# ---- onehot2binary ----
Figure 1. Cells by drive strength (onehot2binary).
Bar = 20 um.
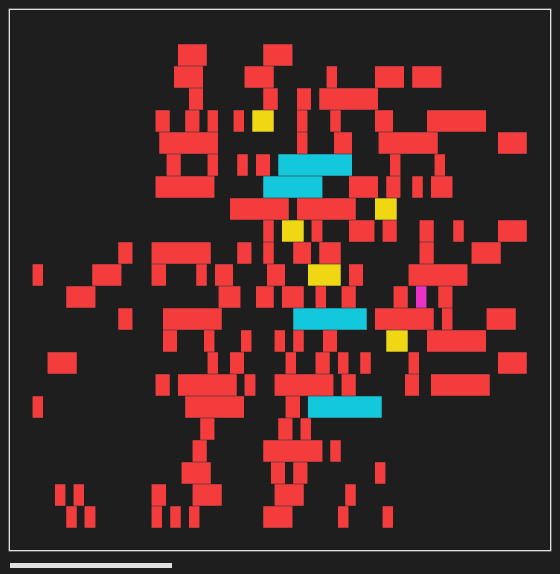

File: config.mk
export PLATFORM = sky130hd
export DESIGN_NAME = onehot2binary
export DESIGN_NICKNAME = d
export VERILOG_FILES = /design/src/rtl/onehot2binary_pkg.sv /design/src/rtl/onehot2binary_stage.sv /design/src/rtl/onehot2binary.sv
export SDC_FILE = /design/constraint.sdc
export NUM_CORES = 1
export LEC_CHECK = 0
export CELL_PAD_IN_SITES_DETAIL_PLACEMENT = 1
export CELL_PAD_IN_SITES_GLOBAL_PLACEMENT = 2
export CORE_MARGIN = 2
export CORE_UTILIZATION = 21
export CTS_BUF_LIST = sky130_fd_sc_hd__clkbuf_16
export CTS_CLUSTER_SIZE = 8
export DETAILED_ROUTE_END_ITERATION = 8
export PLACE_DENSITY = 0.73
export SLEW_MARGIN = 20
export SYNTH_ARGS = -nofsm -noshare
export SYNTH_HDL_FRONTEND = slang
export SYNTH_SLANG_ARGS = --single-unit
File: constraint.sdc
create_clock -name i_clk -period 1.9 [get_ports i_clk]
set_input_delay 0.19 -clock i_clk [delete_from_list [all_inputs] [get_ports i_clk]]
set_output_delay 0.19 -clock i_clk [all_outputs]
set_load 0.05 [all_outputs]
File: src/rtl/onehot2binary_pkg.sv
// onehot2binary_pkg: shared types and encoding helpers for the one-hot to binary encoder.
// Helpers work on a zero-extended OH_MAX_W vector so any BITS up to OH_MAX_W can use them.
package onehot2binary_pkg;

    localparam int OH_MAX_W = 32;

    typedef enum logic [1:0] {
        OH_ZERO,
        OH_ONE,
        OH_MULTI
    } oh_class_e;

    typedef struct packed {
        logic [31:0] nkb;
        logic        zero;
        logic        multi;
    } oh_result_t;

    function automatic logic [31:0] lowest_set_index(input logic [OH_MAX_W-1:0] vec);
        logic [31:0] idx;
        idx = '0;
        for (int i = OH_MAX_W - 1; i >= 0; i--) begin
            if (vec[i]) idx = 32'(i);
        end
        return idx;
    endfunction

    function automatic oh_class_e classify(input logic [OH_MAX_W-1:0] vec);
        if (vec == '0) return OH_ZERO;
        if ((vec & (vec - OH_MAX_W'(1))) != '0) return OH_MULTI;
        return OH_ONE;
    endfunction

endpackage

File: src/rtl/onehot2binary_stage.sv
// onehot2binary_stage: one valid/ready pipeline register slot with a W-bit payload.
// Ready looks through to downstream, so a full slot still accepts when it is being drained.
module onehot2binary_stage #(
    parameter int unsigned W = 8
) (
    input  logic         i_clk,
    input  logic         i_rst,
    input  logic         i_valid,
    output logic         o_ready,
    input  logic [W-1:0] i_data,
    output logic         o_valid,
    input  logic         i_ready,
    output logic [W-1:0] o_data
);

    logic         valid_q, valid_d;
    logic [W-1:0] data_q, data_d;
    logic         load;

    assign o_ready = !valid_q || i_ready;
    assign load    = i_valid && o_ready;
    assign o_valid = valid_q;
    assign o_data  = data_q;

    // Next-state: load on handshake, drop valid when drained, otherwise hold.
    always_comb begin
        valid_d = valid_q;
        data_d  = data_q;
        if (load) begin
            valid_d = 1'b1;
            data_d  = i_data;
        end else if (i_ready) begin
            valid_d = 1'b0;
        end
    end

    // Slot register; data is cleared on reset so outputs read zero afterwards.
    always_ff @(posedge i_clk) begin
        if (i_rst) begin
            valid_q <= 1'b0;
            data_q  <= '0;
        end else begin
            valid_q <= valid_d;
            data_q  <= data_d;
        end
    end

endmodule

File: src/rtl/onehot2binary.sv
// onehot2binary: registered one-hot to binary encoder, two-slot valid/ready pipeline.
// Optional saturating error counter built when ONEHOT2BINARY_ERRCNT_EN is defined.
// BITS must not exceed onehot2binary_pkg::OH_MAX_W.
module onehot2binary
    import onehot2binary_pkg::*;
#(
    parameter int unsigned BITS  = 9,
    parameter int unsigned CNT_W = 8
) (
    input  logic             i_clk,
    input  logic             i_rst,
    input  logic             i_valid,
    output logic             o_ready,
    input  logic [BITS-1:0]  i_onehot,
    output logic             o_valid,
    input  logic             i_ready,
    output logic [BITS-1:0]  o_nkb,
    output logic             o_zero,
    output logic             o_multi,
    input  logic             i_clr,
    output logic [CNT_W-1:0] o_errcnt
);

    logic              s1_valid, s2_ready;
    logic [BITS-1:0]   s1_data;
    logic [BITS+1:0]   s2_in, s2_data;
    logic [OH_MAX_W-1:0] vec_ext;
    oh_class_e         cls;
    oh_result_t        res;

    onehot2binary_stage #(.W(BITS)) u_s1 (
        .i_clk   (i_clk),
        .i_rst   (i_rst),
        .i_valid (i_valid),
        .o_ready (o_ready),
        .i_data  (i_onehot),
        .o_valid (s1_valid),
        .i_ready (s2_ready),
        .o_data  (s1_data)
    );

    // Encode the S1 vector: lowest set index plus zero/multi flags.
    always_comb begin
        vec_ext   = OH_MAX_W'(s1_data);
        cls       = classify(vec_ext);
        res.nkb   = lowest_set_index(vec_ext);
        res.zero  = (cls == OH_ZERO);
        res.multi = (cls == OH_MULTI);
    end

    assign s2_in = {BITS'(res.nkb), res.zero, res.multi};

    onehot2binary_stage #(.W(BITS + 2)) u_s2 (
        .i_clk   (i_clk),
        .i_rst   (i_rst),
        .i_valid (s1_valid),
        .o_ready (s2_ready),
        .i_data  (s2_in),
        .o_valid (o_valid),
        .i_ready (i_ready),
        .o_data  (s2_data)
    );

    assign {o_nkb, o_zero, o_multi} = s2_data;

`ifdef ONEHOT2BINARY_ERRCNT_EN
    logic [CNT_W-1:0] cnt_q, cnt_d;

    // Count consumed error results, saturating; clear has priority.
    always_comb begin
        cnt_d = cnt_q;
        if (i_clr) begin
            cnt_d = '0;
        end else if (o_valid && i_ready && (o_zero || o_multi) && (cnt_q != {CNT_W{1'b1}})) begin
            cnt_d = cnt_q + CNT_W'(1);
        end
    end

    // Error counter register.
    always_ff @(posedge i_clk) begin
        if (i_rst) cnt_q <= '0;
        else       cnt_q <= cnt_d;
    end

    assign o_errcnt = cnt_q;
`else
    logic unused_clr;
    assign unused_clr = i_clr;
    assign o_errcnt   = '0;
`endif

endmodule

# ---- temp_bcd_encoder_flat ----
`src/rtl/temp_bcd_encoder_pkg.sv`:
```
// Shared constants and FSM encoding for the averaging temperature-to-BCD encoder.
package temp_pkg;
  typedef enum logic [1:0] {COLLECT, LOAD, CONVERT, PUBLISH} state_e;

  localparam int DATA_W       = 10;
  localparam int BCD_W        = 4;
  localparam int NDIG         = 3;
  localparam int ITERS        = 10;
  localparam int ITER_W       = 4;
  localparam int MAX_TEMP_DEF = 399;
endpackage

```
`src/rtl/temp_bcd_encoder_if.sv`:
```
// Sample handshake and display bus between producer, encoder and display.
interface temp_bcd_encoder_if;
  import temp_pkg::*;
  logic              SAMPLE_VALID;
  logic [DATA_W-1:0] SAMPLE_F;
  logic              SAMPLE_READY;
  logic [DATA_W-1:0] TEMP_F;
  logic              TEMP_UPDATE;
  logic              TEMP_OVERRANGE;

  modport master (output SAMPLE_VALID, SAMPLE_F,
                  input  SAMPLE_READY, TEMP_F, TEMP_UPDATE, TEMP_OVERRANGE);
  modport slave  (input  SAMPLE_VALID, SAMPLE_F,
                  output SAMPLE_READY, TEMP_F, TEMP_UPDATE, TEMP_OVERRANGE);
endinterface

```
`src/rtl/temp_bcd_encoder_add3.sv`:
```
// Double-dabble digit correction: add 3 to a BCD digit that is 5 or more.
module bcd_add3
  import temp_pkg::*;
(
  input  logic [BCD_W-1:0] d_i,
  output logic [BCD_W-1:0] d_o
);
  assign d_o = (d_i >= BCD_W'(5)) ? d_i + BCD_W'(3) : d_i;
endmodule

```
`src/rtl/temp_bcd_encoder.sv`:
```
// Averages 2^AVG_LOG2 samples, saturates to MAX_TEMP, converts to packed BCD
// with a serial double-dabble and publishes with a one-cycle update pulse.
module temp_bcd_encoder
  import temp_pkg::*;
#(
  parameter int AVG_LOG2 = 2,
  parameter int MAX_TEMP = MAX_TEMP_DEF
) (
  input logic                CLOCK_50,
  input logic                RESET_N,
  temp_bcd_encoder_if.slave  bus
);
  localparam int ACC_W = DATA_W + AVG_LOG2;
  localparam int CNT_W = AVG_LOG2 + 1;
  localparam int SH_W  = NDIG*BCD_W + DATA_W;
  localparam logic [CNT_W-1:0]  CNT_LAST = CNT_W'((1 << AVG_LOG2) - 1);
  localparam logic [DATA_W-1:0] MAX_V    = DATA_W'(MAX_TEMP);

  state_e                        state_q, state_d;
  logic [ACC_W-1:0]              acc_q, acc_d;
  logic [CNT_W-1:0]              cnt_q, cnt_d;
  logic [ITER_W-1:0]             it_q, it_d;
  logic [NDIG-1:0][BCD_W-1:0]    bcd_q, bcd_d, bcd_cor;
  logic [DATA_W-1:0]             bin_q, bin_d;
  logic                          ovr_q, ovr_d;
  logic [DATA_W-1:0]             temp_q, temp_d;
  logic                          tovr_q, tovr_d;
  logic                          upd_q, upd_d;
  logic [DATA_W-1:0]             avg;
  logic [SH_W-1:0]               sh;

  for (genvar g = 0; g < NDIG; g++) begin : g_dig
    bcd_add3 u_add3 (.d_i(bcd_q[g]), .d_o(bcd_cor[g]));
  end

  assign avg              = DATA_W'(acc_q >> AVG_LOG2);
  assign bus.SAMPLE_READY = (state_q == COLLECT);
  assign bus.TEMP_F       = temp_q;
  assign bus.TEMP_UPDATE  = upd_q;
  assign bus.TEMP_OVERRANGE = tovr_q;

  always_comb begin
    state_d = state_q;
    acc_d   = acc_q;
    cnt_d   = cnt_q;
    it_d    = it_q;
    bcd_d   = bcd_q;
    bin_d   = bin_q;
    ovr_d   = ovr_q;
    temp_d  = temp_q;
    tovr_d  = tovr_q;
    upd_d   = 1'b0;
    sh      = {bcd_cor, bin_q};
    unique case (state_q)
      COLLECT: if (bus.SAMPLE_VALID) begin
        acc_d = acc_q + ACC_W'(bus.SAMPLE_F);
        cnt_d = cnt_q + CNT_W'(1);
        if (cnt_q == CNT_LAST) state_d = LOAD;
      end
      LOAD: begin
        if (avg > MAX_V) begin
          bin_d = MAX_V;
          ovr_d = 1'b1;
        end else begin
          bin_d = avg;
          ovr_d = 1'b0;
        end
        bcd_d   = '0;
        it_d    = '0;
        state_d = CONVERT;
      end
      CONVERT: begin
        // Correct digits of the current partial result, then shift in the next MSB.
        {bcd_d, bin_d} = sh << 1;
        it_d = it_q + ITER_W'(1);
        if (it_q == ITER_W'(ITERS-1)) state_d = PUBLISH;
      end
      PUBLISH: begin
        temp_d  = {bcd_q[2][1:0], bcd_q[1], bcd_q[0]};
        tovr_d  = ovr_q;
        upd_d   = 1'b1;
        acc_d   = '0;
        cnt_d   = '0;
        state_d = COLLECT;
      end
      default: state_d = COLLECT;
    endcase
  end

  always_ff @(posedge CLOCK_50 or negedge RESET_N) begin
    if (!RESET_N) begin
      state_q <= COLLECT;
      acc_q   <= '0;
      cnt_q   <= '0;
      it_q    <= '0;
      bcd_q   <= '0;
      bin_q   <= '0;
      ovr_q   <= 1'b0;
      temp_q  <= '0;
      tovr_q  <= 1'b0;
      upd_q   <= 1'b0;
    end else begin
      state_q <= state_d;
      acc_q   <= acc_d;
      cnt_q   <= cnt_d;
      it_q    <= it_d;
      bcd_q   <= bcd_d;
      bin_q   <= bin_d;
      ovr_q   <= ovr_d;
      temp_q  <= temp_d;
      tovr_q  <= tovr_d;
      upd_q   <= upd_d;
    end
  end
endmodule

```
`src/flat_wrapper.sv`:
```
// flat-port wrapper written by rule: the top's interface ports become plain ports
module temp_bcd_encoder_flat import temp_pkg::*;
#(
  parameter int AVG_LOG2 = 2,
  parameter int MAX_TEMP = MAX_TEMP_DEF
)
  (CLOCK_50, RESET_N, bus_SAMPLE_VALID, bus_SAMPLE_F, bus_SAMPLE_READY, bus_TEMP_F, bus_TEMP_UPDATE, bus_TEMP_OVERRANGE);
  temp_bcd_encoder_if bus_i ();
  input logic CLOCK_50;
  input logic RESET_N;
  input wire logic [$bits(bus_i.SAMPLE_VALID)-1:0] bus_SAMPLE_VALID;
  input wire logic [$bits(bus_i.SAMPLE_F)-1:0] bus_SAMPLE_F;
  output wire logic [$bits(bus_i.SAMPLE_READY)-1:0] bus_SAMPLE_READY;
  output wire logic [$bits(bus_i.TEMP_F)-1:0] bus_TEMP_F;
  output wire logic [$bits(bus_i.TEMP_UPDATE)-1:0] bus_TEMP_UPDATE;
  output wire logic [$bits(bus_i.TEMP_OVERRANGE)-1:0] bus_TEMP_OVERRANGE;
  assign bus_i.SAMPLE_VALID = bus_SAMPLE_VALID;
  assign bus_i.SAMPLE_F = bus_SAMPLE_F;
  assign bus_SAMPLE_READY = bus_i.SAMPLE_READY;
  assign bus_TEMP_F = bus_i.TEMP_F;
  assign bus_TEMP_UPDATE = bus_i.TEMP_UPDATE;
  assign bus_TEMP_OVERRANGE = bus_i.TEMP_OVERRANGE;
  temp_bcd_encoder #(.AVG_LOG2(AVG_LOG2), .MAX_TEMP(MAX_TEMP)) u_core (.CLOCK_50(CLOCK_50), .RESET_N(RESET_N), .bus(bus_i));
endmodule
```
`config.mk`:
```
export PLATFORM = sky130hd
export DESIGN_NAME = temp_bcd_encoder_flat
export DESIGN_NICKNAME = d
export VERILOG_FILES = /design/src/rtl/temp_bcd_encoder_pkg.sv /design/src/rtl/temp_bcd_encoder_if.sv /design/src/rtl/temp_bcd_encoder_add3.sv /design/src/rtl/temp_bcd_encoder.sv /design/src/flat_wrapper.sv
export SDC_FILE = /design/constraint.sdc
export NUM_CORES = 1
export LEC_CHECK = 0
export ABC_AREA = 1
export CAP_MARGIN = 10
export CORE_MARGIN = 2
export CORE_UTILIZATION = 45
export CTS_CLUSTER_SIZE = 20
export DETAILED_ROUTE_END_ITERATION = 8
export PLACE_DENSITY = 0.65
export SLEW_MARGIN = 20
export SYNTH_ARGS = -nofsm -noshare
export SYNTH_HDL_FRONTEND = slang
export SYNTH_SLANG_ARGS = --single-unit
```
`constraint.sdc`:
```
create_clock -name CLOCK_50 -period 2.1 [get_ports CLOCK_50]
set_input_delay 0.315 -clock CLOCK_50 [delete_from_list [all_inputs] [get_ports CLOCK_50]]
set_output_delay 0.315 -clock CLOCK_50 [all_outputs]
set_load 0.01 [all_outputs]
```
# ---- prog_loader ----
$ cat config.mk
export PLATFORM = sky130hd
export DESIGN_NAME = prog_loader
export DESIGN_NICKNAME = d
export VERILOG_FILES = /design/src/rtl/prog_loader.sv
export SDC_FILE = /design/constraint.sdc
export NUM_CORES = 1
export LEC_CHECK = 0
export ABC_AREA = 0
export CAP_MARGIN = 20
export CORE_MARGIN = 1
export CORE_UTILIZATION = 58
export CTS_BUF_LIST = sky130_fd_sc_hd__clkbuf_4 sky130_fd_sc_hd__clkbuf_8
export DETAILED_ROUTE_END_ITERATION = 16
export PLACE_DENSITY = 0.88
export SKIP_CTS_REPAIR_TIMING = 1
export SLEW_MARGIN = 20
export SYNTH_ARGS = -nofsm -noshare
export SYNTH_HDL_FRONTEND = slang
export SYNTH_SLANG_ARGS = --single-unit
$ cat constraint.sdc
create_clock -name clk_i -period 3.4 [get_ports clk_i]
set_input_delay 0.34 -clock clk_i [delete_from_list [all_inputs] [get_ports clk_i]]
set_output_delay 0.34 -clock clk_i [all_outputs]
set_load 0.02 [all_outputs]
$ cat src/rtl/prog_loader.sv
// Program-image loader: streams a length-prefixed, checksummed byte image from
// the host link into the program RAM write port while holding the CPU in reset.
module prog_loader #(
    parameter int unsigned       ADDR_W     = 12,
    parameter int unsigned       DATA_W     = 8,
    parameter logic [ADDR_W-1:0] START_ADDR = '0
) (
    input  logic              clk_i,
    input  logic              rst_ni,
    input  logic              start_i,
    input  logic              in_valid_i,
    input  logic [DATA_W-1:0] in_data_i,
    output logic              in_ready_o,
    output logic              we_o,
    output logic [ADDR_W-1:0] waddr_o,
    output logic [DATA_W-1:0] wdata_o,
    output logic              cpu_hold_o,
    output logic              busy_o,
    output logic              done_o,
    output logic              error_o
);

    localparam int unsigned HI_W  = 4;
    localparam int unsigned LEN_W = DATA_W + HI_W;

    typedef enum logic [2:0] {
        S_IDLE,
        S_LEN_HI,
        S_LEN_LO,
        S_DATA,
        S_CSUM,
        S_ERROR
    } state_e;

    state_e state_q, state_d;

    logic              in_ready_q, in_ready_d;
    logic              we_q, we_d;
    logic [ADDR_W-1:0] waddr_q, waddr_d;
    logic [DATA_W-1:0] wdata_q, wdata_d;
    logic              cpu_hold_q, cpu_hold_d;
    logic              busy_q, busy_d;
    logic              done_q, done_d;
    logic              error_q, error_d;
    logic [ADDR_W-1:0] addr_q, addr_d;
    logic [HI_W-1:0]   len_hi_q, len_hi_d;
    logic [LEN_W-1:0]  count_q, count_d;
    logic [DATA_W-1:0] sum_q, sum_d;

    logic              accept_c;
    logic              hi_bad_c;
    logic              csum_ok_c;
    logic [LEN_W-1:0]  len_full_c;

    assign accept_c   = in_valid_i && in_ready_q;
    assign hi_bad_c   = (in_data_i[DATA_W-1:HI_W] != '0);
    assign csum_ok_c  = (DATA_W'(sum_q + in_data_i) == '0);
    assign len_full_c = {len_hi_q, in_data_i};

    // State register
    always_ff @(posedge clk_i or negedge rst_ni) begin
        if (!rst_ni) begin
            state_q <= S_IDLE;
        end else begin
            state_q <= state_d;
        end
    end

    // Next-state logic
    always_comb begin
        state_d = state_q;
        unique case (state_q)
            S_IDLE:   if (start_i) state_d = S_LEN_HI;
            S_LEN_HI: if (accept_c) state_d = hi_bad_c ? S_ERROR : S_LEN_LO;
            S_LEN_LO: if (accept_c) state_d = (len_full_c == '0) ? S_CSUM : S_DATA;
            S_DATA:   if (accept_c && count_q == LEN_W'(1)) state_d = S_CSUM;
            S_CSUM:   if (accept_c) state_d = csum_ok_c ? S_IDLE : S_ERROR;
            S_ERROR:  state_d = S_IDLE;
            default:  state_d = S_IDLE;
        endcase
    end

    // Output and datapath next values; in_ready/busy track the upcoming state
    always_comb begin
        in_ready_d = (state_d == S_LEN_HI) || (state_d == S_LEN_LO) ||
                     (state_d == S_DATA)   || (state_d == S_CSUM);
        busy_d     = (state_d != S_IDLE);
        we_d       = 1'b0;
        waddr_d    = waddr_q;
        wdata_d    = wdata_q;
        cpu_hold_d = cpu_hold_q;
        done_d     = done_q;
        error_d    = error_q;
        addr_d     = addr_q;
        len_hi_d   = len_hi_q;
        count_d    = count_q;
        sum_d      = sum_q;

        unique case (state_q)
            S_IDLE: begin
                if (start_i) begin
                    cpu_hold_d = 1'b1;
                    done_d     = 1'b0;
                    error_d    = 1'b0;
                    sum_d      = '0;
                    addr_d     = START_ADDR;
                end
            end
            S_LEN_HI: begin
                if (accept_c && !hi_bad_c) len_hi_d = in_data_i[HI_W-1:0];
            end
            S_LEN_LO: begin
                if (accept_c) count_d = len_full_c;
            end
            S_DATA: begin
                if (accept_c) begin
                    we_d    = 1'b1;
                    wdata_d = in_data_i;
                    waddr_d = addr_q;
                    addr_d  = ADDR_W'(addr_q + 1'b1);
                    sum_d   = DATA_W'(sum_q + in_data_i);
                    count_d = LEN_W'(count_q - 1'b1);
                end
            end
            S_CSUM: begin
                if (accept_c && csum_ok_c) begin
                    done_d     = 1'b1;
                    cpu_hold_d = 1'b0;
                end
            end
            default: ;
        endcase

        if (state_d == S_ERROR) error_d = 1'b1;
    end

    // Output and datapath registers
    always_ff @(posedge clk_i or negedge rst_ni) begin
        if (!rst_ni) begin
            in_ready_q <= 1'b0;
            we_q       <= 1'b0;
            waddr_q    <= START_ADDR;
            wdata_q    <= '0;
            cpu_hold_q <= 1'b0;
            busy_q     <= 1'b0;
            done_q     <= 1'b0;
            error_q    <= 1'b0;
            addr_q     <= START_ADDR;
            len_hi_q   <= '0;
            count_q    <= '0;
            sum_q      <= '0;
        end else begin
            in_ready_q <= in_ready_d;
            we_q       <= we_d;
            waddr_q    <= waddr_d;
            wdata_q    <= wdata_d;
            cpu_hold_q <= cpu_hold_d;
            busy_q     <= busy_d;
            done_q     <= done_d;
            error_q    <= error_d;
            addr_q     <= addr_d;
            len_hi_q   <= len_hi_d;
            count_q    <= count_d;
            sum_q      <= sum_d;
        end
    end

    assign in_ready_o = in_ready_q;
    assign we_o       = we_q;
    assign waddr_o    = waddr_q;
    assign wdata_o    = wdata_q;
    assign cpu_hold_o = cpu_hold_q;
    assign busy_o     = busy_q;
    assign done_o     = done_q;
    assign error_o    = error_q;

endmodule

Figure 2. Zoomed window (temp_bcd_encoder_flat).
Bar = 10 um. Region (23, 6) to (63, 46) um. Cells in gray, sequential cells in the stronger gray; small squares are vias.
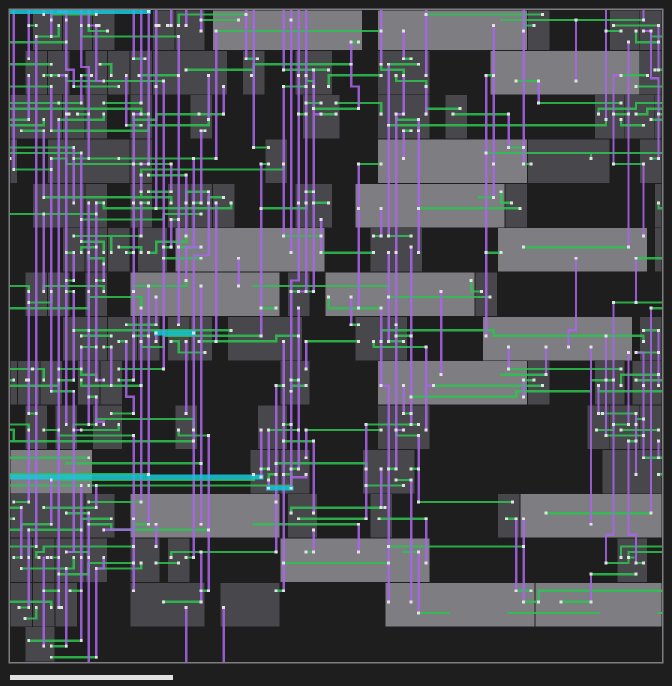
green -> M1
cyan -> M3
purple -> M2
sequential cells in the window = 17
cells with their middle in the window = 115
netlist names of flops here include = `u_core.bin_q` (7), `u_core.acc_q` (5), `u_core.bcd_q` (5)
most frequent = nand2_1 (24), inv_1 (21), o21ai_0 (18)

==> impl_metrics.json, temp_bcd_encoder_flat <==
{
  "status": "completed",
  "dominant_cells": "multi-input combinational cells",
  "cpMaxStageDelayCell": "clkdlybuf4s50_1",
  "reg_top3": "u_core.acc_q (12), u_core.bcd_q (12)",
  "cp_num_buf_inv": 2,
  "r2r_cells": 8,
  "route.met3.wl_um": 212,
  "hpwl_um": 4540,
  "whs_ps": 133,
  "critPathTopFamily": "buffers and inverters",
  "cp.arrival_ps": 1670,
  "fin_util_pct": 53.1,
  "fin_crit_ps": 1990,
  "inv_count": 54,
  "buffer_area_share_pct": 8.76,
  "cp-end-kind": "output pin",
  "wl_um": 6250,
  "yosysSeqAreaShare_pct": 45.4,
  "synthTopCellsByArea": "dfrtp_1 (45%), nand2_1 (10%), ha_1 (9.7%)",
  "max_slew_margin_pct": 52.5,
  "fin_worst_skew_ps": 4.81,
  "cp_cell_sequence": "inv_1 -> ha_1 -> clkdlybuf4s50_1",
  "grt_usage_pct": 18.7,
  "post_cts_buffers": 0,
  "rr_startpoint": "u_core.acc_q[0]",
  "dp.cells": 480,
  "syn-cell-area_mm2": 0.00309,
  "grt_pass1_wl_um": 11300,
  "antenna_found_initial": 0,
  "power_per_cell_area_mw_per_mm2": 1250,
  "num_vias": 2510,
  "cp_max_fo": 5,
  "warnings": 33,
  "ys_types": 29,
  "total_power_mw": 4.45,
  "cts.repair.resized": 0,
  "dpl_cell_area_mm2": 0.00346,
  "fmax_mhz": 503,
  "htree_levels": 2,
  "final_cells": 488,
  "row_count": 30,
  "port_buffers": 25,
  "fin_area_mm2": 0.00357,
  "drt_iter0_drc": 157,
  "grt_pass1_vias": 2515,
  "simple_gate_share_pct": 18.6,
  "drv_cap": 0,
  "synth.comb.largest_family": "simple AND/OR/NAND/NOR gates",
  "ctsHoldBuffers": 0,
  "yosysMostFrequentCell": "nand2_1",
  "final-comb-area_mm2": 0.00144,
  "core_area_mm2": 0.00672,
  "ant_nets": 0,
  "sh_comb_area_pct": 40.4,
  "mux_share_pct": 0,
  "top_cells_by_count": "nand2_1 (86), dfrtp_1 (56), inv_1 (52), o21ai_0 (45), ha_1 (24)",
  "cp_slowest_stage_delay_ps": 570,
  "areaGrowthSynthToFinish_pct": 15.6,
  "route.met2.wl_um": 3110
}
## temp_bcd_encoder_flat: where the power goes
part | leakage [nW] | total, mW | internal [mW] | switching, mW
Combinational | 0.951 | 2.14 | 0.826 | 1.32
Clock | 0.0558 | 0.730 | 0.361 | 0.368
Sequential | 0.742 | 1.58 | 1.38 | 0.197
## temp_bcd_encoder_flat: routing by layer
layer	vias up	track usage, %
met5	-	0
met4	0	4.12
met3	6	4.29
met2	39	31.9
met1	1165	24.2
li1	1300	-
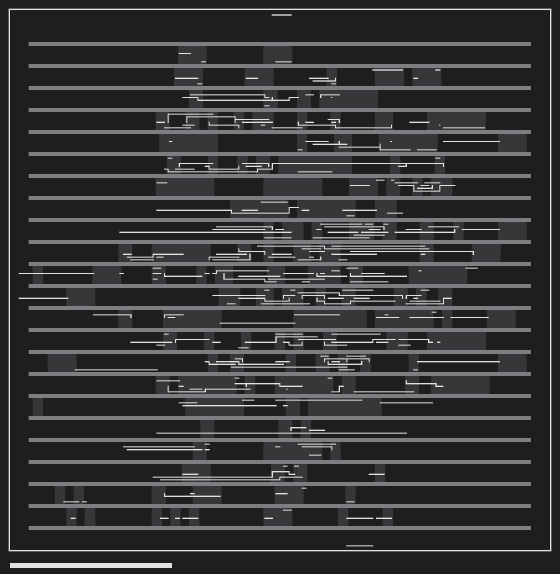
Figure 3: onehot2binary, met1 routing.
Bar = 20 um. Supply wires on this layer in gray.
wire length on this layer = 948 um
share of all routed wire = 46%
nets with wire on the layer = 126
longest straight run = 30.8 um
routed vias: 777
GR Util met1: 12.6%

Figure 4. Signal wires on met2 (onehot2binary).
Bar = 20 um.
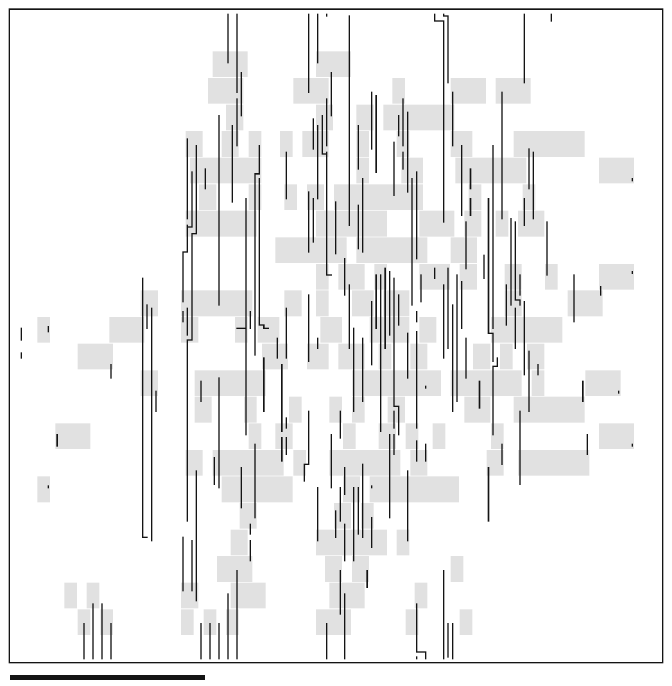
share of all routed wire = 49%
main direction = vertical
wire length on this layer = 1020 um
WL final: 2080 um
met2 GRT Util: 17.9%

About Figure 1:
red -> x1 and smaller  # cells 123
cyan -> x6 and larger  # cells 4, most used clkbuf_16
yellow -> x3 and x4  # cells 5, most used buf_4
magenta -> x2  # cells 1, most used inv_2

==> impl_metrics.json, onehot2binary <==
{
  "startpoint": "u_s2.o_data[0]",
  "status": "completed",
  "syn_inst": 111,
  "swShare_pct": 28.5,
  "pg_comb_uw": 206,
  "syn-cell-area_um2": 827,
  "top_cells_by_count": "a21oi_1 (19), dfxtp_1 (17), nand2_1 (15), buf_4 (13), nor2_1 (13)",
  "whs_ps": 449,
  "ant_nets": 0,
  "grt_pass1_vias": 811,
  "worst_pin_slew_ps": 628,
  "rr_startpoint": "u_s1.o_data[4]",
  "cp.arrival_ps": 1390,
  "final-seq-area_um2": 340,
  "route.met2.wl_um": 1020,
  "pwr-share-clk_pct": 40.6,
  "path_class": "flip-flop to output pin",
  "final-comb-area_um2": 407,
  "gr-usage-met3_pct": 2.53,
  "p_switching_uw": 288,
  "fin_util_pct": 30.5,
  "synth-adder-area-share_pct": 0,
  "mux_share_pct": 0,
  "synth.comb.largest_family": "simple AND/OR/NAND/NOR gates",
  "max_slew_margin_pct": 58.0,
  "yosysMostFrequentCell": "a21oi_1",
  "synthTopCellsByArea": "dfxtp_1 (41%), buf_4 (12%), a21oi_1 (11%)",
  "row_count": 22,
  "drive_above_1_share_pct": 7.52,
  "powerClk_uw": 411,
  "htree_levels": 1,
  "antenna_found_initial": 0,
  "wire_per_inst_um": 11.5,
  "yosysWarnings": 0,
  "die_w_um": 66.8,
  "ys_sh_xor_pct": 0,
  "total_power_mw": 1.01,
  "power_per_cell_area_mw_per_mm2": 893,
  "dp.cells": 177,
  "ctsHoldBuffers": 0,
  "cp_cell_sequence": "clkdlybuf4s50_1",
  "fin_crit_ps": 1580,
  "fin_worst_skew_ps": 2.15,
  "grt_max_degree": 18,
  "cp_num_buf_inv": 1,
  "largest_reg_flops": 9,
  "pre_cts_slack_ps": 190,
  "post-route-drc-count": 0,
  "synth-area-yosys_um2": 827,
  "cts.sinks": 17,
  "place.gp.congestion": 0.750,
  "fin_area_mm2": 0.00113,
  "synth_top_area_share_pct": 41.1,
  "fmax_mhz": 632,
  "globalRouteOverflowTotal": 0,
  "grt_pass1_wl_um": 3580,
  "io_pins": 35,
  "aoi_share_pct": 16.5,
  "fin_tns_setup_ps": 0,
  "p_seq_uw": 395,
  "drt_iter0_drc": 28,
  "simple_gate_share_pct": 26.8,
  "ys_types": 23,
  "largestPowerGroup": "the clock network",
  "critPathTopFamily": "buffers and inverters",
  "drv_cap": 0
}
==> onehot2binary: cell type report <==
type / count / share of cell area (%)
multi-input cells: 86 / 35.9
clock inverters: 1 / 0.331
repair buffers: 24 / 21.2
flip-flops and latches: 17 / 30.0
well taps: 48 / 5.30
clock buffers: 3 / 6.62
inverters: 2 / 0.662
==> onehot2binary: path summary, 6_finish.rpt <==
kind         slack [ps]        endpoint  cells after the start
max                 320         o_multi                      1
min                 450  u_s2.o_data[3]                      2
min reg2reg         450  u_s2.o_data[3]                      2
max reg2reg         440  u_s2.o_data[0]                      4
Figure 5. Cells by drive strength (prog_loader).
Bar = 20 um.
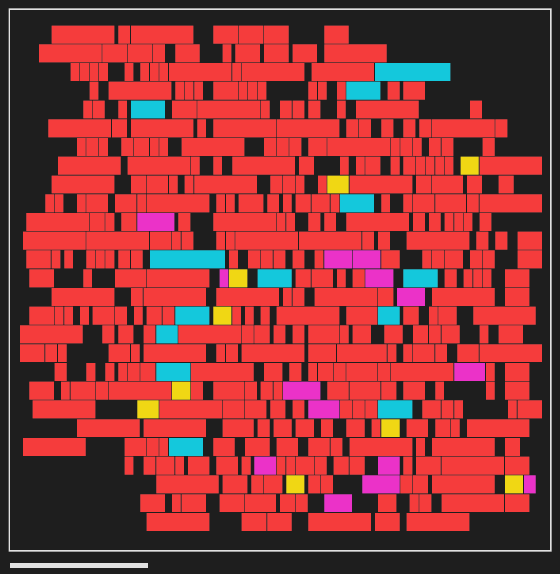
red -> x1 and smaller  # cells 386, most used nand2_1
yellow -> x3 and x4  # cells 9, most used buf_4
magenta -> x2  # cells 14, most used mux2_2
cyan -> x6 and larger  # cells 13, most used clkbuf_8

==> impl_metrics.json, prog_loader <==
{
  "fmax_mhz": 341,
  "buffers": 43,
  "layout_top_cell": "nand2_1",
  "fin_crit_ps": 2930,
  "reg2reg_to": "error_o",
  "cp_max_fo": 5,
  "gr-usage-met3_pct": 5.58,
  "top_area_cell": "dfrtp_1",
  "synthTopCellsByArea": "dfrtp_1 (48%), nand2_1 (8.7%), o21ai_0 (4.7%)",
  "max_slew_margin_pct": 36.5,
  "globalRouteOverflowTotal": 0,
  "dieArea_mm2": 0.00614,
  "fin_tns_setup_ps": 0,
  "rr_startpoint": "sum_q[0]",
  "ant_nets": 0,
  "comb_cells": 291,
  "drv_cap": 0,
  "irDropWorstVdd_mv": 0.420,
  "layout_top_cells": "nand2_1 (78), dfrtp_1 (65), clkdlybuf4s50_1 (36)",
  "ys_sh_xor_pct": 3.37,
  "hpwl_um": 5600,
  "fin_worst_skew_ps": 7.73,
  "dp.cells": 478,
  "seq_area_share_pct": 40.2,
  "insertion_delay_ps": 340,
  "well_tap_count": 72,
  "cts.sinks": 65,
  "yosysWarnings": 0,
  "aoi_share_pct": 15.2,
  "chipHeight_um": 78.4,
  "final-comb-area_mm2": 0.00167,
  "num_vias": 2996,
  "die_w_um": 78.4,
  "ys_cells": 379,
  "power_per_cell_area_mw_per_mm2": 700,
  "yosysSeqAreaShare_pct": 48.1,
  "core_area_mm2": 0.00557,
  "status": "completed",
  "port_buffers": 37,
  "warnings": 27,
  "sh_comb_area_pct": 41.2,
  "areaGrowthSynthToFinish_pct": 19.8,
  "simple_gate_share_pct": 25.0,
  "grt_pass1_vias": 3044,
  "synth_top_area_share_pct": 48.1
}
## prog_loader: power by group
group / internal, mW / switching, mW / total (mW)
registers: 0.950 / 0.195 / 1.15
logic: 0.387 / 0.557 / 0.944
clock network: 0.420 / 0.327 / 0.747
total: 1.76 / 1.08 / 2.84
## prog_loader: worst max-delay path, delay by kind of cell
kind	cells	cell delay, ps
adder cells (fa/ha/maj)	2	750
AND-OR/OR-AND	4	1250
buffers and inverters	1	500
AND/OR/NAND/NOR	2	310
## prog_loader: metal layers
metal	vias up	routed length, um
met1	1431	3370
met3	26	520
met5	-	0
li1	1408	-
met2	131	4100
met4	0	262

# ---- bus_invert_codec_seg ----
Figure 6. Met1 routing (bus_invert_codec_seg).
Bar = 100 um. Supply wires on this layer in gray.
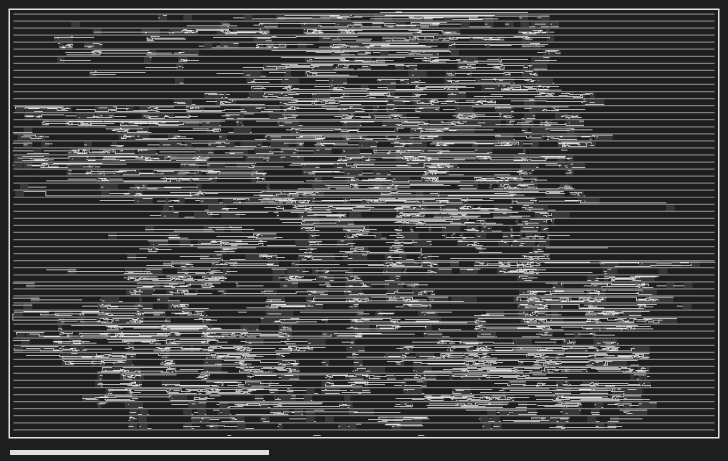

`src/rtl/bic_pkg.sv`:
```
// Shared definitions for the segmented bus-invert codec.
//   BIC_ENC / BIC_DEC : values of the mode input
//   popcount          : ones count of a vector, up to 64 bits wide (zero-extend narrower ones)
//   sat_add           : a + b clamped to 2^w - 1, for counters up to 64 bits wide
package bic_pkg;

   localparam logic BIC_ENC = 1'b0;
   localparam logic BIC_DEC = 1'b1;

   // Widest vector the helpers below accept.
   localparam int unsigned BIC_MAX_W = 64;

   function automatic logic [6:0] popcount(input logic [63:0] v);
      logic [6:0] c;
      c = '0;
      for (int i = 0; i < 64; i++) begin
         c = c + {6'd0, v[i]};
      end
      return c;
   endfunction

   // The 65-bit intermediate keeps the sum from wrapping before it is clamped.
   function automatic logic [63:0] sat_add(input logic [63:0] a, input logic [63:0] b,
                                           input int unsigned w);
      logic [64:0] sum;
      logic [64:0] max;
      sum = {1'b0, a} + {1'b0, b};
      max = (65'd1 << w) - 65'd1;
      return (sum > max) ? max[63:0] : sum[63:0];
   endfunction

endpackage

```
`src/rtl/bic_seg_decide.sv`:
```
// Combinational invert decision for one bus segment.
//   seg_i      : raw segment to be sent
//   prev_seg_i : segment value currently driven on the bus
//   inv_prev_i : invert line value currently driven for this segment
//   inv_o      : new invert line value
//   out_seg_o  : segment value to drive (inverted when inv_o is set)
//   tgl_o      : number of data lines in this segment that toggle
module bic_seg_decide
   import bic_pkg::*;
#(
   parameter int unsigned SegW = 4
) (
   input  logic [SegW-1:0] seg_i,
   input  logic [SegW-1:0] prev_seg_i,
   input  logic            inv_prev_i,
   output logic            inv_o,
   output logic [SegW-1:0] out_seg_o,
   output logic [6:0]      tgl_o
);

   localparam logic [6:0] Half = 7'(SegW / 2);
   localparam logic [6:0] Full = 7'(SegW);

   logic [6:0] hd;

   always_comb begin
      hd = popcount(64'(seg_i ^ prev_seg_i));
      // On a tie both choices cost the same on the data lines, so keep the
      // invert line where it is and save its toggle.
      if (hd > Half) begin
         inv_o = 1'b1;
      end else if (hd == Half) begin
         inv_o = inv_prev_i;
      end else begin
         inv_o = 1'b0;
      end
      out_seg_o = inv_o ? ~seg_i : seg_i;
      tgl_o     = inv_o ? (Full - hd) : hd;
   end

endmodule

```
`src/rtl/bus_invert_codec_seg.sv`:
```
// Segmented bus-invert encoder/decoder with a valid/ready stream on each side.
//   clk, rst              : clock (rising edge) and synchronous active-low reset
//   mode                  : BIC_ENC / BIC_DEC, sampled with each accepted beat
//   in_valid/in_ready     : input handshake; in_data is the raw (encode) or bus (decode) word,
//                           in_inv the received invert lines (decode only)
//   out_valid/out_ready   : output handshake; out_data/out_inv held while stalled
//   clr_stats             : clears both counters, wins over a same-cycle increment
//   stat_raw_tgl          : data-line toggles the uncoded stream would have caused
//   stat_enc_tgl          : data + invert line toggles caused by the encoded stream
module bus_invert_codec_seg
   import bic_pkg::*;
#(
   parameter int unsigned WIDTH = 32,
   parameter int unsigned NSEG  = 4,
   parameter int unsigned CNT_W = 32
) (
   input  logic             clk,
   input  logic             rst,
   input  logic             mode,
   input  logic             in_valid,
   output logic             in_ready,
   input  logic [WIDTH-1:0] in_data,
   input  logic [NSEG-1:0]  in_inv,
   output logic             out_valid,
   input  logic             out_ready,
   output logic [WIDTH-1:0] out_data,
   output logic [NSEG-1:0]  out_inv,
   input  logic             clr_stats,
   output logic [CNT_W-1:0] stat_raw_tgl,
   output logic [CNT_W-1:0] stat_enc_tgl
);

   localparam int unsigned SEG_W = WIDTH / NSEG;

   if (WIDTH % NSEG != 0) begin : g_err_div
      $error("WIDTH must be a multiple of NSEG");
   end
   if (SEG_W < 2) begin : g_err_segw
      $error("segment width must be at least 2");
   end
   if (WIDTH > BIC_MAX_W) begin : g_err_width
      $error("WIDTH exceeds the popcount helper range");
   end
   if (CNT_W == 0 || CNT_W > BIC_MAX_W) begin : g_err_cntw
      $error("CNT_W out of range");
   end

   logic             out_valid_q, out_valid_d;
   logic [WIDTH-1:0] out_data_q, out_data_d;
   logic [NSEG-1:0]  out_inv_q, out_inv_d;
   logic [WIDTH-1:0] bus_prev_q, bus_prev_d;
   logic [NSEG-1:0]  inv_prev_q, inv_prev_d;
   logic [WIDTH-1:0] raw_prev_q, raw_prev_d;
   logic [CNT_W-1:0] raw_cnt_q, raw_cnt_d;
   logic [CNT_W-1:0] enc_cnt_q, enc_cnt_d;

   logic             accept;
   logic [WIDTH-1:0] enc_data;
   logic [NSEG-1:0]  enc_inv;
   logic [WIDTH-1:0] dec_mask;
   logic [6:0]       seg_tgl [NSEG];
   logic [6:0]       raw_inc;
   logic [7:0]       enc_inc;

   assign in_ready = !out_valid_q || out_ready;
   assign accept   = in_valid && in_ready;

   for (genvar s = 0; s < NSEG; s++) begin : g_seg
      bic_seg_decide #(
         .SegW(SEG_W)
      ) u_decide (
         .seg_i      (in_data[s*SEG_W +: SEG_W]),
         .prev_seg_i (bus_prev_q[s*SEG_W +: SEG_W]),
         .inv_prev_i (inv_prev_q[s]),
         .inv_o      (enc_inv[s]),
         .out_seg_o  (enc_data[s*SEG_W +: SEG_W]),
         .tgl_o      (seg_tgl[s])
      );
      assign dec_mask[s*SEG_W +: SEG_W] = {SEG_W{in_inv[s]}};
   end

   always_comb begin
      raw_inc = popcount(64'(in_data ^ raw_prev_q));
      enc_inc = {1'b0, popcount(64'(enc_inv ^ inv_prev_q))};
      for (int s = 0; s < NSEG; s++) begin
         enc_inc = enc_inc + {1'b0, seg_tgl[s]};
      end
   end

   always_comb begin
      out_valid_d = out_valid_q;
      out_data_d  = out_data_q;
      out_inv_d   = out_inv_q;
      bus_prev_d  = bus_prev_q;
      inv_prev_d  = inv_prev_q;
      raw_prev_d  = raw_prev_q;
      raw_cnt_d   = raw_cnt_q;
      enc_cnt_d   = enc_cnt_q;

      if (out_ready) begin
         out_valid_d = 1'b0;
      end

      if (accept) begin
         out_valid_d = 1'b1;
         if (mode == BIC_DEC) begin
            // Decode leaves all encoder history untouched.
            out_data_d = in_data ^ dec_mask;
            out_inv_d  = '0;
         end else begin
            out_data_d = enc_data;
            out_inv_d  = enc_inv;
            bus_prev_d = enc_data;
            inv_prev_d = enc_inv;
            raw_prev_d = in_data;
            raw_cnt_d  = CNT_W'(sat_add(64'(raw_cnt_q), 64'(raw_inc), CNT_W));
            enc_cnt_d  = CNT_W'(sat_add(64'(enc_cnt_q), 64'(enc_inc), CNT_W));
         end
      end

      if (clr_stats) begin
         raw_cnt_d = '0;
         enc_cnt_d = '0;
      end
   end

   always_ff @(posedge clk) begin
      if (!rst) begin
         out_valid_q <= 1'b0;
         out_data_q  <= '0;
         out_inv_q   <= '0;
         bus_prev_q  <= '0;
         inv_prev_q  <= '0;
         raw_prev_q  <= '0;
         raw_cnt_q   <= '0;
         enc_cnt_q   <= '0;
      end else begin
         out_valid_q <= out_valid_d;
         out_data_q  <= out_data_d;
         out_inv_q   <= out_inv_d;
         bus_prev_q  <= bus_prev_d;
         inv_prev_q  <= inv_prev_d;
         raw_prev_q  <= raw_prev_d;
         raw_cnt_q   <= raw_cnt_d;
         enc_cnt_q   <= enc_cnt_d;
      end
   end

   assign out_valid    = out_valid_q;
   assign out_data     = out_data_q;
   assign out_inv      = out_inv_q;
   assign stat_raw_tgl = raw_cnt_q;
   assign stat_enc_tgl = enc_cnt_q;

endmodule

```
`config.mk`:
```
export PLATFORM = sky130hd
export DESIGN_NAME = bus_invert_codec_seg
export DESIGN_NICKNAME = d
export VERILOG_FILES = /design/src/rtl/bic_pkg.sv /design/src/rtl/bic_seg_decide.sv /design/src/rtl/bus_invert_codec_seg.sv
export SDC_FILE = /design/constraint.sdc
export NUM_CORES = 1
export LEC_CHECK = 0
export CAP_MARGIN = 40
export CORE_ASPECT_RATIO = 0.6
export CORE_UTILIZATION = 25
export CTS_BUF_LIST = sky130_fd_sc_hd__clkbuf_8
export DETAILED_ROUTE_END_ITERATION = 8
export GPL_ROUTABILITY_DRIVEN = 0
export PLACE_DENSITY = 0.42
export SLEW_MARGIN = 5
export SYNTH_ARGS = -nofsm -noshare
export SYNTH_HDL_FRONTEND = slang
export SYNTH_SLANG_ARGS = --single-unit
```
`constraint.sdc`:
```
create_clock -name clk -period 11.9 [get_ports clk]
set_input_delay 1.19 -clock clk [delete_from_list [all_inputs] [get_ports clk]]
set_output_delay 1.19 -clock clk [all_outputs]
set_load 0.005 [all_outputs]
```
# ---- vin_sonar_scheduler ----
$ cat config.mk
export PLATFORM = sky130hd
export DESIGN_NAME = vin_sonar_scheduler
export DESIGN_NICKNAME = d
export VERILOG_FILES = /design/src/rtl/vin_sonar_pkg.sv /design/src/rtl/vin_sonar_sync.sv /design/src/rtl/vin_sonar_scheduler.sv
export SDC_FILE = /design/constraint.sdc
export NUM_CORES = 1
export LEC_CHECK = 0
export CORE_UTILIZATION = 53
export CTS_BUF_LIST = sky130_fd_sc_hd__clkbuf_4
export DETAILED_ROUTE_END_ITERATION = 16
export GPL_TIMING_DRIVEN = 0
export PLACE_DENSITY = 0.83
export SYNTH_ARGS = -nofsm -noshare
export SYNTH_HDL_FRONTEND = slang
export SYNTH_SLANG_ARGS = --single-unit
$ cat constraint.sdc
create_clock -name clk -period 3.15 [get_ports clk]
set_input_delay 0.945 -clock clk [delete_from_list [all_inputs] [get_ports clk]]
set_output_delay 0.945 -clock clk [all_outputs]
set_load 0.05 [all_outputs]
$ cat src/rtl/vin_sonar_pkg.sv
// Shared types and widths for the sonar round-robin scheduler.
package vin_sonar_pkg;

    localparam int DIST_W = 32;
    localparam int CNT_W  = 32;

    typedef enum logic [2:0] {
        S_IDLE,
        S_TRIG,
        S_WAIT,
        S_MEAS,
        S_HOLD
    } state_t;

endpackage

$ cat src/rtl/vin_sonar_sync.sv
// Parameterized-width two-flop synchronizer, synchronous active-high reset to 0.
module vin_sonar_sync #(
    parameter int WIDTH = 1
) (
    input  logic             clk,
    input  logic             rst,
    input  logic [WIDTH-1:0] d,
    output logic [WIDTH-1:0] q
);

    logic [WIDTH-1:0] meta;

    always_ff @(posedge clk) begin
        if (rst) begin
            meta <= '0;
            q    <= '0;
        end else begin
            meta <= d;
            q    <= meta;
        end
    end

endmodule

$ cat src/rtl/vin_sonar_scheduler.sv
// Round-robin sonar sequencer: trigger, echo timing, holdoff, per-channel results.
// Optional SONAR_CHANNEL_MASK_EN adds an enable port that skips disabled channels.
//
// state  | meaning
// S_IDLE | pick channel (skip disabled ones when masking), one cycle
// S_TRIG | trigger[active_ch] high for TRIGGER_LEN cycles
// S_WAIT | wait up to ECHO_TIMEOUT cycles for echo_s to rise
// S_MEAS | count echo-high cycles, saturating at ECHO_MAX
// S_HOLD | quiet for HOLDOFF cycles, then advance to the next channel
module vin_sonar_scheduler
    import vin_sonar_pkg::*;
#(
    parameter int CHANNELS     = 4,
    parameter int TRIGGER_LEN  = 500,
    parameter int ECHO_TIMEOUT = 1500000,
    parameter int ECHO_MAX     = 2000000,
    parameter int HOLDOFF      = 500000,
    localparam int CH_W        = (CHANNELS > 1) ? $clog2(CHANNELS) : 1
) (
    input  logic                         clk,
    input  logic                         rst,
    input  logic [CHANNELS-1:0]          echo,
    output logic [CHANNELS-1:0]          trigger,
    output logic [CHANNELS*DIST_W-1:0]   distance,
    output logic [CHANNELS-1:0]          valid,
    output logic [CHANNELS-1:0]          timeout,
    output logic [CH_W-1:0]              active_ch
`ifdef SONAR_CHANNEL_MASK_EN
    ,
    input  logic [CHANNELS-1:0]          enable
`endif
);

    localparam logic [CNT_W-1:0] TRIG_LAST = CNT_W'(TRIGGER_LEN - 1);
    localparam logic [CNT_W-1:0] TO_LAST   = CNT_W'(ECHO_TIMEOUT - 1);
    localparam logic [CNT_W-1:0] MAX_LAST  = CNT_W'(ECHO_MAX - 1);
    localparam logic [CNT_W-1:0] HOLD_LAST = CNT_W'(HOLDOFF - 1);
    localparam logic [CNT_W-1:0] MAX_VAL   = CNT_W'(ECHO_MAX);
    localparam logic [CH_W-1:0]  LAST_CH   = CH_W'(CHANNELS - 1);

    state_t            state, state_n;
    logic [CNT_W-1:0]  cnt, cnt_n;
    logic [CHANNELS-1:0] echo_s;
    logic              adv_ch;
    logic              wr_meas, wr_sat, wr_to;
    logic [CH_W-1:0]   next_ch;

    vin_sonar_sync #(.WIDTH(CHANNELS)) u_sync (
        .clk (clk),
        .rst (rst),
        .d   (echo),
        .q   (echo_s)
    );

    assign next_ch = (active_ch == LAST_CH) ? '0 : active_ch + 1'b1;

    always_comb begin
        state_n = state;
        cnt_n   = cnt;
        adv_ch  = 1'b0;
        wr_meas = 1'b0;
        wr_sat  = 1'b0;
        wr_to   = 1'b0;
        case (state)
            S_IDLE: begin
`ifdef SONAR_CHANNEL_MASK_EN
                if (enable[active_ch]) begin
                    state_n = S_TRIG;
                    cnt_n   = '0;
                end else begin
                    adv_ch = 1'b1;
                end
`else
                state_n = S_TRIG;
                cnt_n   = '0;
`endif
            end
            S_TRIG: begin
                if (cnt >= TRIG_LAST) begin
                    state_n = S_WAIT;
                    cnt_n   = '0;
                end else begin
                    cnt_n = cnt + 1'b1;
                end
            end
            S_WAIT: begin
                // The cycle that sees the rise is already the first counted high cycle.
                if (echo_s[active_ch]) begin
                    state_n = S_MEAS;
                    cnt_n   = CNT_W'(1);
                end else if (cnt >= TO_LAST) begin
                    wr_to   = 1'b1;
                    state_n = S_HOLD;
                    cnt_n   = '0;
                end else begin
                    cnt_n = cnt + 1'b1;
                end
            end
            S_MEAS: begin
                if (!echo_s[active_ch]) begin
                    wr_meas = 1'b1;
                    state_n = S_HOLD;
                    cnt_n   = '0;
                end else if (cnt >= MAX_LAST) begin
                    wr_sat  = 1'b1;
                    state_n = S_HOLD;
                    cnt_n   = '0;
                end else begin
                    cnt_n = cnt + 1'b1;
                end
            end
            S_HOLD: begin
                if (cnt >= HOLD_LAST) begin
                    adv_ch  = 1'b1;
                    state_n = S_IDLE;
                    cnt_n   = '0;
                end else begin
                    cnt_n = cnt + 1'b1;
                end
            end
            default: begin
                state_n = S_IDLE;
                cnt_n   = '0;
            end
        endcase
    end

    always_ff @(posedge clk) begin
        if (rst) begin
            state     <= S_IDLE;
            cnt       <= '0;
            active_ch <= '0;
        end else begin
            state <= state_n;
            cnt   <= cnt_n;
            if (adv_ch) begin
                active_ch <= next_ch;
            end
        end
    end

    // Whole distance word is written on one edge, so the host never sees a partial value.
    always_ff @(posedge clk) begin
        if (rst) begin
            distance <= '0;
            valid    <= '0;
            timeout  <= '0;
        end else begin
            for (int i = 0; i < CHANNELS; i++) begin
                if (CH_W'(i) == active_ch) begin
                    if (wr_meas) begin
                        distance[i*DIST_W +: DIST_W] <= cnt;
                        valid[i]   <= 1'b1;
                        timeout[i] <= 1'b0;
                    end
                    if (wr_sat) begin
                        distance[i*DIST_W +: DIST_W] <= MAX_VAL;
                        timeout[i] <= 1'b1;
                    end
                    if (wr_to) begin
                        timeout[i] <= 1'b1;
                    end
                end
            end
        end
    end

    always_comb begin
        trigger = '0;
        if (state == S_TRIG) begin
            trigger[active_ch] = 1'b1;
        end
    end

endmodule

Figure 7. Track usage over the die (bus_invert_codec_seg).
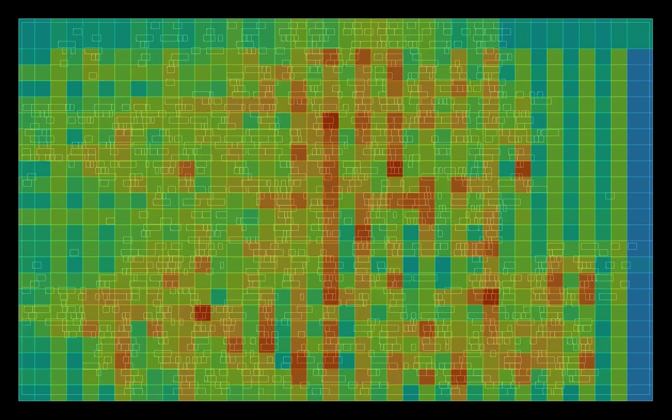
wire per inst: 17.1 um
M3 GR Usage: 3.82%
gr busiest metal: met1
post-layout util: 30.9%

About Figure 6:
longest straight run = 90.2 um
share of all routed wire = 54%
nets with wire on the layer = 1427
main direction = horizontal
wire length on this layer = 18100 um

==> impl_metrics.json, bus_invert_codec_seg <==
{
  "status": "completed",
  "fin_tns_setup_ps": 0,
  "cts_tree": "yes",
  "rrSetupSlack_ps": 3050,
  "syn-num-nets": 1420,
  "n_clock_buffer": 18,
  "grt_max_degree": 88,
  "yosysMostFrequentCell": "dfxtp_1",
  "buffers": 157,
  "route.met3.wl_um": 1340,
  "hold_end": "out_inv[3]",
  "inv_count": 83,
  "post-route-drc-count": 0,
  "max_slew_margin_pct": 45.2
}
bus_invert_codec_seg: stage by stage:
step	cell area, um2	util [%]	setup slack (ps)	hold WS, ps
floorplan	11000	-	2400	455
global placement	12900	29.7	1410	463
detailed placement	13000	30.0	1530	466
CTS	13400	30.9	2050	483
global route	13400	30.9	1490	498
finish	13400	30.9	2010	477
bus_invert_codec_seg: registers in the layout, indices dropped and copies added (netlist names):
name	cells
stat_enc_tgl	32
bus_prev_q	32
out_data	32
out_inv	4
inv_prev_q	4
raw_prev_q	32
out_valid	1
stat_raw_tgl	32
Figure 8. Met1 routing (vin_sonar_scheduler).
Bar = 20 um. Supply wires on this layer in gray.
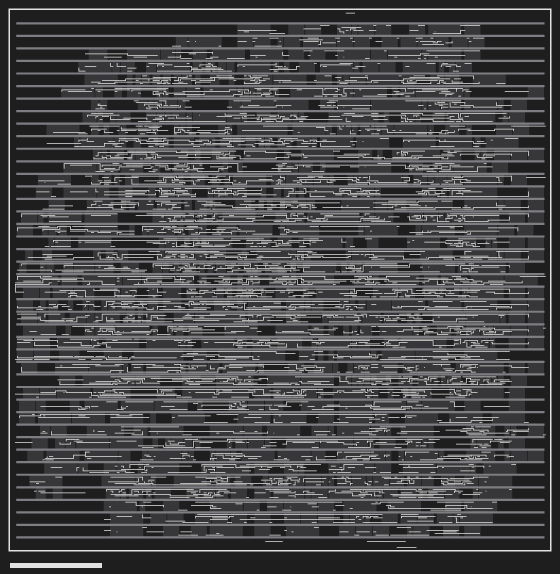
wire length on this layer = 8460 um
nets with wire on the layer = 845
routed vias: 6388
WL final: 20400 um

==> impl_metrics.json, vin_sonar_scheduler <==
{
  "pre_cts_slack_ps": 213,
  "status": "completed",
  "post_cts_buffers": 0,
  "reg_top3": "distance (128), cnt (32)",
  "comb_cells": 385,
  "fin_worst_skew_ps": 14.5,
  "final-seq-area_mm2": 0.00362,
  "port_buffers": 146,
  "buffer_area_share_pct": 20.2,
  "cp-end-kind": "output pin",
  "syn_inst": 729,
  "ys_cells": 729,
  "ant_nets": 0,
  "yosysSeqAreaShare_pct": 51.6
}
vin_sonar_scheduler: worst min-delay path by stage:
stage | start | end | depth (start not counted)
floorplan | u_sync.meta[0] | u_sync.q[0] | 1
finish | u_sync.meta[0] | u_sync.q[0] | 1
detailed placement | u_sync.meta[3] | u_sync.q[3] | 1
CTS | u_sync.meta[3] | u_sync.q[3] | 1
global route | u_sync.meta[0] | u_sync.q[0] | 1
global placement | u_sync.meta[2] | u_sync.q[2] | 1

# ---- cp0_reg_file ----
Figure 9. Zoomed window (cp0_reg_file).
Bar = 10 um. Region (66, 36) to (106, 76) um. Cells in gray, sequential cells in the stronger gray; small squares are vias.
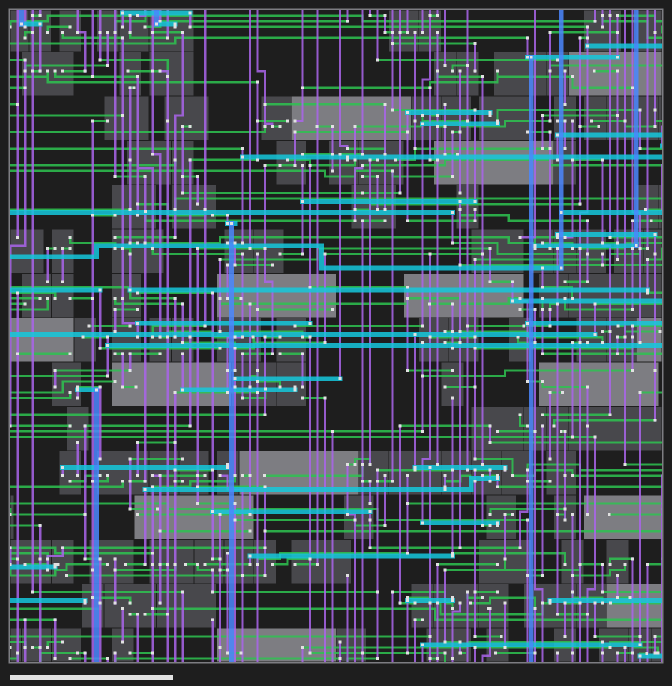

### src/rtl/cp0_reg_file.sv
`default_nettype none
// ============================================================================
// Module      : cp0_reg_file
// Description : Architectural CP0 registers (BadVAddr, Count, Compare, Status,
//               Cause, EPC) with MTC0 writes, exception/ERET updates and timer.
// Revision    : 1.0 - initial release
// ============================================================================
module cp0_reg_file #(
    parameter int          COUNT_DIV    = 2,
    parameter logic [31:0] STATUS_RESET = 32'h0040_0000
) (
    input  logic        clk,
    input  logic        rst,
    input  logic        cp0_write_en,
    input  logic [4:0]  cp0_write_addr,
    input  logic [31:0] cp0_write_data,
    input  logic [4:0]  cp0_read_addr,
    input  logic        exc_valid,
    input  logic [4:0]  exc_code,
    input  logic [31:0] exc_pc,
    input  logic        exc_in_delayslot,
    input  logic [31:0] exc_badvaddr,
    input  logic        eret,
    input  logic [5:0]  int_i,
    output logic [31:0] cp0_read_data_o,
    output logic [31:0] cp0_status_o,
    output logic [31:0] cp0_cause_o,
    output logic [31:0] cp0_epc_o,
    output logic        timer_int_o
);

    localparam logic [4:0]  c_ADDR_BADVADDR = 5'd8;
    localparam logic [4:0]  c_ADDR_COUNT    = 5'd9;
    localparam logic [4:0]  c_ADDR_COMPARE  = 5'd11;
    localparam logic [4:0]  c_ADDR_STATUS   = 5'd12;
    localparam logic [4:0]  c_ADDR_CAUSE    = 5'd13;
    localparam logic [4:0]  c_ADDR_EPC      = 5'd14;
    localparam logic [31:0] c_STATUS_MASK   = 32'h0000_FF03;
    localparam logic [31:0] c_BEV_MASK      = 32'h0040_0000;
    localparam int          c_DIV_W         = (COUNT_DIV > 1) ? $clog2(COUNT_DIV) : 1;
    localparam logic [c_DIV_W-1:0] c_DIV_LAST = c_DIV_W'(COUNT_DIV - 1);

    logic [31:0]        r_badvaddr;
    logic [31:0]        r_count;
    logic [31:0]        r_compare;
    logic [31:0]        r_status;
    logic [31:0]        r_epc;
    logic               r_bd;
    logic               r_ti;
    logic [5:0]         r_ip_hw;
    logic [1:0]         r_ip_sw;
    logic [4:0]         r_exc_code;
    logic [c_DIV_W-1:0] r_div;

    logic        w_wr_count;
    logic        w_wr_compare;
    logic        w_wr_status;
    logic        w_wr_cause;
    logic        w_wr_epc;
    logic        w_div_tick;
    logic        w_exc_addr;
    logic [31:0] w_exc_epc;

    assign w_wr_count   = cp0_write_en && (cp0_write_addr == c_ADDR_COUNT);
    assign w_wr_compare = cp0_write_en && (cp0_write_addr == c_ADDR_COMPARE);
    assign w_wr_status  = cp0_write_en && (cp0_write_addr == c_ADDR_STATUS);
    assign w_wr_cause   = cp0_write_en && (cp0_write_addr == c_ADDR_CAUSE);
    assign w_wr_epc     = cp0_write_en && (cp0_write_addr == c_ADDR_EPC);
    assign w_div_tick   = (r_div == c_DIV_LAST);
    assign w_exc_addr   = (exc_code == 5'h04) || (exc_code == 5'h05);
    assign w_exc_epc    = exc_in_delayslot ? (exc_pc - 32'd4) : exc_pc;

    always_ff @(posedge clk) begin
        if (rst) begin
            r_badvaddr <= '0;
            r_count    <= '0;
            r_compare  <= '0;
            r_status   <= STATUS_RESET & c_STATUS_MASK;
            r_epc      <= '0;
            r_bd       <= 1'b0;
            r_ti       <= 1'b0;
            r_ip_hw    <= '0;
            r_ip_sw    <= '0;
            r_exc_code <= '0;
            r_div      <= '0;
        end else begin
            if (w_wr_count) begin
                r_count <= cp0_write_data;
                r_div   <= '0;
            end else begin
                r_div <= w_div_tick ? '0 : r_div + 1'b1;
                if (w_div_tick) begin
                    r_count <= r_count + 32'd1;
                end
            end

            if (w_wr_compare) begin
                r_compare <= cp0_write_data;
                r_ti      <= 1'b0;
            end else if ((r_count == r_compare) && (r_compare != '0)) begin
                r_ti <= 1'b1;
            end

            r_ip_hw <= {int_i[5] | r_ti, int_i[4:0]};

            if (w_wr_status) begin
                r_status <= cp0_write_data & c_STATUS_MASK;
            end
            if (w_wr_cause) begin
                r_ip_sw <= cp0_write_data[9:8];
            end
            if (w_wr_epc) begin
                r_epc <= cp0_write_data;
            end

            // Later assignments override the MTC0 write only on the fields they touch.
            if (exc_valid) begin
                if (!r_status[1]) begin
                    r_epc <= w_exc_epc;
                    r_bd  <= exc_in_delayslot;
                end
                r_status[1] <= 1'b1;
                r_exc_code  <= exc_code;
                if (w_exc_addr) begin
                    r_badvaddr <= exc_badvaddr;
                end
            end else if (eret) begin
                r_status[1] <= 1'b0;
            end
        end
    end

    assign cp0_status_o = (r_status & c_STATUS_MASK) | (STATUS_RESET & c_BEV_MASK);
    assign cp0_cause_o  = {r_bd, r_ti, 14'b0, r_ip_hw, r_ip_sw, 1'b0, r_exc_code, 2'b0};
    assign cp0_epc_o    = r_epc;
    assign timer_int_o  = r_ti;

    always_comb begin
        cp0_read_data_o = '0;
        case (cp0_read_addr)
            c_ADDR_BADVADDR: cp0_read_data_o = r_badvaddr;
            c_ADDR_COUNT:    cp0_read_data_o = r_count;
            c_ADDR_COMPARE:  cp0_read_data_o = r_compare;
            c_ADDR_STATUS:   cp0_read_data_o = cp0_status_o;
            c_ADDR_CAUSE:    cp0_read_data_o = cp0_cause_o;
            c_ADDR_EPC:      cp0_read_data_o = r_epc;
            default:         cp0_read_data_o = '0;
        endcase
    end

endmodule
`default_nettype wire

### config.mk
export PLATFORM = sky130hd
export DESIGN_NAME = cp0_reg_file
export DESIGN_NICKNAME = d
export VERILOG_FILES = /design/src/rtl/cp0_reg_file.sv
export SDC_FILE = /design/constraint.sdc
export NUM_CORES = 1
export LEC_CHECK = 0
export ABC_AREA = 1
export CORE_ASPECT_RATIO = 1.1
export CORE_UTILIZATION = 30
export DETAILED_ROUTE_END_ITERATION = 6
export SLEW_MARGIN = 20
export SYNTH_ARGS = -nofsm -noshare
export SYNTH_HDL_FRONTEND = slang
export SYNTH_SLANG_ARGS = --single-unit
### constraint.sdc
create_clock -name clk -period 4.2 [get_ports clk]
set_input_delay 0.84 -clock clk [delete_from_list [all_inputs] [get_ports clk]]
set_output_delay 0.84 -clock clk [all_outputs]
set_load 0.005 [all_outputs]
# ---- fetch_sequencer ----
**src/rtl/fetch_sequencer.sv**
```systemverilog
// Instruction-fetch sequencer: owns the PC, reads a combinational instruction
// memory, and buffers fetched words in a 2-entry FIFO toward decode.
`timescale 1ns/1ps
module fetch_sequencer #(
  parameter logic [31:0] RESET_PC   = 32'h0000_0000,
  parameter int          IMEM_DEPTH = 32,
  parameter int          ADDR_W     = 5
) (
  input  logic              clk,
  input  logic              rst_n,
  input  logic              enable,
  output logic [ADDR_W-1:0] imem_addr,
  input  logic [31:0]       imem_rdata,
  input  logic              redirect_valid,
  input  logic [31:0]       redirect_pc,
  output logic              out_valid,
  input  logic              out_ready,
  output logic [31:0]       out_instr,
  output logic [31:0]       out_pc,
  output logic              fault,
  output logic [31:0]       fault_pc
);

  typedef enum logic [1:0] {
    ST_IDLE = 2'd0,
    ST_RUN  = 2'd1,
    ST_HALT = 2'd2
  } state_t;

  localparam logic [31:0] PC_LIMIT = 32'(IMEM_DEPTH * 4);

  state_t      state_r, state_s;
  logic [31:0] pc_r;
  logic        head_v_r, tail_v_r;
  logic [31:0] head_pc_r, head_instr_r, tail_pc_r, tail_instr_r;
  logic        fault_r;
  logic [31:0] fault_pc_r;

  logic pc_illegal_s, attempt_s, pop_s, room_s, push_s, fault_now_s;

  assign imem_addr = pc_r[ADDR_W+1:2];
  assign out_valid = head_v_r;
  assign out_pc    = head_pc_r;
  assign out_instr = head_instr_r;
  assign fault     = fault_r;
  assign fault_pc  = fault_pc_r;

  // Fetch/pop qualifiers; a redirect suppresses both push and pop.
  always_comb begin
    pc_illegal_s = (pc_r[1:0] != 2'b00) || (pc_r >= PC_LIMIT);
    attempt_s    = (state_r == ST_RUN) && enable && !redirect_valid;
    pop_s        = head_v_r && out_ready && !redirect_valid;
    room_s       = !tail_v_r || pop_s;
    push_s       = attempt_s && !pc_illegal_s && room_s;
    fault_now_s  = attempt_s && pc_illegal_s;
  end

  // Next-state logic for the fetch controller.
  always_comb begin
    state_s = state_r;
    case (state_r)
      ST_IDLE: begin
        if (redirect_valid) state_s = ST_IDLE;
        else if (enable)    state_s = ST_RUN;
        else                state_s = ST_IDLE;
      end
      ST_RUN: begin
        if (redirect_valid)    state_s = ST_RUN;
        else if (!enable)      state_s = ST_IDLE;
        else if (pc_illegal_s) state_s = ST_HALT;
        else                   state_s = ST_RUN;
      end
      ST_HALT: begin
        if (redirect_valid) state_s = ST_RUN;
        else                state_s = ST_HALT;
      end
      default: state_s = ST_IDLE;
    endcase
  end

  // State register.
  always_ff @(posedge clk or negedge rst_n) begin
    if (!rst_n) state_r <= ST_IDLE;
    else        state_r <= state_s;
  end

  // Program counter: redirect wins, otherwise advance on each push.
  always_ff @(posedge clk or negedge rst_n) begin
    if (!rst_n)              pc_r <= RESET_PC;
    else if (redirect_valid) pc_r <= redirect_pc;
    else if (push_s)         pc_r <= pc_r + 32'd4;
    else                     pc_r <= pc_r;
  end

  // Sticky fault; only a redirect (or reset) clears it.
  always_ff @(posedge clk or negedge rst_n) begin
    if (!rst_n) begin
      fault_r    <= 1'b0;
      fault_pc_r <= 32'h0000_0000;
    end else if (redirect_valid) begin
      fault_r    <= 1'b0;
      fault_pc_r <= fault_pc_r;
    end else if (fault_now_s) begin
      fault_r    <= 1'b1;
      fault_pc_r <= pc_r;
    end else begin
      fault_r    <= fault_r;
      fault_pc_r <= fault_pc_r;
    end
  end

  // Two-entry FIFO: head drives out_*, tail is only valid behind a valid head.
  always_ff @(posedge clk or negedge rst_n) begin
    if (!rst_n) begin
      head_v_r     <= 1'b0;
      tail_v_r     <= 1'b0;
      head_pc_r    <= 32'h0000_0000;
      head_instr_r <= 32'h0000_0000;
      tail_pc_r    <= 32'h0000_0000;
      tail_instr_r <= 32'h0000_0000;
    end else if (redirect_valid) begin
      head_v_r <= 1'b0;
      tail_v_r <= 1'b0;
    end else if (pop_s && push_s) begin
      if (tail_v_r) begin
        head_pc_r    <= tail_pc_r;
        head_instr_r <= tail_instr_r;
        tail_pc_r    <= pc_r;
        tail_instr_r <= imem_rdata;
      end else begin
        head_pc_r    <= pc_r;
        head_instr_r <= imem_rdata;
      end
    end else if (pop_s) begin
      head_v_r     <= tail_v_r;
      head_pc_r    <= tail_pc_r;
      head_instr_r <= tail_instr_r;
      tail_v_r     <= 1'b0;
    end else if (push_s) begin
      if (!head_v_r) begin
        head_v_r     <= 1'b1;
        head_pc_r    <= pc_r;
        head_instr_r <= imem_rdata;
      end else begin
        tail_v_r     <= 1'b1;
        tail_pc_r    <= pc_r;
        tail_instr_r <= imem_rdata;
      end
    end else begin
      head_v_r <= head_v_r;
      tail_v_r <= tail_v_r;
    end
  end

endmodule
```
**config.mk**
```make
export PLATFORM = sky130hd
export DESIGN_NAME = fetch_sequencer
export DESIGN_NICKNAME = d
export VERILOG_FILES = /design/src/rtl/fetch_sequencer.sv
export SDC_FILE = /design/constraint.sdc
export NUM_CORES = 1
export LEC_CHECK = 0
export ABC_AREA = 1
export CAP_MARGIN = 10
export CORE_ASPECT_RATIO = 1.25
export CORE_UTILIZATION = 25
export DETAILED_ROUTE_END_ITERATION = 10
export HOLD_SLACK_MARGIN = 0.03
export RECOVER_POWER = 100
export SKIP_LAST_GASP = 1
export SYNTH_ARGS = -nofsm -noshare
export SYNTH_HDL_FRONTEND = slang
export SYNTH_SLANG_ARGS = --single-unit
```
**constraint.sdc**
```tcl
create_clock -name clk -period 2.6 [get_ports clk]
set_input_delay 0.52 -clock clk [delete_from_list [all_inputs] [get_ports clk]]
set_output_delay 0.52 -clock clk [all_outputs]
set_load 0.01 [all_outputs]
```
# ---- lcd_power_seq ----
$ cat src/rtl/lcd_seq_pkg.sv
// Shared state encodings and widths for the LCD power sequencer.
package lcd_seq_pkg;

   localparam int SEQ_W  = 3;
   localparam int DUTY_W = 8;

   typedef enum logic [SEQ_W-1:0] {
      OFF        = 3'd0,
      RST_HOLD   = 3'd1,
      RST_WAIT   = 3'd2,
      TIMING_ON  = 3'd3,
      ON         = 3'd4,
      BL_OFF     = 3'd5,
      TIMING_OFF = 3'd6
   } seq_state_t;

endpackage

$ cat src/rtl/lcd_bl_pwm.sv
// Backlight PWM: prescaler, free-running 8-bit counter and duty latch.
// Optional per-frame duty fade when LCD_BL_FADE_EN is defined.
module lcd_bl_pwm
   import lcd_seq_pkg::*;
#(
   parameter int PWM_DIV = 195
) (
   input  logic              sys_clk,
   input  logic              sys_rst_n,
   input  logic              enable,
   input  logic [DUTY_W-1:0] target_duty,
   input  logic              frame_evt,
   output logic              lcd_bl,
   output logic              duty_is_zero
);

   localparam int PRE_W = (PWM_DIV > 1) ? $clog2(PWM_DIV) : 1;
   localparam logic [PRE_W-1:0] PRE_MAX = PRE_W'(PWM_DIV - 1);

   logic [PRE_W-1:0]  pre_cnt, pre_nxt;
   logic [DUTY_W-1:0] pwm_cnt, pwm_nxt;
   logic [DUTY_W-1:0] duty, duty_nxt;
   logic              enable_q;
   logic              step;

   always_comb begin
      step     = (pre_cnt == PRE_MAX);
      pre_nxt  = step ? '0 : pre_cnt + 1'b1;
      pwm_nxt  = step ? pwm_cnt + 1'b1 : pwm_cnt;
      duty_nxt = duty;
      // Duty is held at zero while disabled so duty_is_zero reads true outside ON.
      if (!enable) begin
         duty_nxt = '0;
`ifdef LCD_BL_FADE_EN
      end else if (!enable_q) begin
         duty_nxt = '0;
      end else if (frame_evt && (duty < target_duty)) begin
         duty_nxt = duty + 1'b1;
      end else if (frame_evt && (duty > target_duty)) begin
         duty_nxt = duty - 1'b1;
      end
`else
      end else if (!enable_q || (step && (pwm_cnt == '1))) begin
         duty_nxt = target_duty;
      end
`endif
   end

   always_ff @(posedge sys_clk) begin
      if (!sys_rst_n) begin
         pre_cnt  <= '0;
         pwm_cnt  <= '0;
         duty     <= '0;
         enable_q <= 1'b0;
         lcd_bl   <= 1'b0;
      end else begin
         pre_cnt  <= pre_nxt;
         pwm_cnt  <= pwm_nxt;
         duty     <= duty_nxt;
         enable_q <= enable;
         lcd_bl   <= enable && (pwm_nxt < duty_nxt);
      end
   end

   assign duty_is_zero = (duty == '0);

endmodule

$ cat src/rtl/lcd_power_seq.sv
// Panel power/enable sequencer: reset, timing enable and backlight ordering.
// Optional backlight fade via LCD_BL_FADE_EN.
//
// state      | meaning
// OFF        | panel unpowered, waiting for panel_en
// RST_HOLD   | lcd_rst held low for T_RST_MS
// RST_WAIT   | reset released, panel init delay T_INIT_MS
// TIMING_ON  | video running, backlight off, waiting T_BL_FRAMES frames
// ON         | video and backlight PWM active
// BL_OFF     | backlight off, video kept for T_BL_FRAMES frames
// TIMING_OFF | timing stopped, settle T_OFF_MS before OFF
module lcd_power_seq
   import lcd_seq_pkg::*;
#(
   parameter int TICK_CYC    = 50000,
   parameter int T_RST_MS    = 10,
   parameter int T_INIT_MS   = 120,
   parameter int T_BL_FRAMES = 2,
   parameter int T_OFF_MS    = 20,
   parameter int FRAME_TO_MS = 100,
   parameter int PWM_DIV     = 195
) (
   input  logic              sys_clk,
   input  logic              sys_rst_n,
   input  logic              panel_en,
   input  logic [DUTY_W-1:0] bl_duty,
   input  logic              lcd_vs,
   output logic              timing_en,
   output logic              lcd_rst,
   output logic              lcd_bl,
   output logic              panel_ready,
   output logic [SEQ_W-1:0]  seq_state
);

   localparam int TICK_W = (TICK_CYC > 1) ? $clog2(TICK_CYC) : 1;
   localparam int MS_W   = 16;
   localparam logic [TICK_W-1:0] TICK_LOAD = TICK_W'(TICK_CYC - 1);
   localparam logic [MS_W-1:0]   RST_LAST  = MS_W'(T_RST_MS - 1);
   localparam logic [MS_W-1:0]   INIT_LAST = MS_W'(T_INIT_MS - 1);
   localparam logic [MS_W-1:0]   OFF_LAST  = MS_W'(T_OFF_MS - 1);
   localparam logic [MS_W-1:0]   FTO_LAST  = MS_W'(FRAME_TO_MS - 1);
   localparam logic [7:0]        FRM_LAST  = 8'(T_BL_FRAMES - 1);

   seq_state_t        state, nxt;
   logic [TICK_W-1:0] presc;
   logic [MS_W-1:0]   ms_cnt;
   logic [7:0]        frm_cnt;
   logic              vs_q;
   logic              ms_tick, vs_fall, frame_win, frame_evt;
   logic              frm_count_en, frm_done;
   logic              bl_en, duty_is_zero;
   logic [DUTY_W-1:0] bl_target;

   always_comb begin
      ms_tick = (presc == '0);
      vs_fall = vs_q && !lcd_vs;
`ifdef LCD_BL_FADE_EN
      frame_win = (state == TIMING_ON) || (state == ON) || (state == BL_OFF);
`else
      frame_win = (state == TIMING_ON) || (state == BL_OFF);
`endif
      frame_evt    = frame_win && (vs_fall || (ms_tick && (ms_cnt == FTO_LAST)));
      // BL_OFF frames only count once the backlight has fully dimmed.
      frm_count_en = frame_evt && ((state != BL_OFF) || duty_is_zero);
      frm_done     = frm_count_en && (frm_cnt == FRM_LAST);

      nxt = state;
      case (state)
         OFF:        if (panel_en) nxt = RST_HOLD;
         RST_HOLD:   if (!panel_en) nxt = OFF;
                     else if (ms_tick && (ms_cnt == RST_LAST)) nxt = RST_WAIT;
         RST_WAIT:   if (!panel_en) nxt = OFF;
                     else if (ms_tick && (ms_cnt == INIT_LAST)) nxt = TIMING_ON;
         TIMING_ON:  if (!panel_en) nxt = TIMING_OFF;
                     else if (frm_done) nxt = ON;
         ON:         if (!panel_en) nxt = BL_OFF;
         BL_OFF:     if (frm_done) nxt = TIMING_OFF;
         TIMING_OFF: if (ms_tick && (ms_cnt == OFF_LAST)) nxt = OFF;
         default:    nxt = OFF;
      endcase
   end

   always_ff @(posedge sys_clk) begin
      if (!sys_rst_n) begin
         state       <= OFF;
         presc       <= '0;
         ms_cnt      <= '0;
         frm_cnt     <= '0;
         vs_q        <= 1'b1;
         timing_en   <= 1'b0;
         lcd_rst     <= 1'b0;
         panel_ready <= 1'b0;
      end else begin
         state <= nxt;
         vs_q  <= lcd_vs;
         // Timebase restarts on entry and on every frame so dwell and timeout are exact.
         if ((nxt != state) || frame_evt) begin
            presc  <= TICK_LOAD;
            ms_cnt <= '0;
         end else if (ms_tick) begin
            presc  <= TICK_LOAD;
            ms_cnt <= ms_cnt + 1'b1;
         end else begin
            presc  <= presc - 1'b1;
         end
         if (nxt != state)      frm_cnt <= '0;
         else if (frm_count_en) frm_cnt <= frm_cnt + 1'b1;
         lcd_rst     <= (nxt != OFF) && (nxt != RST_HOLD);
         timing_en   <= (nxt == TIMING_ON) || (nxt == ON) || (nxt == BL_OFF);
         panel_ready <= (nxt == ON);
      end
   end

`ifdef LCD_BL_FADE_EN
   assign bl_en     = (nxt == ON) || (nxt == BL_OFF);
   assign bl_target = (state == BL_OFF) ? '0 : bl_duty;
`else
   assign bl_en     = (nxt == ON);
   assign bl_target = bl_duty;
`endif

   lcd_bl_pwm #(.PWM_DIV(PWM_DIV)) u_bl_pwm (
      .sys_clk      (sys_clk),
      .sys_rst_n    (sys_rst_n),
      .enable       (bl_en),
      .target_duty  (bl_target),
      .frame_evt    (frame_evt),
      .lcd_bl       (lcd_bl),
      .duty_is_zero (duty_is_zero)
   );

   assign seq_state = state;

endmodule
$ cat config.mk
export PLATFORM = sky130hd
export DESIGN_NAME = lcd_power_seq
export DESIGN_NICKNAME = d
export VERILOG_FILES = /design/src/rtl/lcd_seq_pkg.sv /design/src/rtl/lcd_bl_pwm.sv /design/src/rtl/lcd_power_seq.sv
export SDC_FILE = /design/constraint.sdc
export NUM_CORES = 1
export LEC_CHECK = 0
export CORE_MARGIN = 1.5
export CORE_UTILIZATION = 30
export DETAILED_ROUTE_END_ITERATION = 12
export GPL_TIMING_DRIVEN = 0
export PLACE_DENSITY = 0.57
export SLEW_MARGIN = 20
export SYNTH_ARGS = -nofsm -noshare
export SYNTH_HDL_FRONTEND = slang
export SYNTH_SLANG_ARGS = --single-unit
$ cat constraint.sdc
create_clock -name sys_clk -period 3.9 [get_ports sys_clk]
set_clock_uncertainty 0.2 [all_clocks]
set_input_delay 0.975 -clock sys_clk [delete_from_list [all_inputs] [get_ports sys_clk]]
set_output_delay 0.975 -clock sys_clk [all_outputs]
set_load 0.03 [all_outputs]
Figure 10. Signal wires on met2 (cp0_reg_file).
Bar = 50 um.
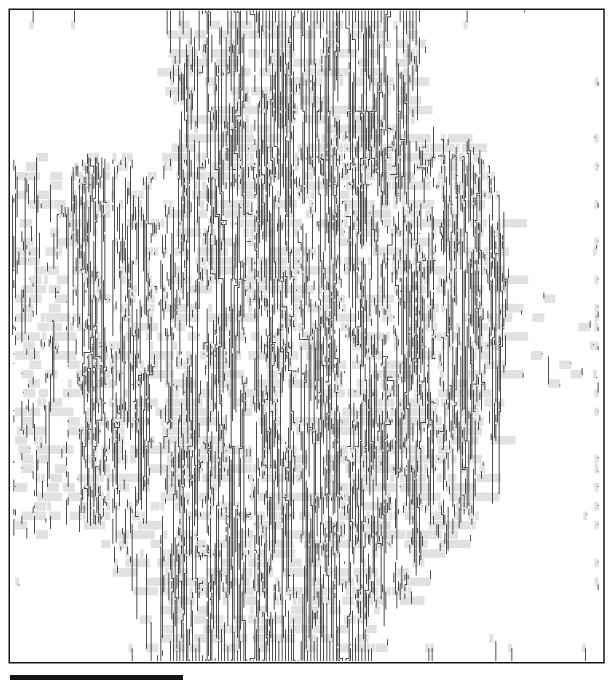
wire length on this layer = 18500 um
share of all routed wire = 46%
WL final: 40100 um
routed vias: 10600
met2 GRT Util: 39.4%

## Picture notes: Figure 9
purple -> M2
cyan -> M3
green -> M1
blue -> M4
cells with their middle in the window = 125
sequential cells in the window = 12
most frequent = nand2_1 (21), a21oi_1 (15), o21ai_0 (15)
netlist names of flops here include = `r_compare` (8), `r_status` (3)

==> impl_metrics.json, cp0_reg_file <==
{
  "well_tap_count": 414,
  "yosysMostFrequentCell": "nand2_1",
  "fin_util_pct": 40.6,
  "cts_tree": "yes",
  "post_cts_buffers": 0,
  "ant_nets": 0,
  "place.gp.congestion": 0.933,
  "insertion_delay_ps": 440,
  "synthTopCellsByArea": "dfxtp_1 (33%), nand2_1 (11%), nor2_1 (8.5%)",
  "cpMaxStageDelayCell": "clkdlybuf4s50_1",
  "cp-start-kind": "input pin",
  "hold_depth": 2,
  "fmax_mhz": 260,
  "swShare_pct": 27.1,
  "startpoint": "cp0_read_addr[0]",
  "inv_count": 192,
  "final_nets": 1787,
  "largestPowerGroup": "the clock network",
  "layout_top_cell": "nand2_1",
  "pg_comb_uw": 542,
  "powerClk_mw": 1.69,
  "gr-usage-met3_pct": 5.21,
  "cts_max_path_buffers": 2,
  "p_int_mw": 2.78,
  "fin_worst_skew_ps": 7.42,
  "drv_cap": 0,
  "port_buffers": 212,
  "status": "completed",
  "hpwl_um": 31800,
  "ys_types": 40,
  "p_switching_mw": 1.03,
  "top_area_cell": "dfxtp_1"
}
-- cp0_reg_file: cells by family (layout without fill, tap and decap cells) --
| family | after synthesis | in the layout | synth area share, % |
|---|---|---|---|
| DFF | 154 | 154 | 32.7 |
| adders and majority gates | 2 | 2 | 0.265 |
| other | 2 | 41 | 0.0796 |
| buffers and inverters | 301 | 459 | 14.0 |
| and+or+nand+nor | 648 | 648 | 29.3 |
| AOI/OAI and AO/OA | 333 | 333 | 19.9 |
| xor gates and xnor gates | 40 | 40 | 3.72 |
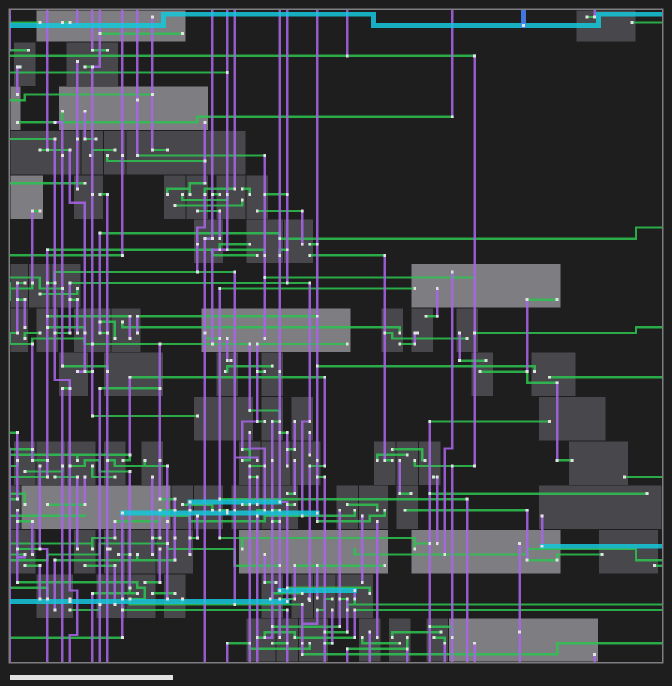
Figure 11: fetch_sequencer, zoomed window.
Bar = 10 um. Region (72, 49) to (112, 89) um. Cells in gray, sequential cells in the stronger gray; small squares are vias.
blue -> M4
cyan -> M3
green -> M1
purple -> M2
cells with their middle in the window = 83
most frequent = nand2_1 (27), o21ai_0 (13), inv_1 (10)
netlist names of flops here include = `tail_pc_r` (4), `out_pc` (3)
sequential cells in the window = 8

==> impl_metrics.json, fetch_sequencer <==
{
  "flop_cell": "dfrtp_1",
  "synth_top_area_share_pct": 47.8,
  "cp_max_fo": 25,
  "slew_viol_final": 70,
  "drt_iter0_drc": 527,
  "grt_most_used_layer": "met2",
  "grt_usage_pct": 14.5,
  "chipHeight_um": 229,
  "cp_cell_sequence": "nor2_1 -> nand2_1 -> nor2_1 -> nand2_1 -> nor2_4 -> clkbuf_2 -> nand4_1 -> nand3_1 -> nand2_1 -> inv_1",
  "pre_cts_slack_ps": 114,
  "globalRouteOverflowTotal": 0,
  "place.gp.congestion": 0.767,
  "post_cts_buffers": 0,
  "p_seq_mw": 3.52,
  "fillers": 4348,
  "pwr-share-clk_pct": 36.4,
  "worstPathRequired_ps": 3010,
  "fmax_mhz": 445,
  "drt_pass1_iterations": 5,
  "timing.critical_path.depth": 10,
  "irDropWorstVdd_mv": 0.496,
  "p_comb_share_pct": 17.8,
  "yosysMostFrequentCell": "nand2_1",
  "drv_cap": 1,
  "failed_checks": "max-capacitance violations, max-slew violations",
  "cp-end-kind": "flip-flop",
  "yosysSeqAreaShare_pct": 47.8,
  "post-route-drc-count": 0,
  "r2r_cells": 10,
  "cts_tree": "yes",
  "htree_levels": 4,
  "setup_ws_ps": 351,
  "cp_num_buf_inv": 2,
  "grt_max_degree": 130,
  "ant_nets": 0,
  "async_reset_ff_share_pct": 100,
  "min_path_type": "flip-flop to flip-flop",
  "cts_max_path_buffers": 2,
  "status": "finished, violations left",
  "fin_worst_skew_ps": 22.5,
  "rsz0062_at_grt": "no",
  "hold_depth": 2,
  "cts.repair.resized": 0,
  "fin_area_mm2": 0.0131,
  "wire_per_inst_um": 14.3,
  "cp-start-kind": "flip-flop",
  "use_met2_pct": 24.0
}
fetch_sequencer: layout make-up:
cell class              count  area (um2)  area share [%]
multi-input cells         881        3960            30.2
clock inverters            15         200            1.52
flip-flops and latches    197        4930            37.6
inverters                 225         845            6.43
repair buffers            203        2090            15.9
well taps                 546         683            5.20
clock buffers              17         425            3.24
fetch_sequencer: cells by family after synthesis:
kind of cell	synth area share (%)
flops	47.8
fa+ha+maj	0.243
xor+xnor	0.255
compound gates	12.6
simple gates	25.9
buf+inv	13.2
Figure 12. Signal wires on met2 (lcd_power_seq).
Bar = 20 um.
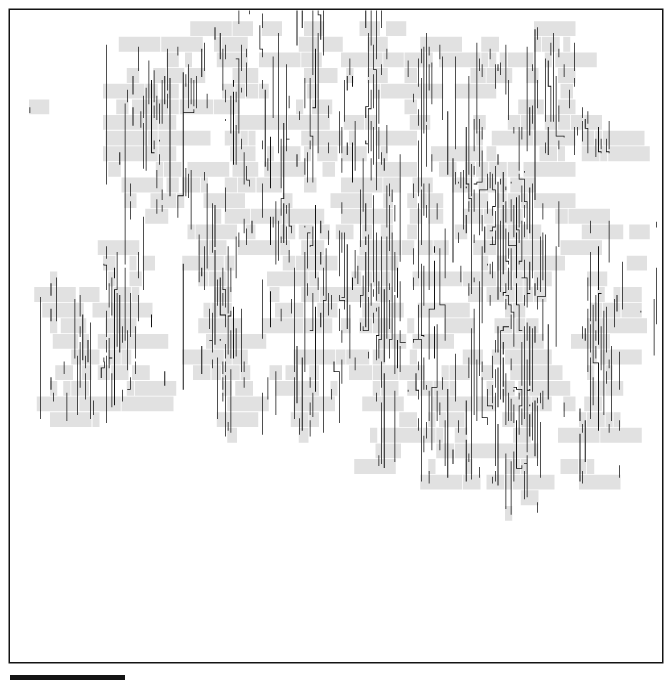
nets with wire on the layer = 401
main direction = vertical
longest straight run = 29.6 um
wire length on this layer = 3640 um
share of all routed wire = 47%
met2 GRT Util: 21.3%
WL final: 7780 um
routed vias: 2924

Figure 13. Cells by drive strength (lcd_power_seq).
Bar = 20 um.
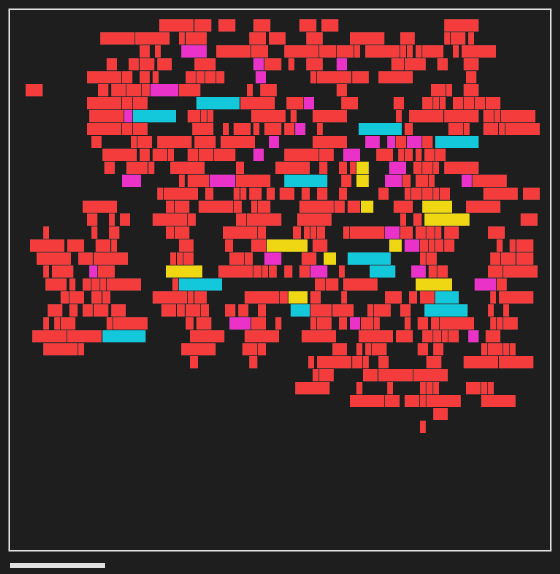
cyan -> x6 and larger  # cells 12, most used clkbuf_16
magenta -> x2  # cells 29, most used or2_2
yellow -> x3 and x4  # cells 11, most used buf_4
red -> x1 and smaller  # cells 389, most used dfxtp_1

==> impl_metrics.json, lcd_power_seq <==
{
  "cts_tree": "yes",
  "fmax_mhz": 272,
  "wl_met1_um": 3780,
  "slew_viol_final": 0,
  "synth-adder-area-share_pct": 5.13,
  "num_antenna_cells": 0,
  "worstPathRequired_ps": 3950,
  "status": "completed",
  "yosysWarnings": 0,
  "fin_tns_setup_ps": 0,
  "reg2reg_to": "u_bl_pwm.lcd_bl",
  "critPathTopFamily": "simple AND/OR/NAND/NOR gates",
  "htree_levels": 3,
  "cts_made_buffers": 9,
  "mux_share_pct": 2.50,
  "grt_max_degree": 11,
  "synth-area-yosys_mm2": 0.00366,
  "max_slew_margin_pct": 36.8,
  "hold_viol_final": 0,
  "wire_per_inst_um": 13.2,
  "startpoint": "panel_en",
  "top_cells_by_count": "dfxtp_1 (72), nor2_1 (58), xor2_1 (25), xnor2_1 (24), nand2_1 (22)",
  "ys_sh_xor_pct": 11.7,
  "post-route-drc-count": 0,
  "warnings": 29,
  "critPathCapture": "u_bl_pwm.lcd_bl",
  "path_class": "input pin to flip-flop",
  "fin_crit_ps": 3680,
  "viasPerCell": 4.97,
  "reg_top3": "ms_cnt (16), presc (16)",
  "cpMaxStageDelayCell": "clkdlybuf4s50_1",
  "rrSetupSlack_ps": 260,
  "rsz0062_at_grt": "no",
  "timing.critical_path.depth": 13,
  "die_w_um": 113,
  "syn-num-nets": 434,
  "io_pins": 19,
  "grt_pass1_wl_um": 13400,
  "pre_cts_slack_ps": -564,
  "top_area_cell": "dfxtp_1",
  "edf_count": 0,
  "ant_nets": 0,
  "areaGrowthSynthToFinish_pct": 18.9,
  "post_cts_buffers": 0,
  "drv_cap": 0,
  "syn-cell-area_mm2": 0.00366,
  "hold_end": "presc[0]",
  "rr_startpoint": "ms_cnt[0]",
  "power_per_cell_area_mw_per_mm2": 380,
  "row_count": 40
}
-- lcd_power_seq: report_power, final --
group / total (mW) / internal, mW / leakage (nW) / switching [mW]
Combinational: 0.156 / 0.0724 / 0.823 / 0.0832
Clock: 0.710 / 0.430 / 0.126 / 0.280
Sequential: 0.784 / 0.757 / 0.584 / 0.0278
Total: 1.65 / 1.26 / 1.53 / 0.391
-- lcd_power_seq: final cells by class --
type                    instances  area, um2
fillers                      1214       7620
multi-input cells             315       2160
flip-flops and latches         72       1440
clock buffers                  10        239
repair buffers                 22        210
well taps                     147        184
plain buffers                  11       65.1
inverters                       9       33.8
clock inverters                 2       10.0

==> gallery <==
Track usage over the die.
(a)
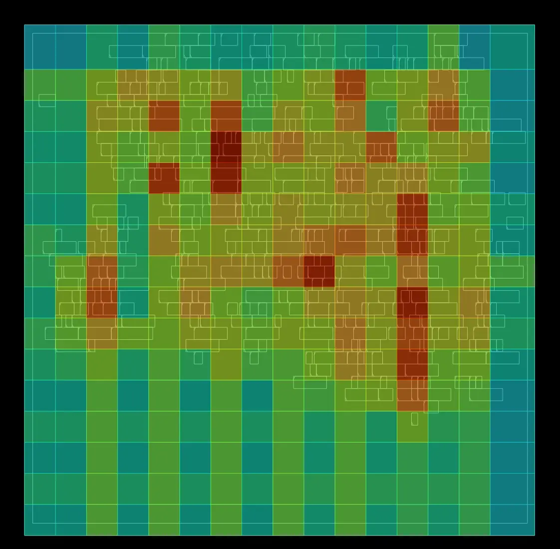
(b)
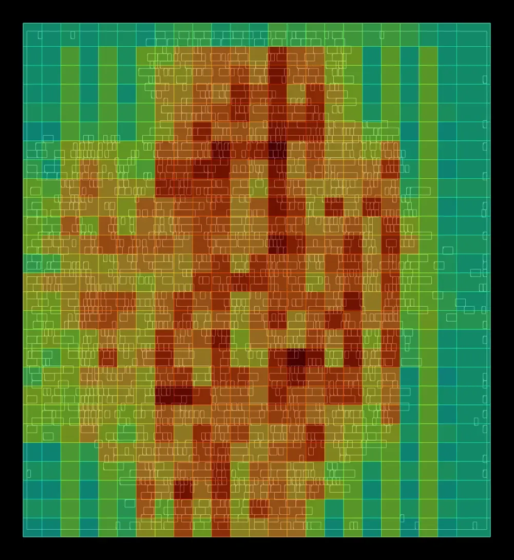
(c)
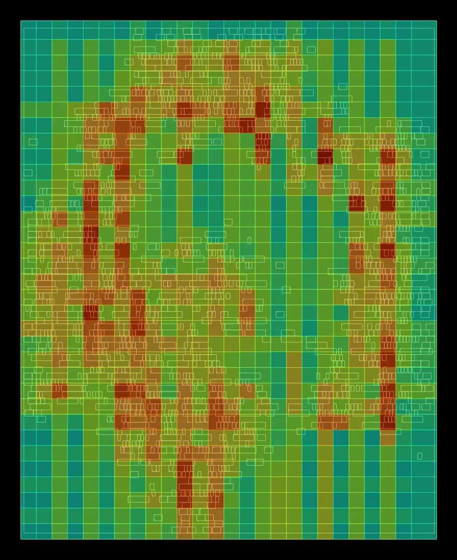
fetch_sequencer -> (c)
cp0_reg_file -> (b)
lcd_power_seq -> (a)
The one with the highest track usage is (b).


# ---- mul_behav_seq ----
--- src/rtl/mul_behav_seq.sv ---
// Multi-cycle 32x32->64 multiplier for RV32M MUL/MULH/MULHSU/MULHU.
// Operands are captured on the start edge; done pulses for one cycle after LATENCY edges.
module mul_behav_seq #(
  parameter int unsigned LATENCY = 4
) (
  input  logic        clk_core,
  input  logic        reset_n,
  input  logic        go,
  input  logic        sign0,
  input  logic        sign1,
  input  logic [31:0] m,
  input  logic [31:0] r,
  output logic        done,
  output logic [63:0] result
);

  // state | meaning
  // IDLE  | waiting for a start edge (go high)
  // BUSY  | counting down while go stays high; go low aborts
  // DONE  | result valid, done high for this single cycle
  typedef enum logic [1:0] {
    ST_IDLE = 2'd0,
    ST_BUSY = 2'd1,
    ST_DONE = 2'd2
  } state_t;

  localparam logic [3:0] CNT_LOAD = 4'(LATENCY - 1);

  state_t      state, state_nxt;
  logic [3:0]  cnt, cnt_nxt;
  logic        cap_en;
  logic        res_en;
  logic [31:0] m_q, r_q;
  logic        sign0_q, sign1_q;

  logic [31:0] op_m, op_r;
  logic        op_s0, op_s1;
  logic [63:0] m_ext, r_ext;
  logic [63:0] prod;

  always_comb begin
    state_nxt = state;
    cnt_nxt   = cnt;
    cap_en    = 1'b0;
    case (state)
      ST_IDLE: begin
        if (go) begin
          cap_en = 1'b1;
          if (LATENCY <= 1) begin
            state_nxt = ST_DONE;
            cnt_nxt   = 4'd0;
          end else begin
            state_nxt = ST_BUSY;
            cnt_nxt   = CNT_LOAD;
          end
        end
      end
      ST_BUSY: begin
        if (!go) begin
          state_nxt = ST_IDLE;
          cnt_nxt   = 4'd0;
        end else if (cnt == 4'd1) begin
          state_nxt = ST_DONE;
          cnt_nxt   = 4'd0;
        end else begin
          cnt_nxt = cnt - 4'd1;
        end
      end
      ST_DONE: begin
        state_nxt = ST_IDLE;
        cnt_nxt   = 4'd0;
      end
      default: begin
        state_nxt = ST_IDLE;
        cnt_nxt   = 4'd0;
      end
    endcase
  end

  assign res_en = (state_nxt == ST_DONE);

  // With LATENCY=1 the start edge also writes the result, so bypass the capture registers.
  assign op_m  = cap_en ? m     : m_q;
  assign op_r  = cap_en ? r     : r_q;
  assign op_s0 = cap_en ? sign0 : sign0_q;
  assign op_s1 = cap_en ? sign1 : sign1_q;

  // Low 64 bits of the 64x64 product equal the low 64 bits of the 33x33 signed product.
  assign m_ext = {{32{op_s1 & op_m[31]}}, op_m};
  assign r_ext = {{32{op_s0 & op_r[31]}}, op_r};
  assign prod  = m_ext * r_ext;

  always_ff @(posedge clk_core) begin
    if (!reset_n) begin
      state   <= ST_IDLE;
      cnt     <= 4'd0;
      done    <= 1'b0;
      result  <= 64'd0;
      m_q     <= 32'd0;
      r_q     <= 32'd0;
      sign0_q <= 1'b0;
      sign1_q <= 1'b0;
    end else begin
      state <= state_nxt;
      cnt   <= cnt_nxt;
      done  <= res_en;
      if (cap_en) begin
        m_q     <= m;
        r_q     <= r;
        sign0_q <= sign0;
        sign1_q <= sign1;
      end
      if (res_en) result <= prod;
    end
  end

endmodule

--- config.mk ---
export PLATFORM = sky130hd
export DESIGN_NAME = mul_behav_seq
export DESIGN_NICKNAME = d
export VERILOG_FILES = /design/src/rtl/mul_behav_seq.sv
export SDC_FILE = /design/constraint.sdc
export NUM_CORES = 2
export LEC_CHECK = 0
export CAP_MARGIN = 10
export CORE_ASPECT_RATIO = 0.75
export CORE_UTILIZATION = 45
export CTS_BUF_LIST = sky130_fd_sc_hd__clkbuf_2
export DETAILED_ROUTE_END_ITERATION = 7
export PLACE_DENSITY = 0.71
export SYNTH_ARGS = -nofsm -noshare
export SYNTH_HDL_FRONTEND = slang
export SYNTH_SLANG_ARGS = --single-unit
--- constraint.sdc ---
create_clock -name clk_core -period 20.6 [get_ports clk_core]
set_input_delay 5.15 -clock clk_core [delete_from_list [all_inputs] [get_ports clk_core]]
set_output_delay 5.15 -clock clk_core [all_outputs]
set_load 0.1 [all_outputs]
Figure 14. Signal wires on met2 (mul_behav_seq).
Bar = 100 um.
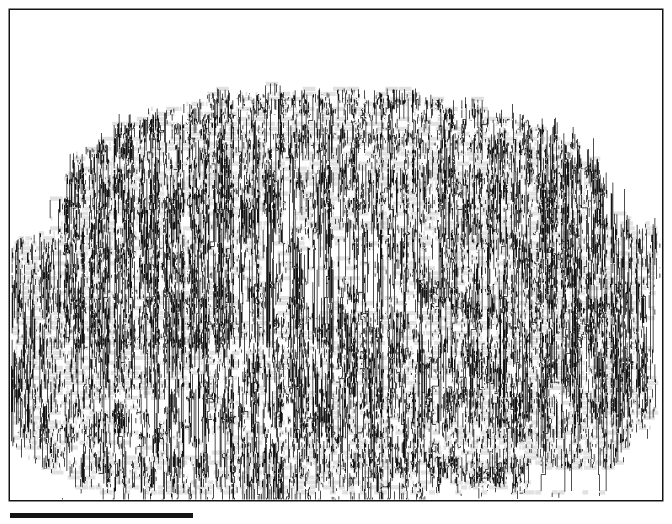
share of all routed wire = 43%
longest straight run = 100 um
main direction = vertical
wire length on this layer = 59.3 mm
routed vias: 32400
WL final: 138000 um
met2 GRT Util: 44.3%

Figure 15. Met1 routing (mul_behav_seq).
Bar = 100 um. Supply wires on this layer in gray.
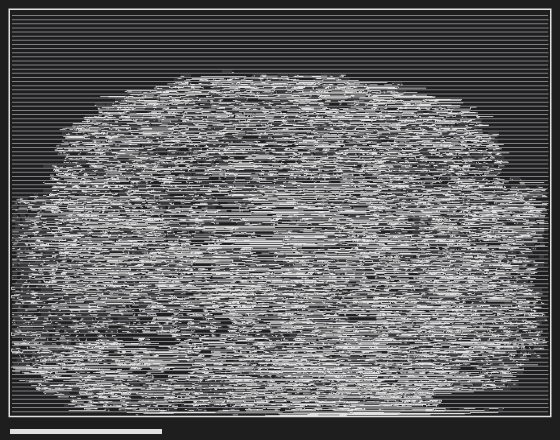
main direction = horizontal
nets with wire on the layer = 5559
GR Util met1: 43.1%

==> impl_metrics.json <==
{
  "seq_area_share_pct": 6.07,
  "grt_max_degree": 69,
  "port_buffers": 133,
  "cpMaxStageDelayCell": "fa_1",
  "post_cts_buffers": 0,
  "failed_checks": "design-rule violations",
  "grt_usage_pct": 30.4,
  "post-route-drc-count": 10,
  "status": "finished, violations left",
  "syn_inst": 4683,
  "n_clock_buffer": 17,
  "syn_area_per_cell_um2": 9.03
}
Figure 16. Zoomed window (mul_behav_seq).
Bar = 10 um. Region (158, 60) to (198, 100) um. Cells in gray, sequential cells in the stronger gray; small squares are vias.
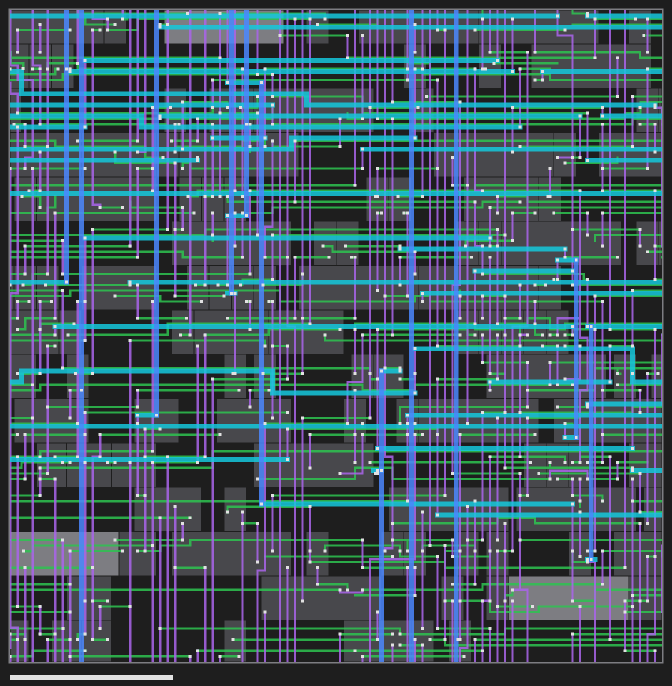
purple -> M2
cyan -> M3
green -> M1
blue -> M4
netlist names of flops here include = `r_q` (3)
most frequent = inv_1 (31), nand2_1 (22), fa_1 (22)
cells with their middle in the window = 110
sequential cells in the window = 3

-- path summary, 6_finish.rpt --
| kind | start | to | slack, ps | cells after the start |
|---|---|---|---|---|
| max reg2reg | state[1] | result[62] | 9280 | 28 |
| min | result[41] | result[41] | 470 | 2 |
| min reg2reg | result[41] | result[41] | 470 | 2 |
| max | go | result[62] | 5140 | 28 |
-- critical path: cells and delay by family --
kind / cells / cell delay, ps
XOR/XNOR: 1 / 120
multiplexers: 1 / 1030
AND-OR/OR-AND: 9 / 2140
AND/OR/NAND/NOR: 2 / 520
buffers and inverters: 6 / 1980
adder cells (fa/ha/maj): 9 / 5410


==> notes/layouts.md <==
Pictures saved along the way, in no particular order.

Cells by drive strength.
Plate I
Bar = 50 um.
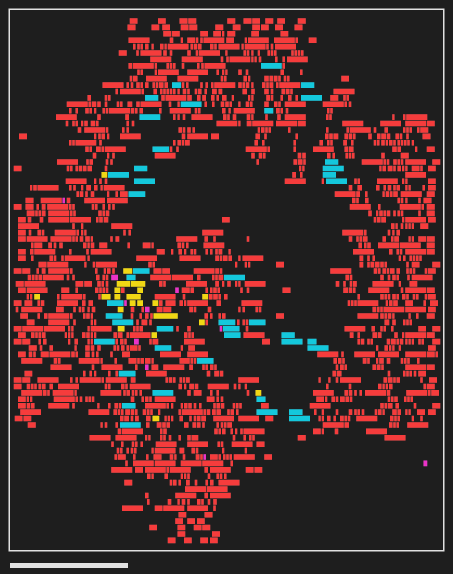
Plate II
Bar = 50 um.
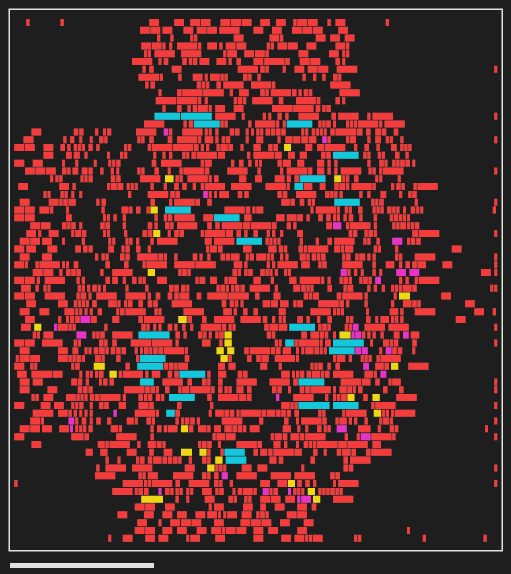
Plate III
Bar = 100 um.
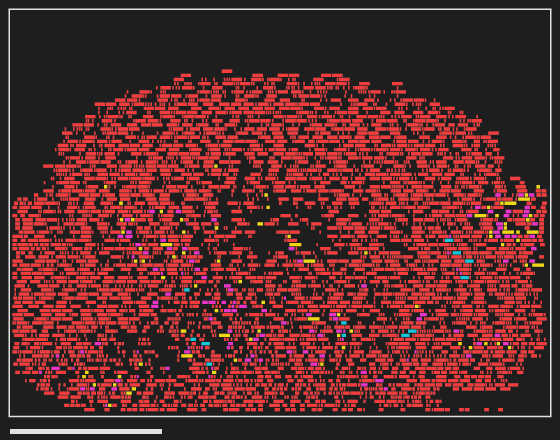
Plate IV
Bar = 20 um.
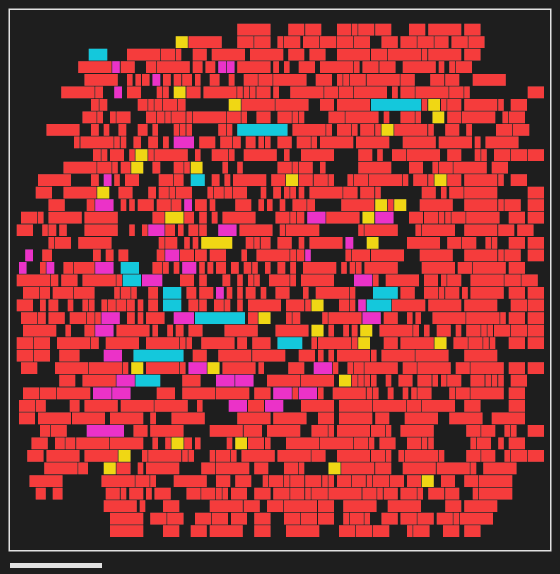
Plate V
Bar = 100 um.
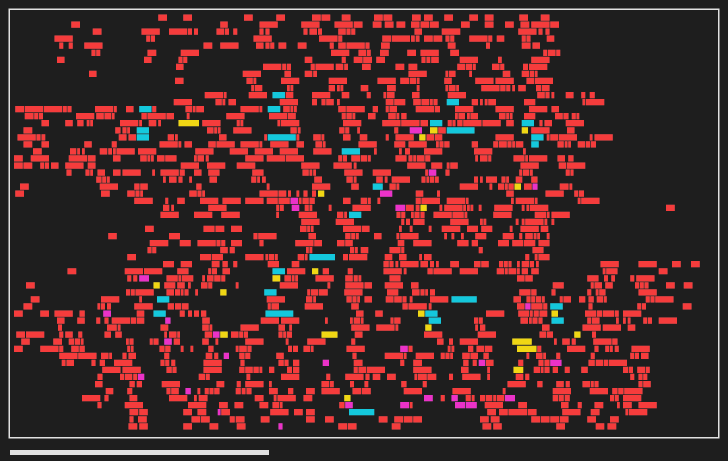
Plate VI
Bar = 20 um.
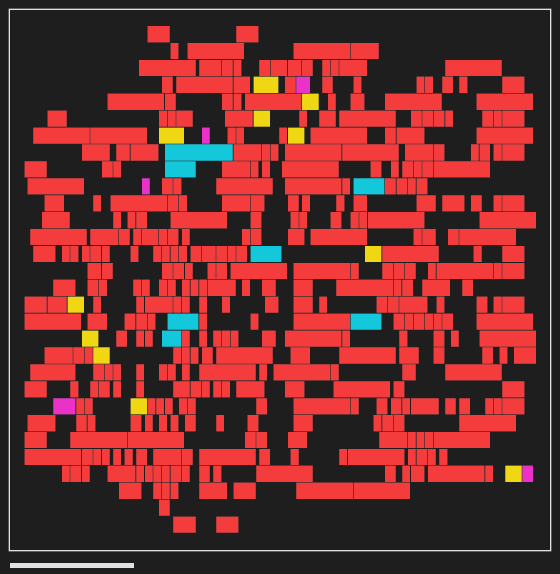
Plate III: mul_behav_seq
Plate II: cp0_reg_file
Plate V: bus_invert_codec_seg
Plate IV: vin_sonar_scheduler
Plate I: fetch_sequencer
Plate VI: temp_bcd_encoder_flat
The one with the most cells is Plate III.
The one with the smallest die is Plate VI.

Key to Plate I:
magenta -> x2  # cells 10, most used inv_2
red -> x1 and smaller  # cells 1464, most used nand2_1
yellow -> x3 and x4  # cells 21, most used buf_4
cyan -> x6 and larger  # cells 43, most used clkbuf_16


==> notes/layouts.md <==
Pictures saved along the way, in no particular order.

Track usage over the die.
image #1
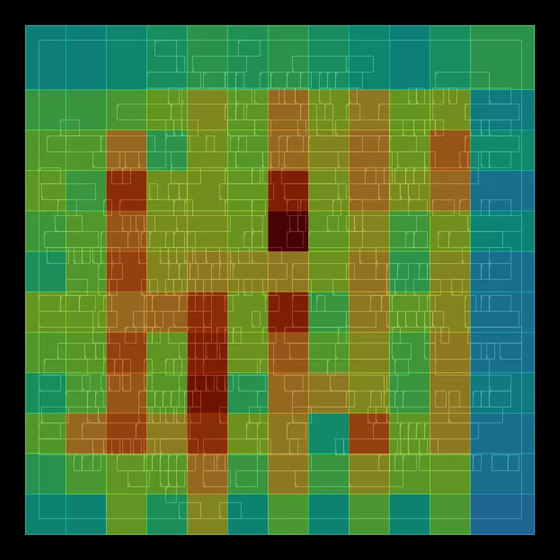
image #2
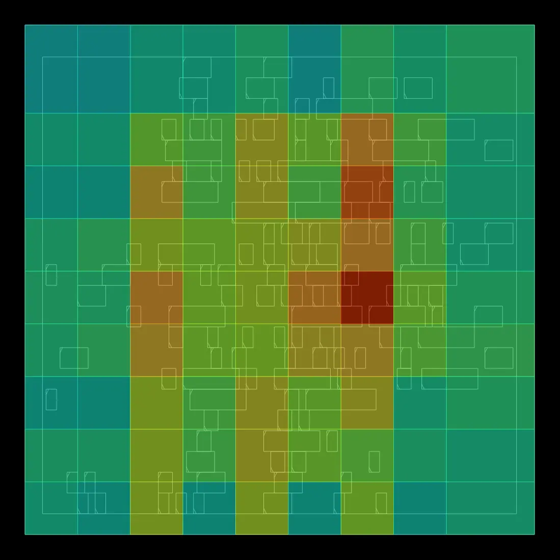
image #3
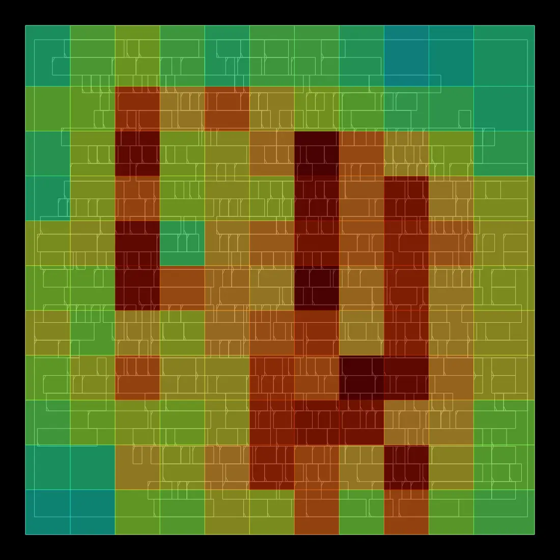
image #4
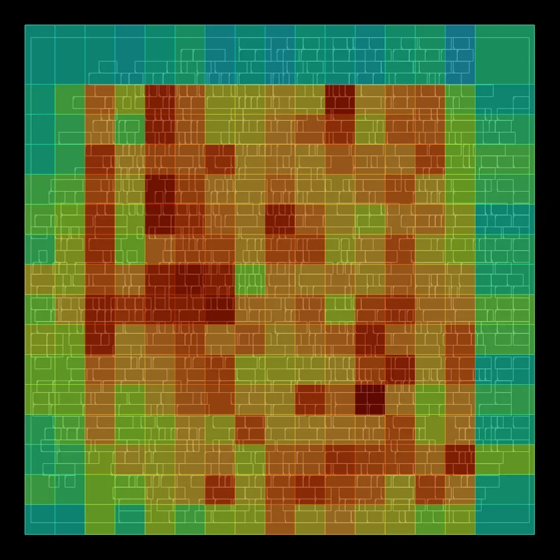
image #5
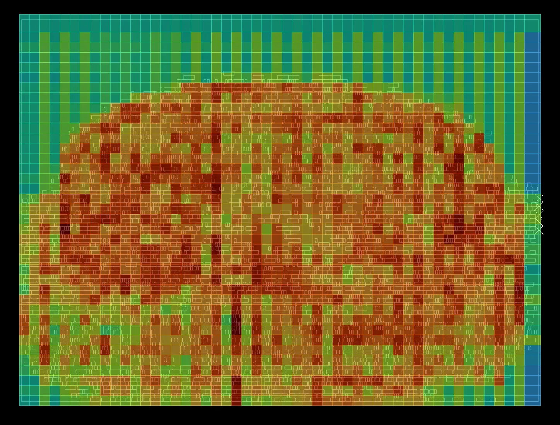
- image #3 = prog_loader
- image #4 = vin_sonar_scheduler
- image #1 = temp_bcd_encoder_flat
- image #2 = onehot2binary
- image #5 = mul_behav_seq
- most wire per cell: image #5
- lowest track usage: image #2

Power and IR drop assume default switching activity.
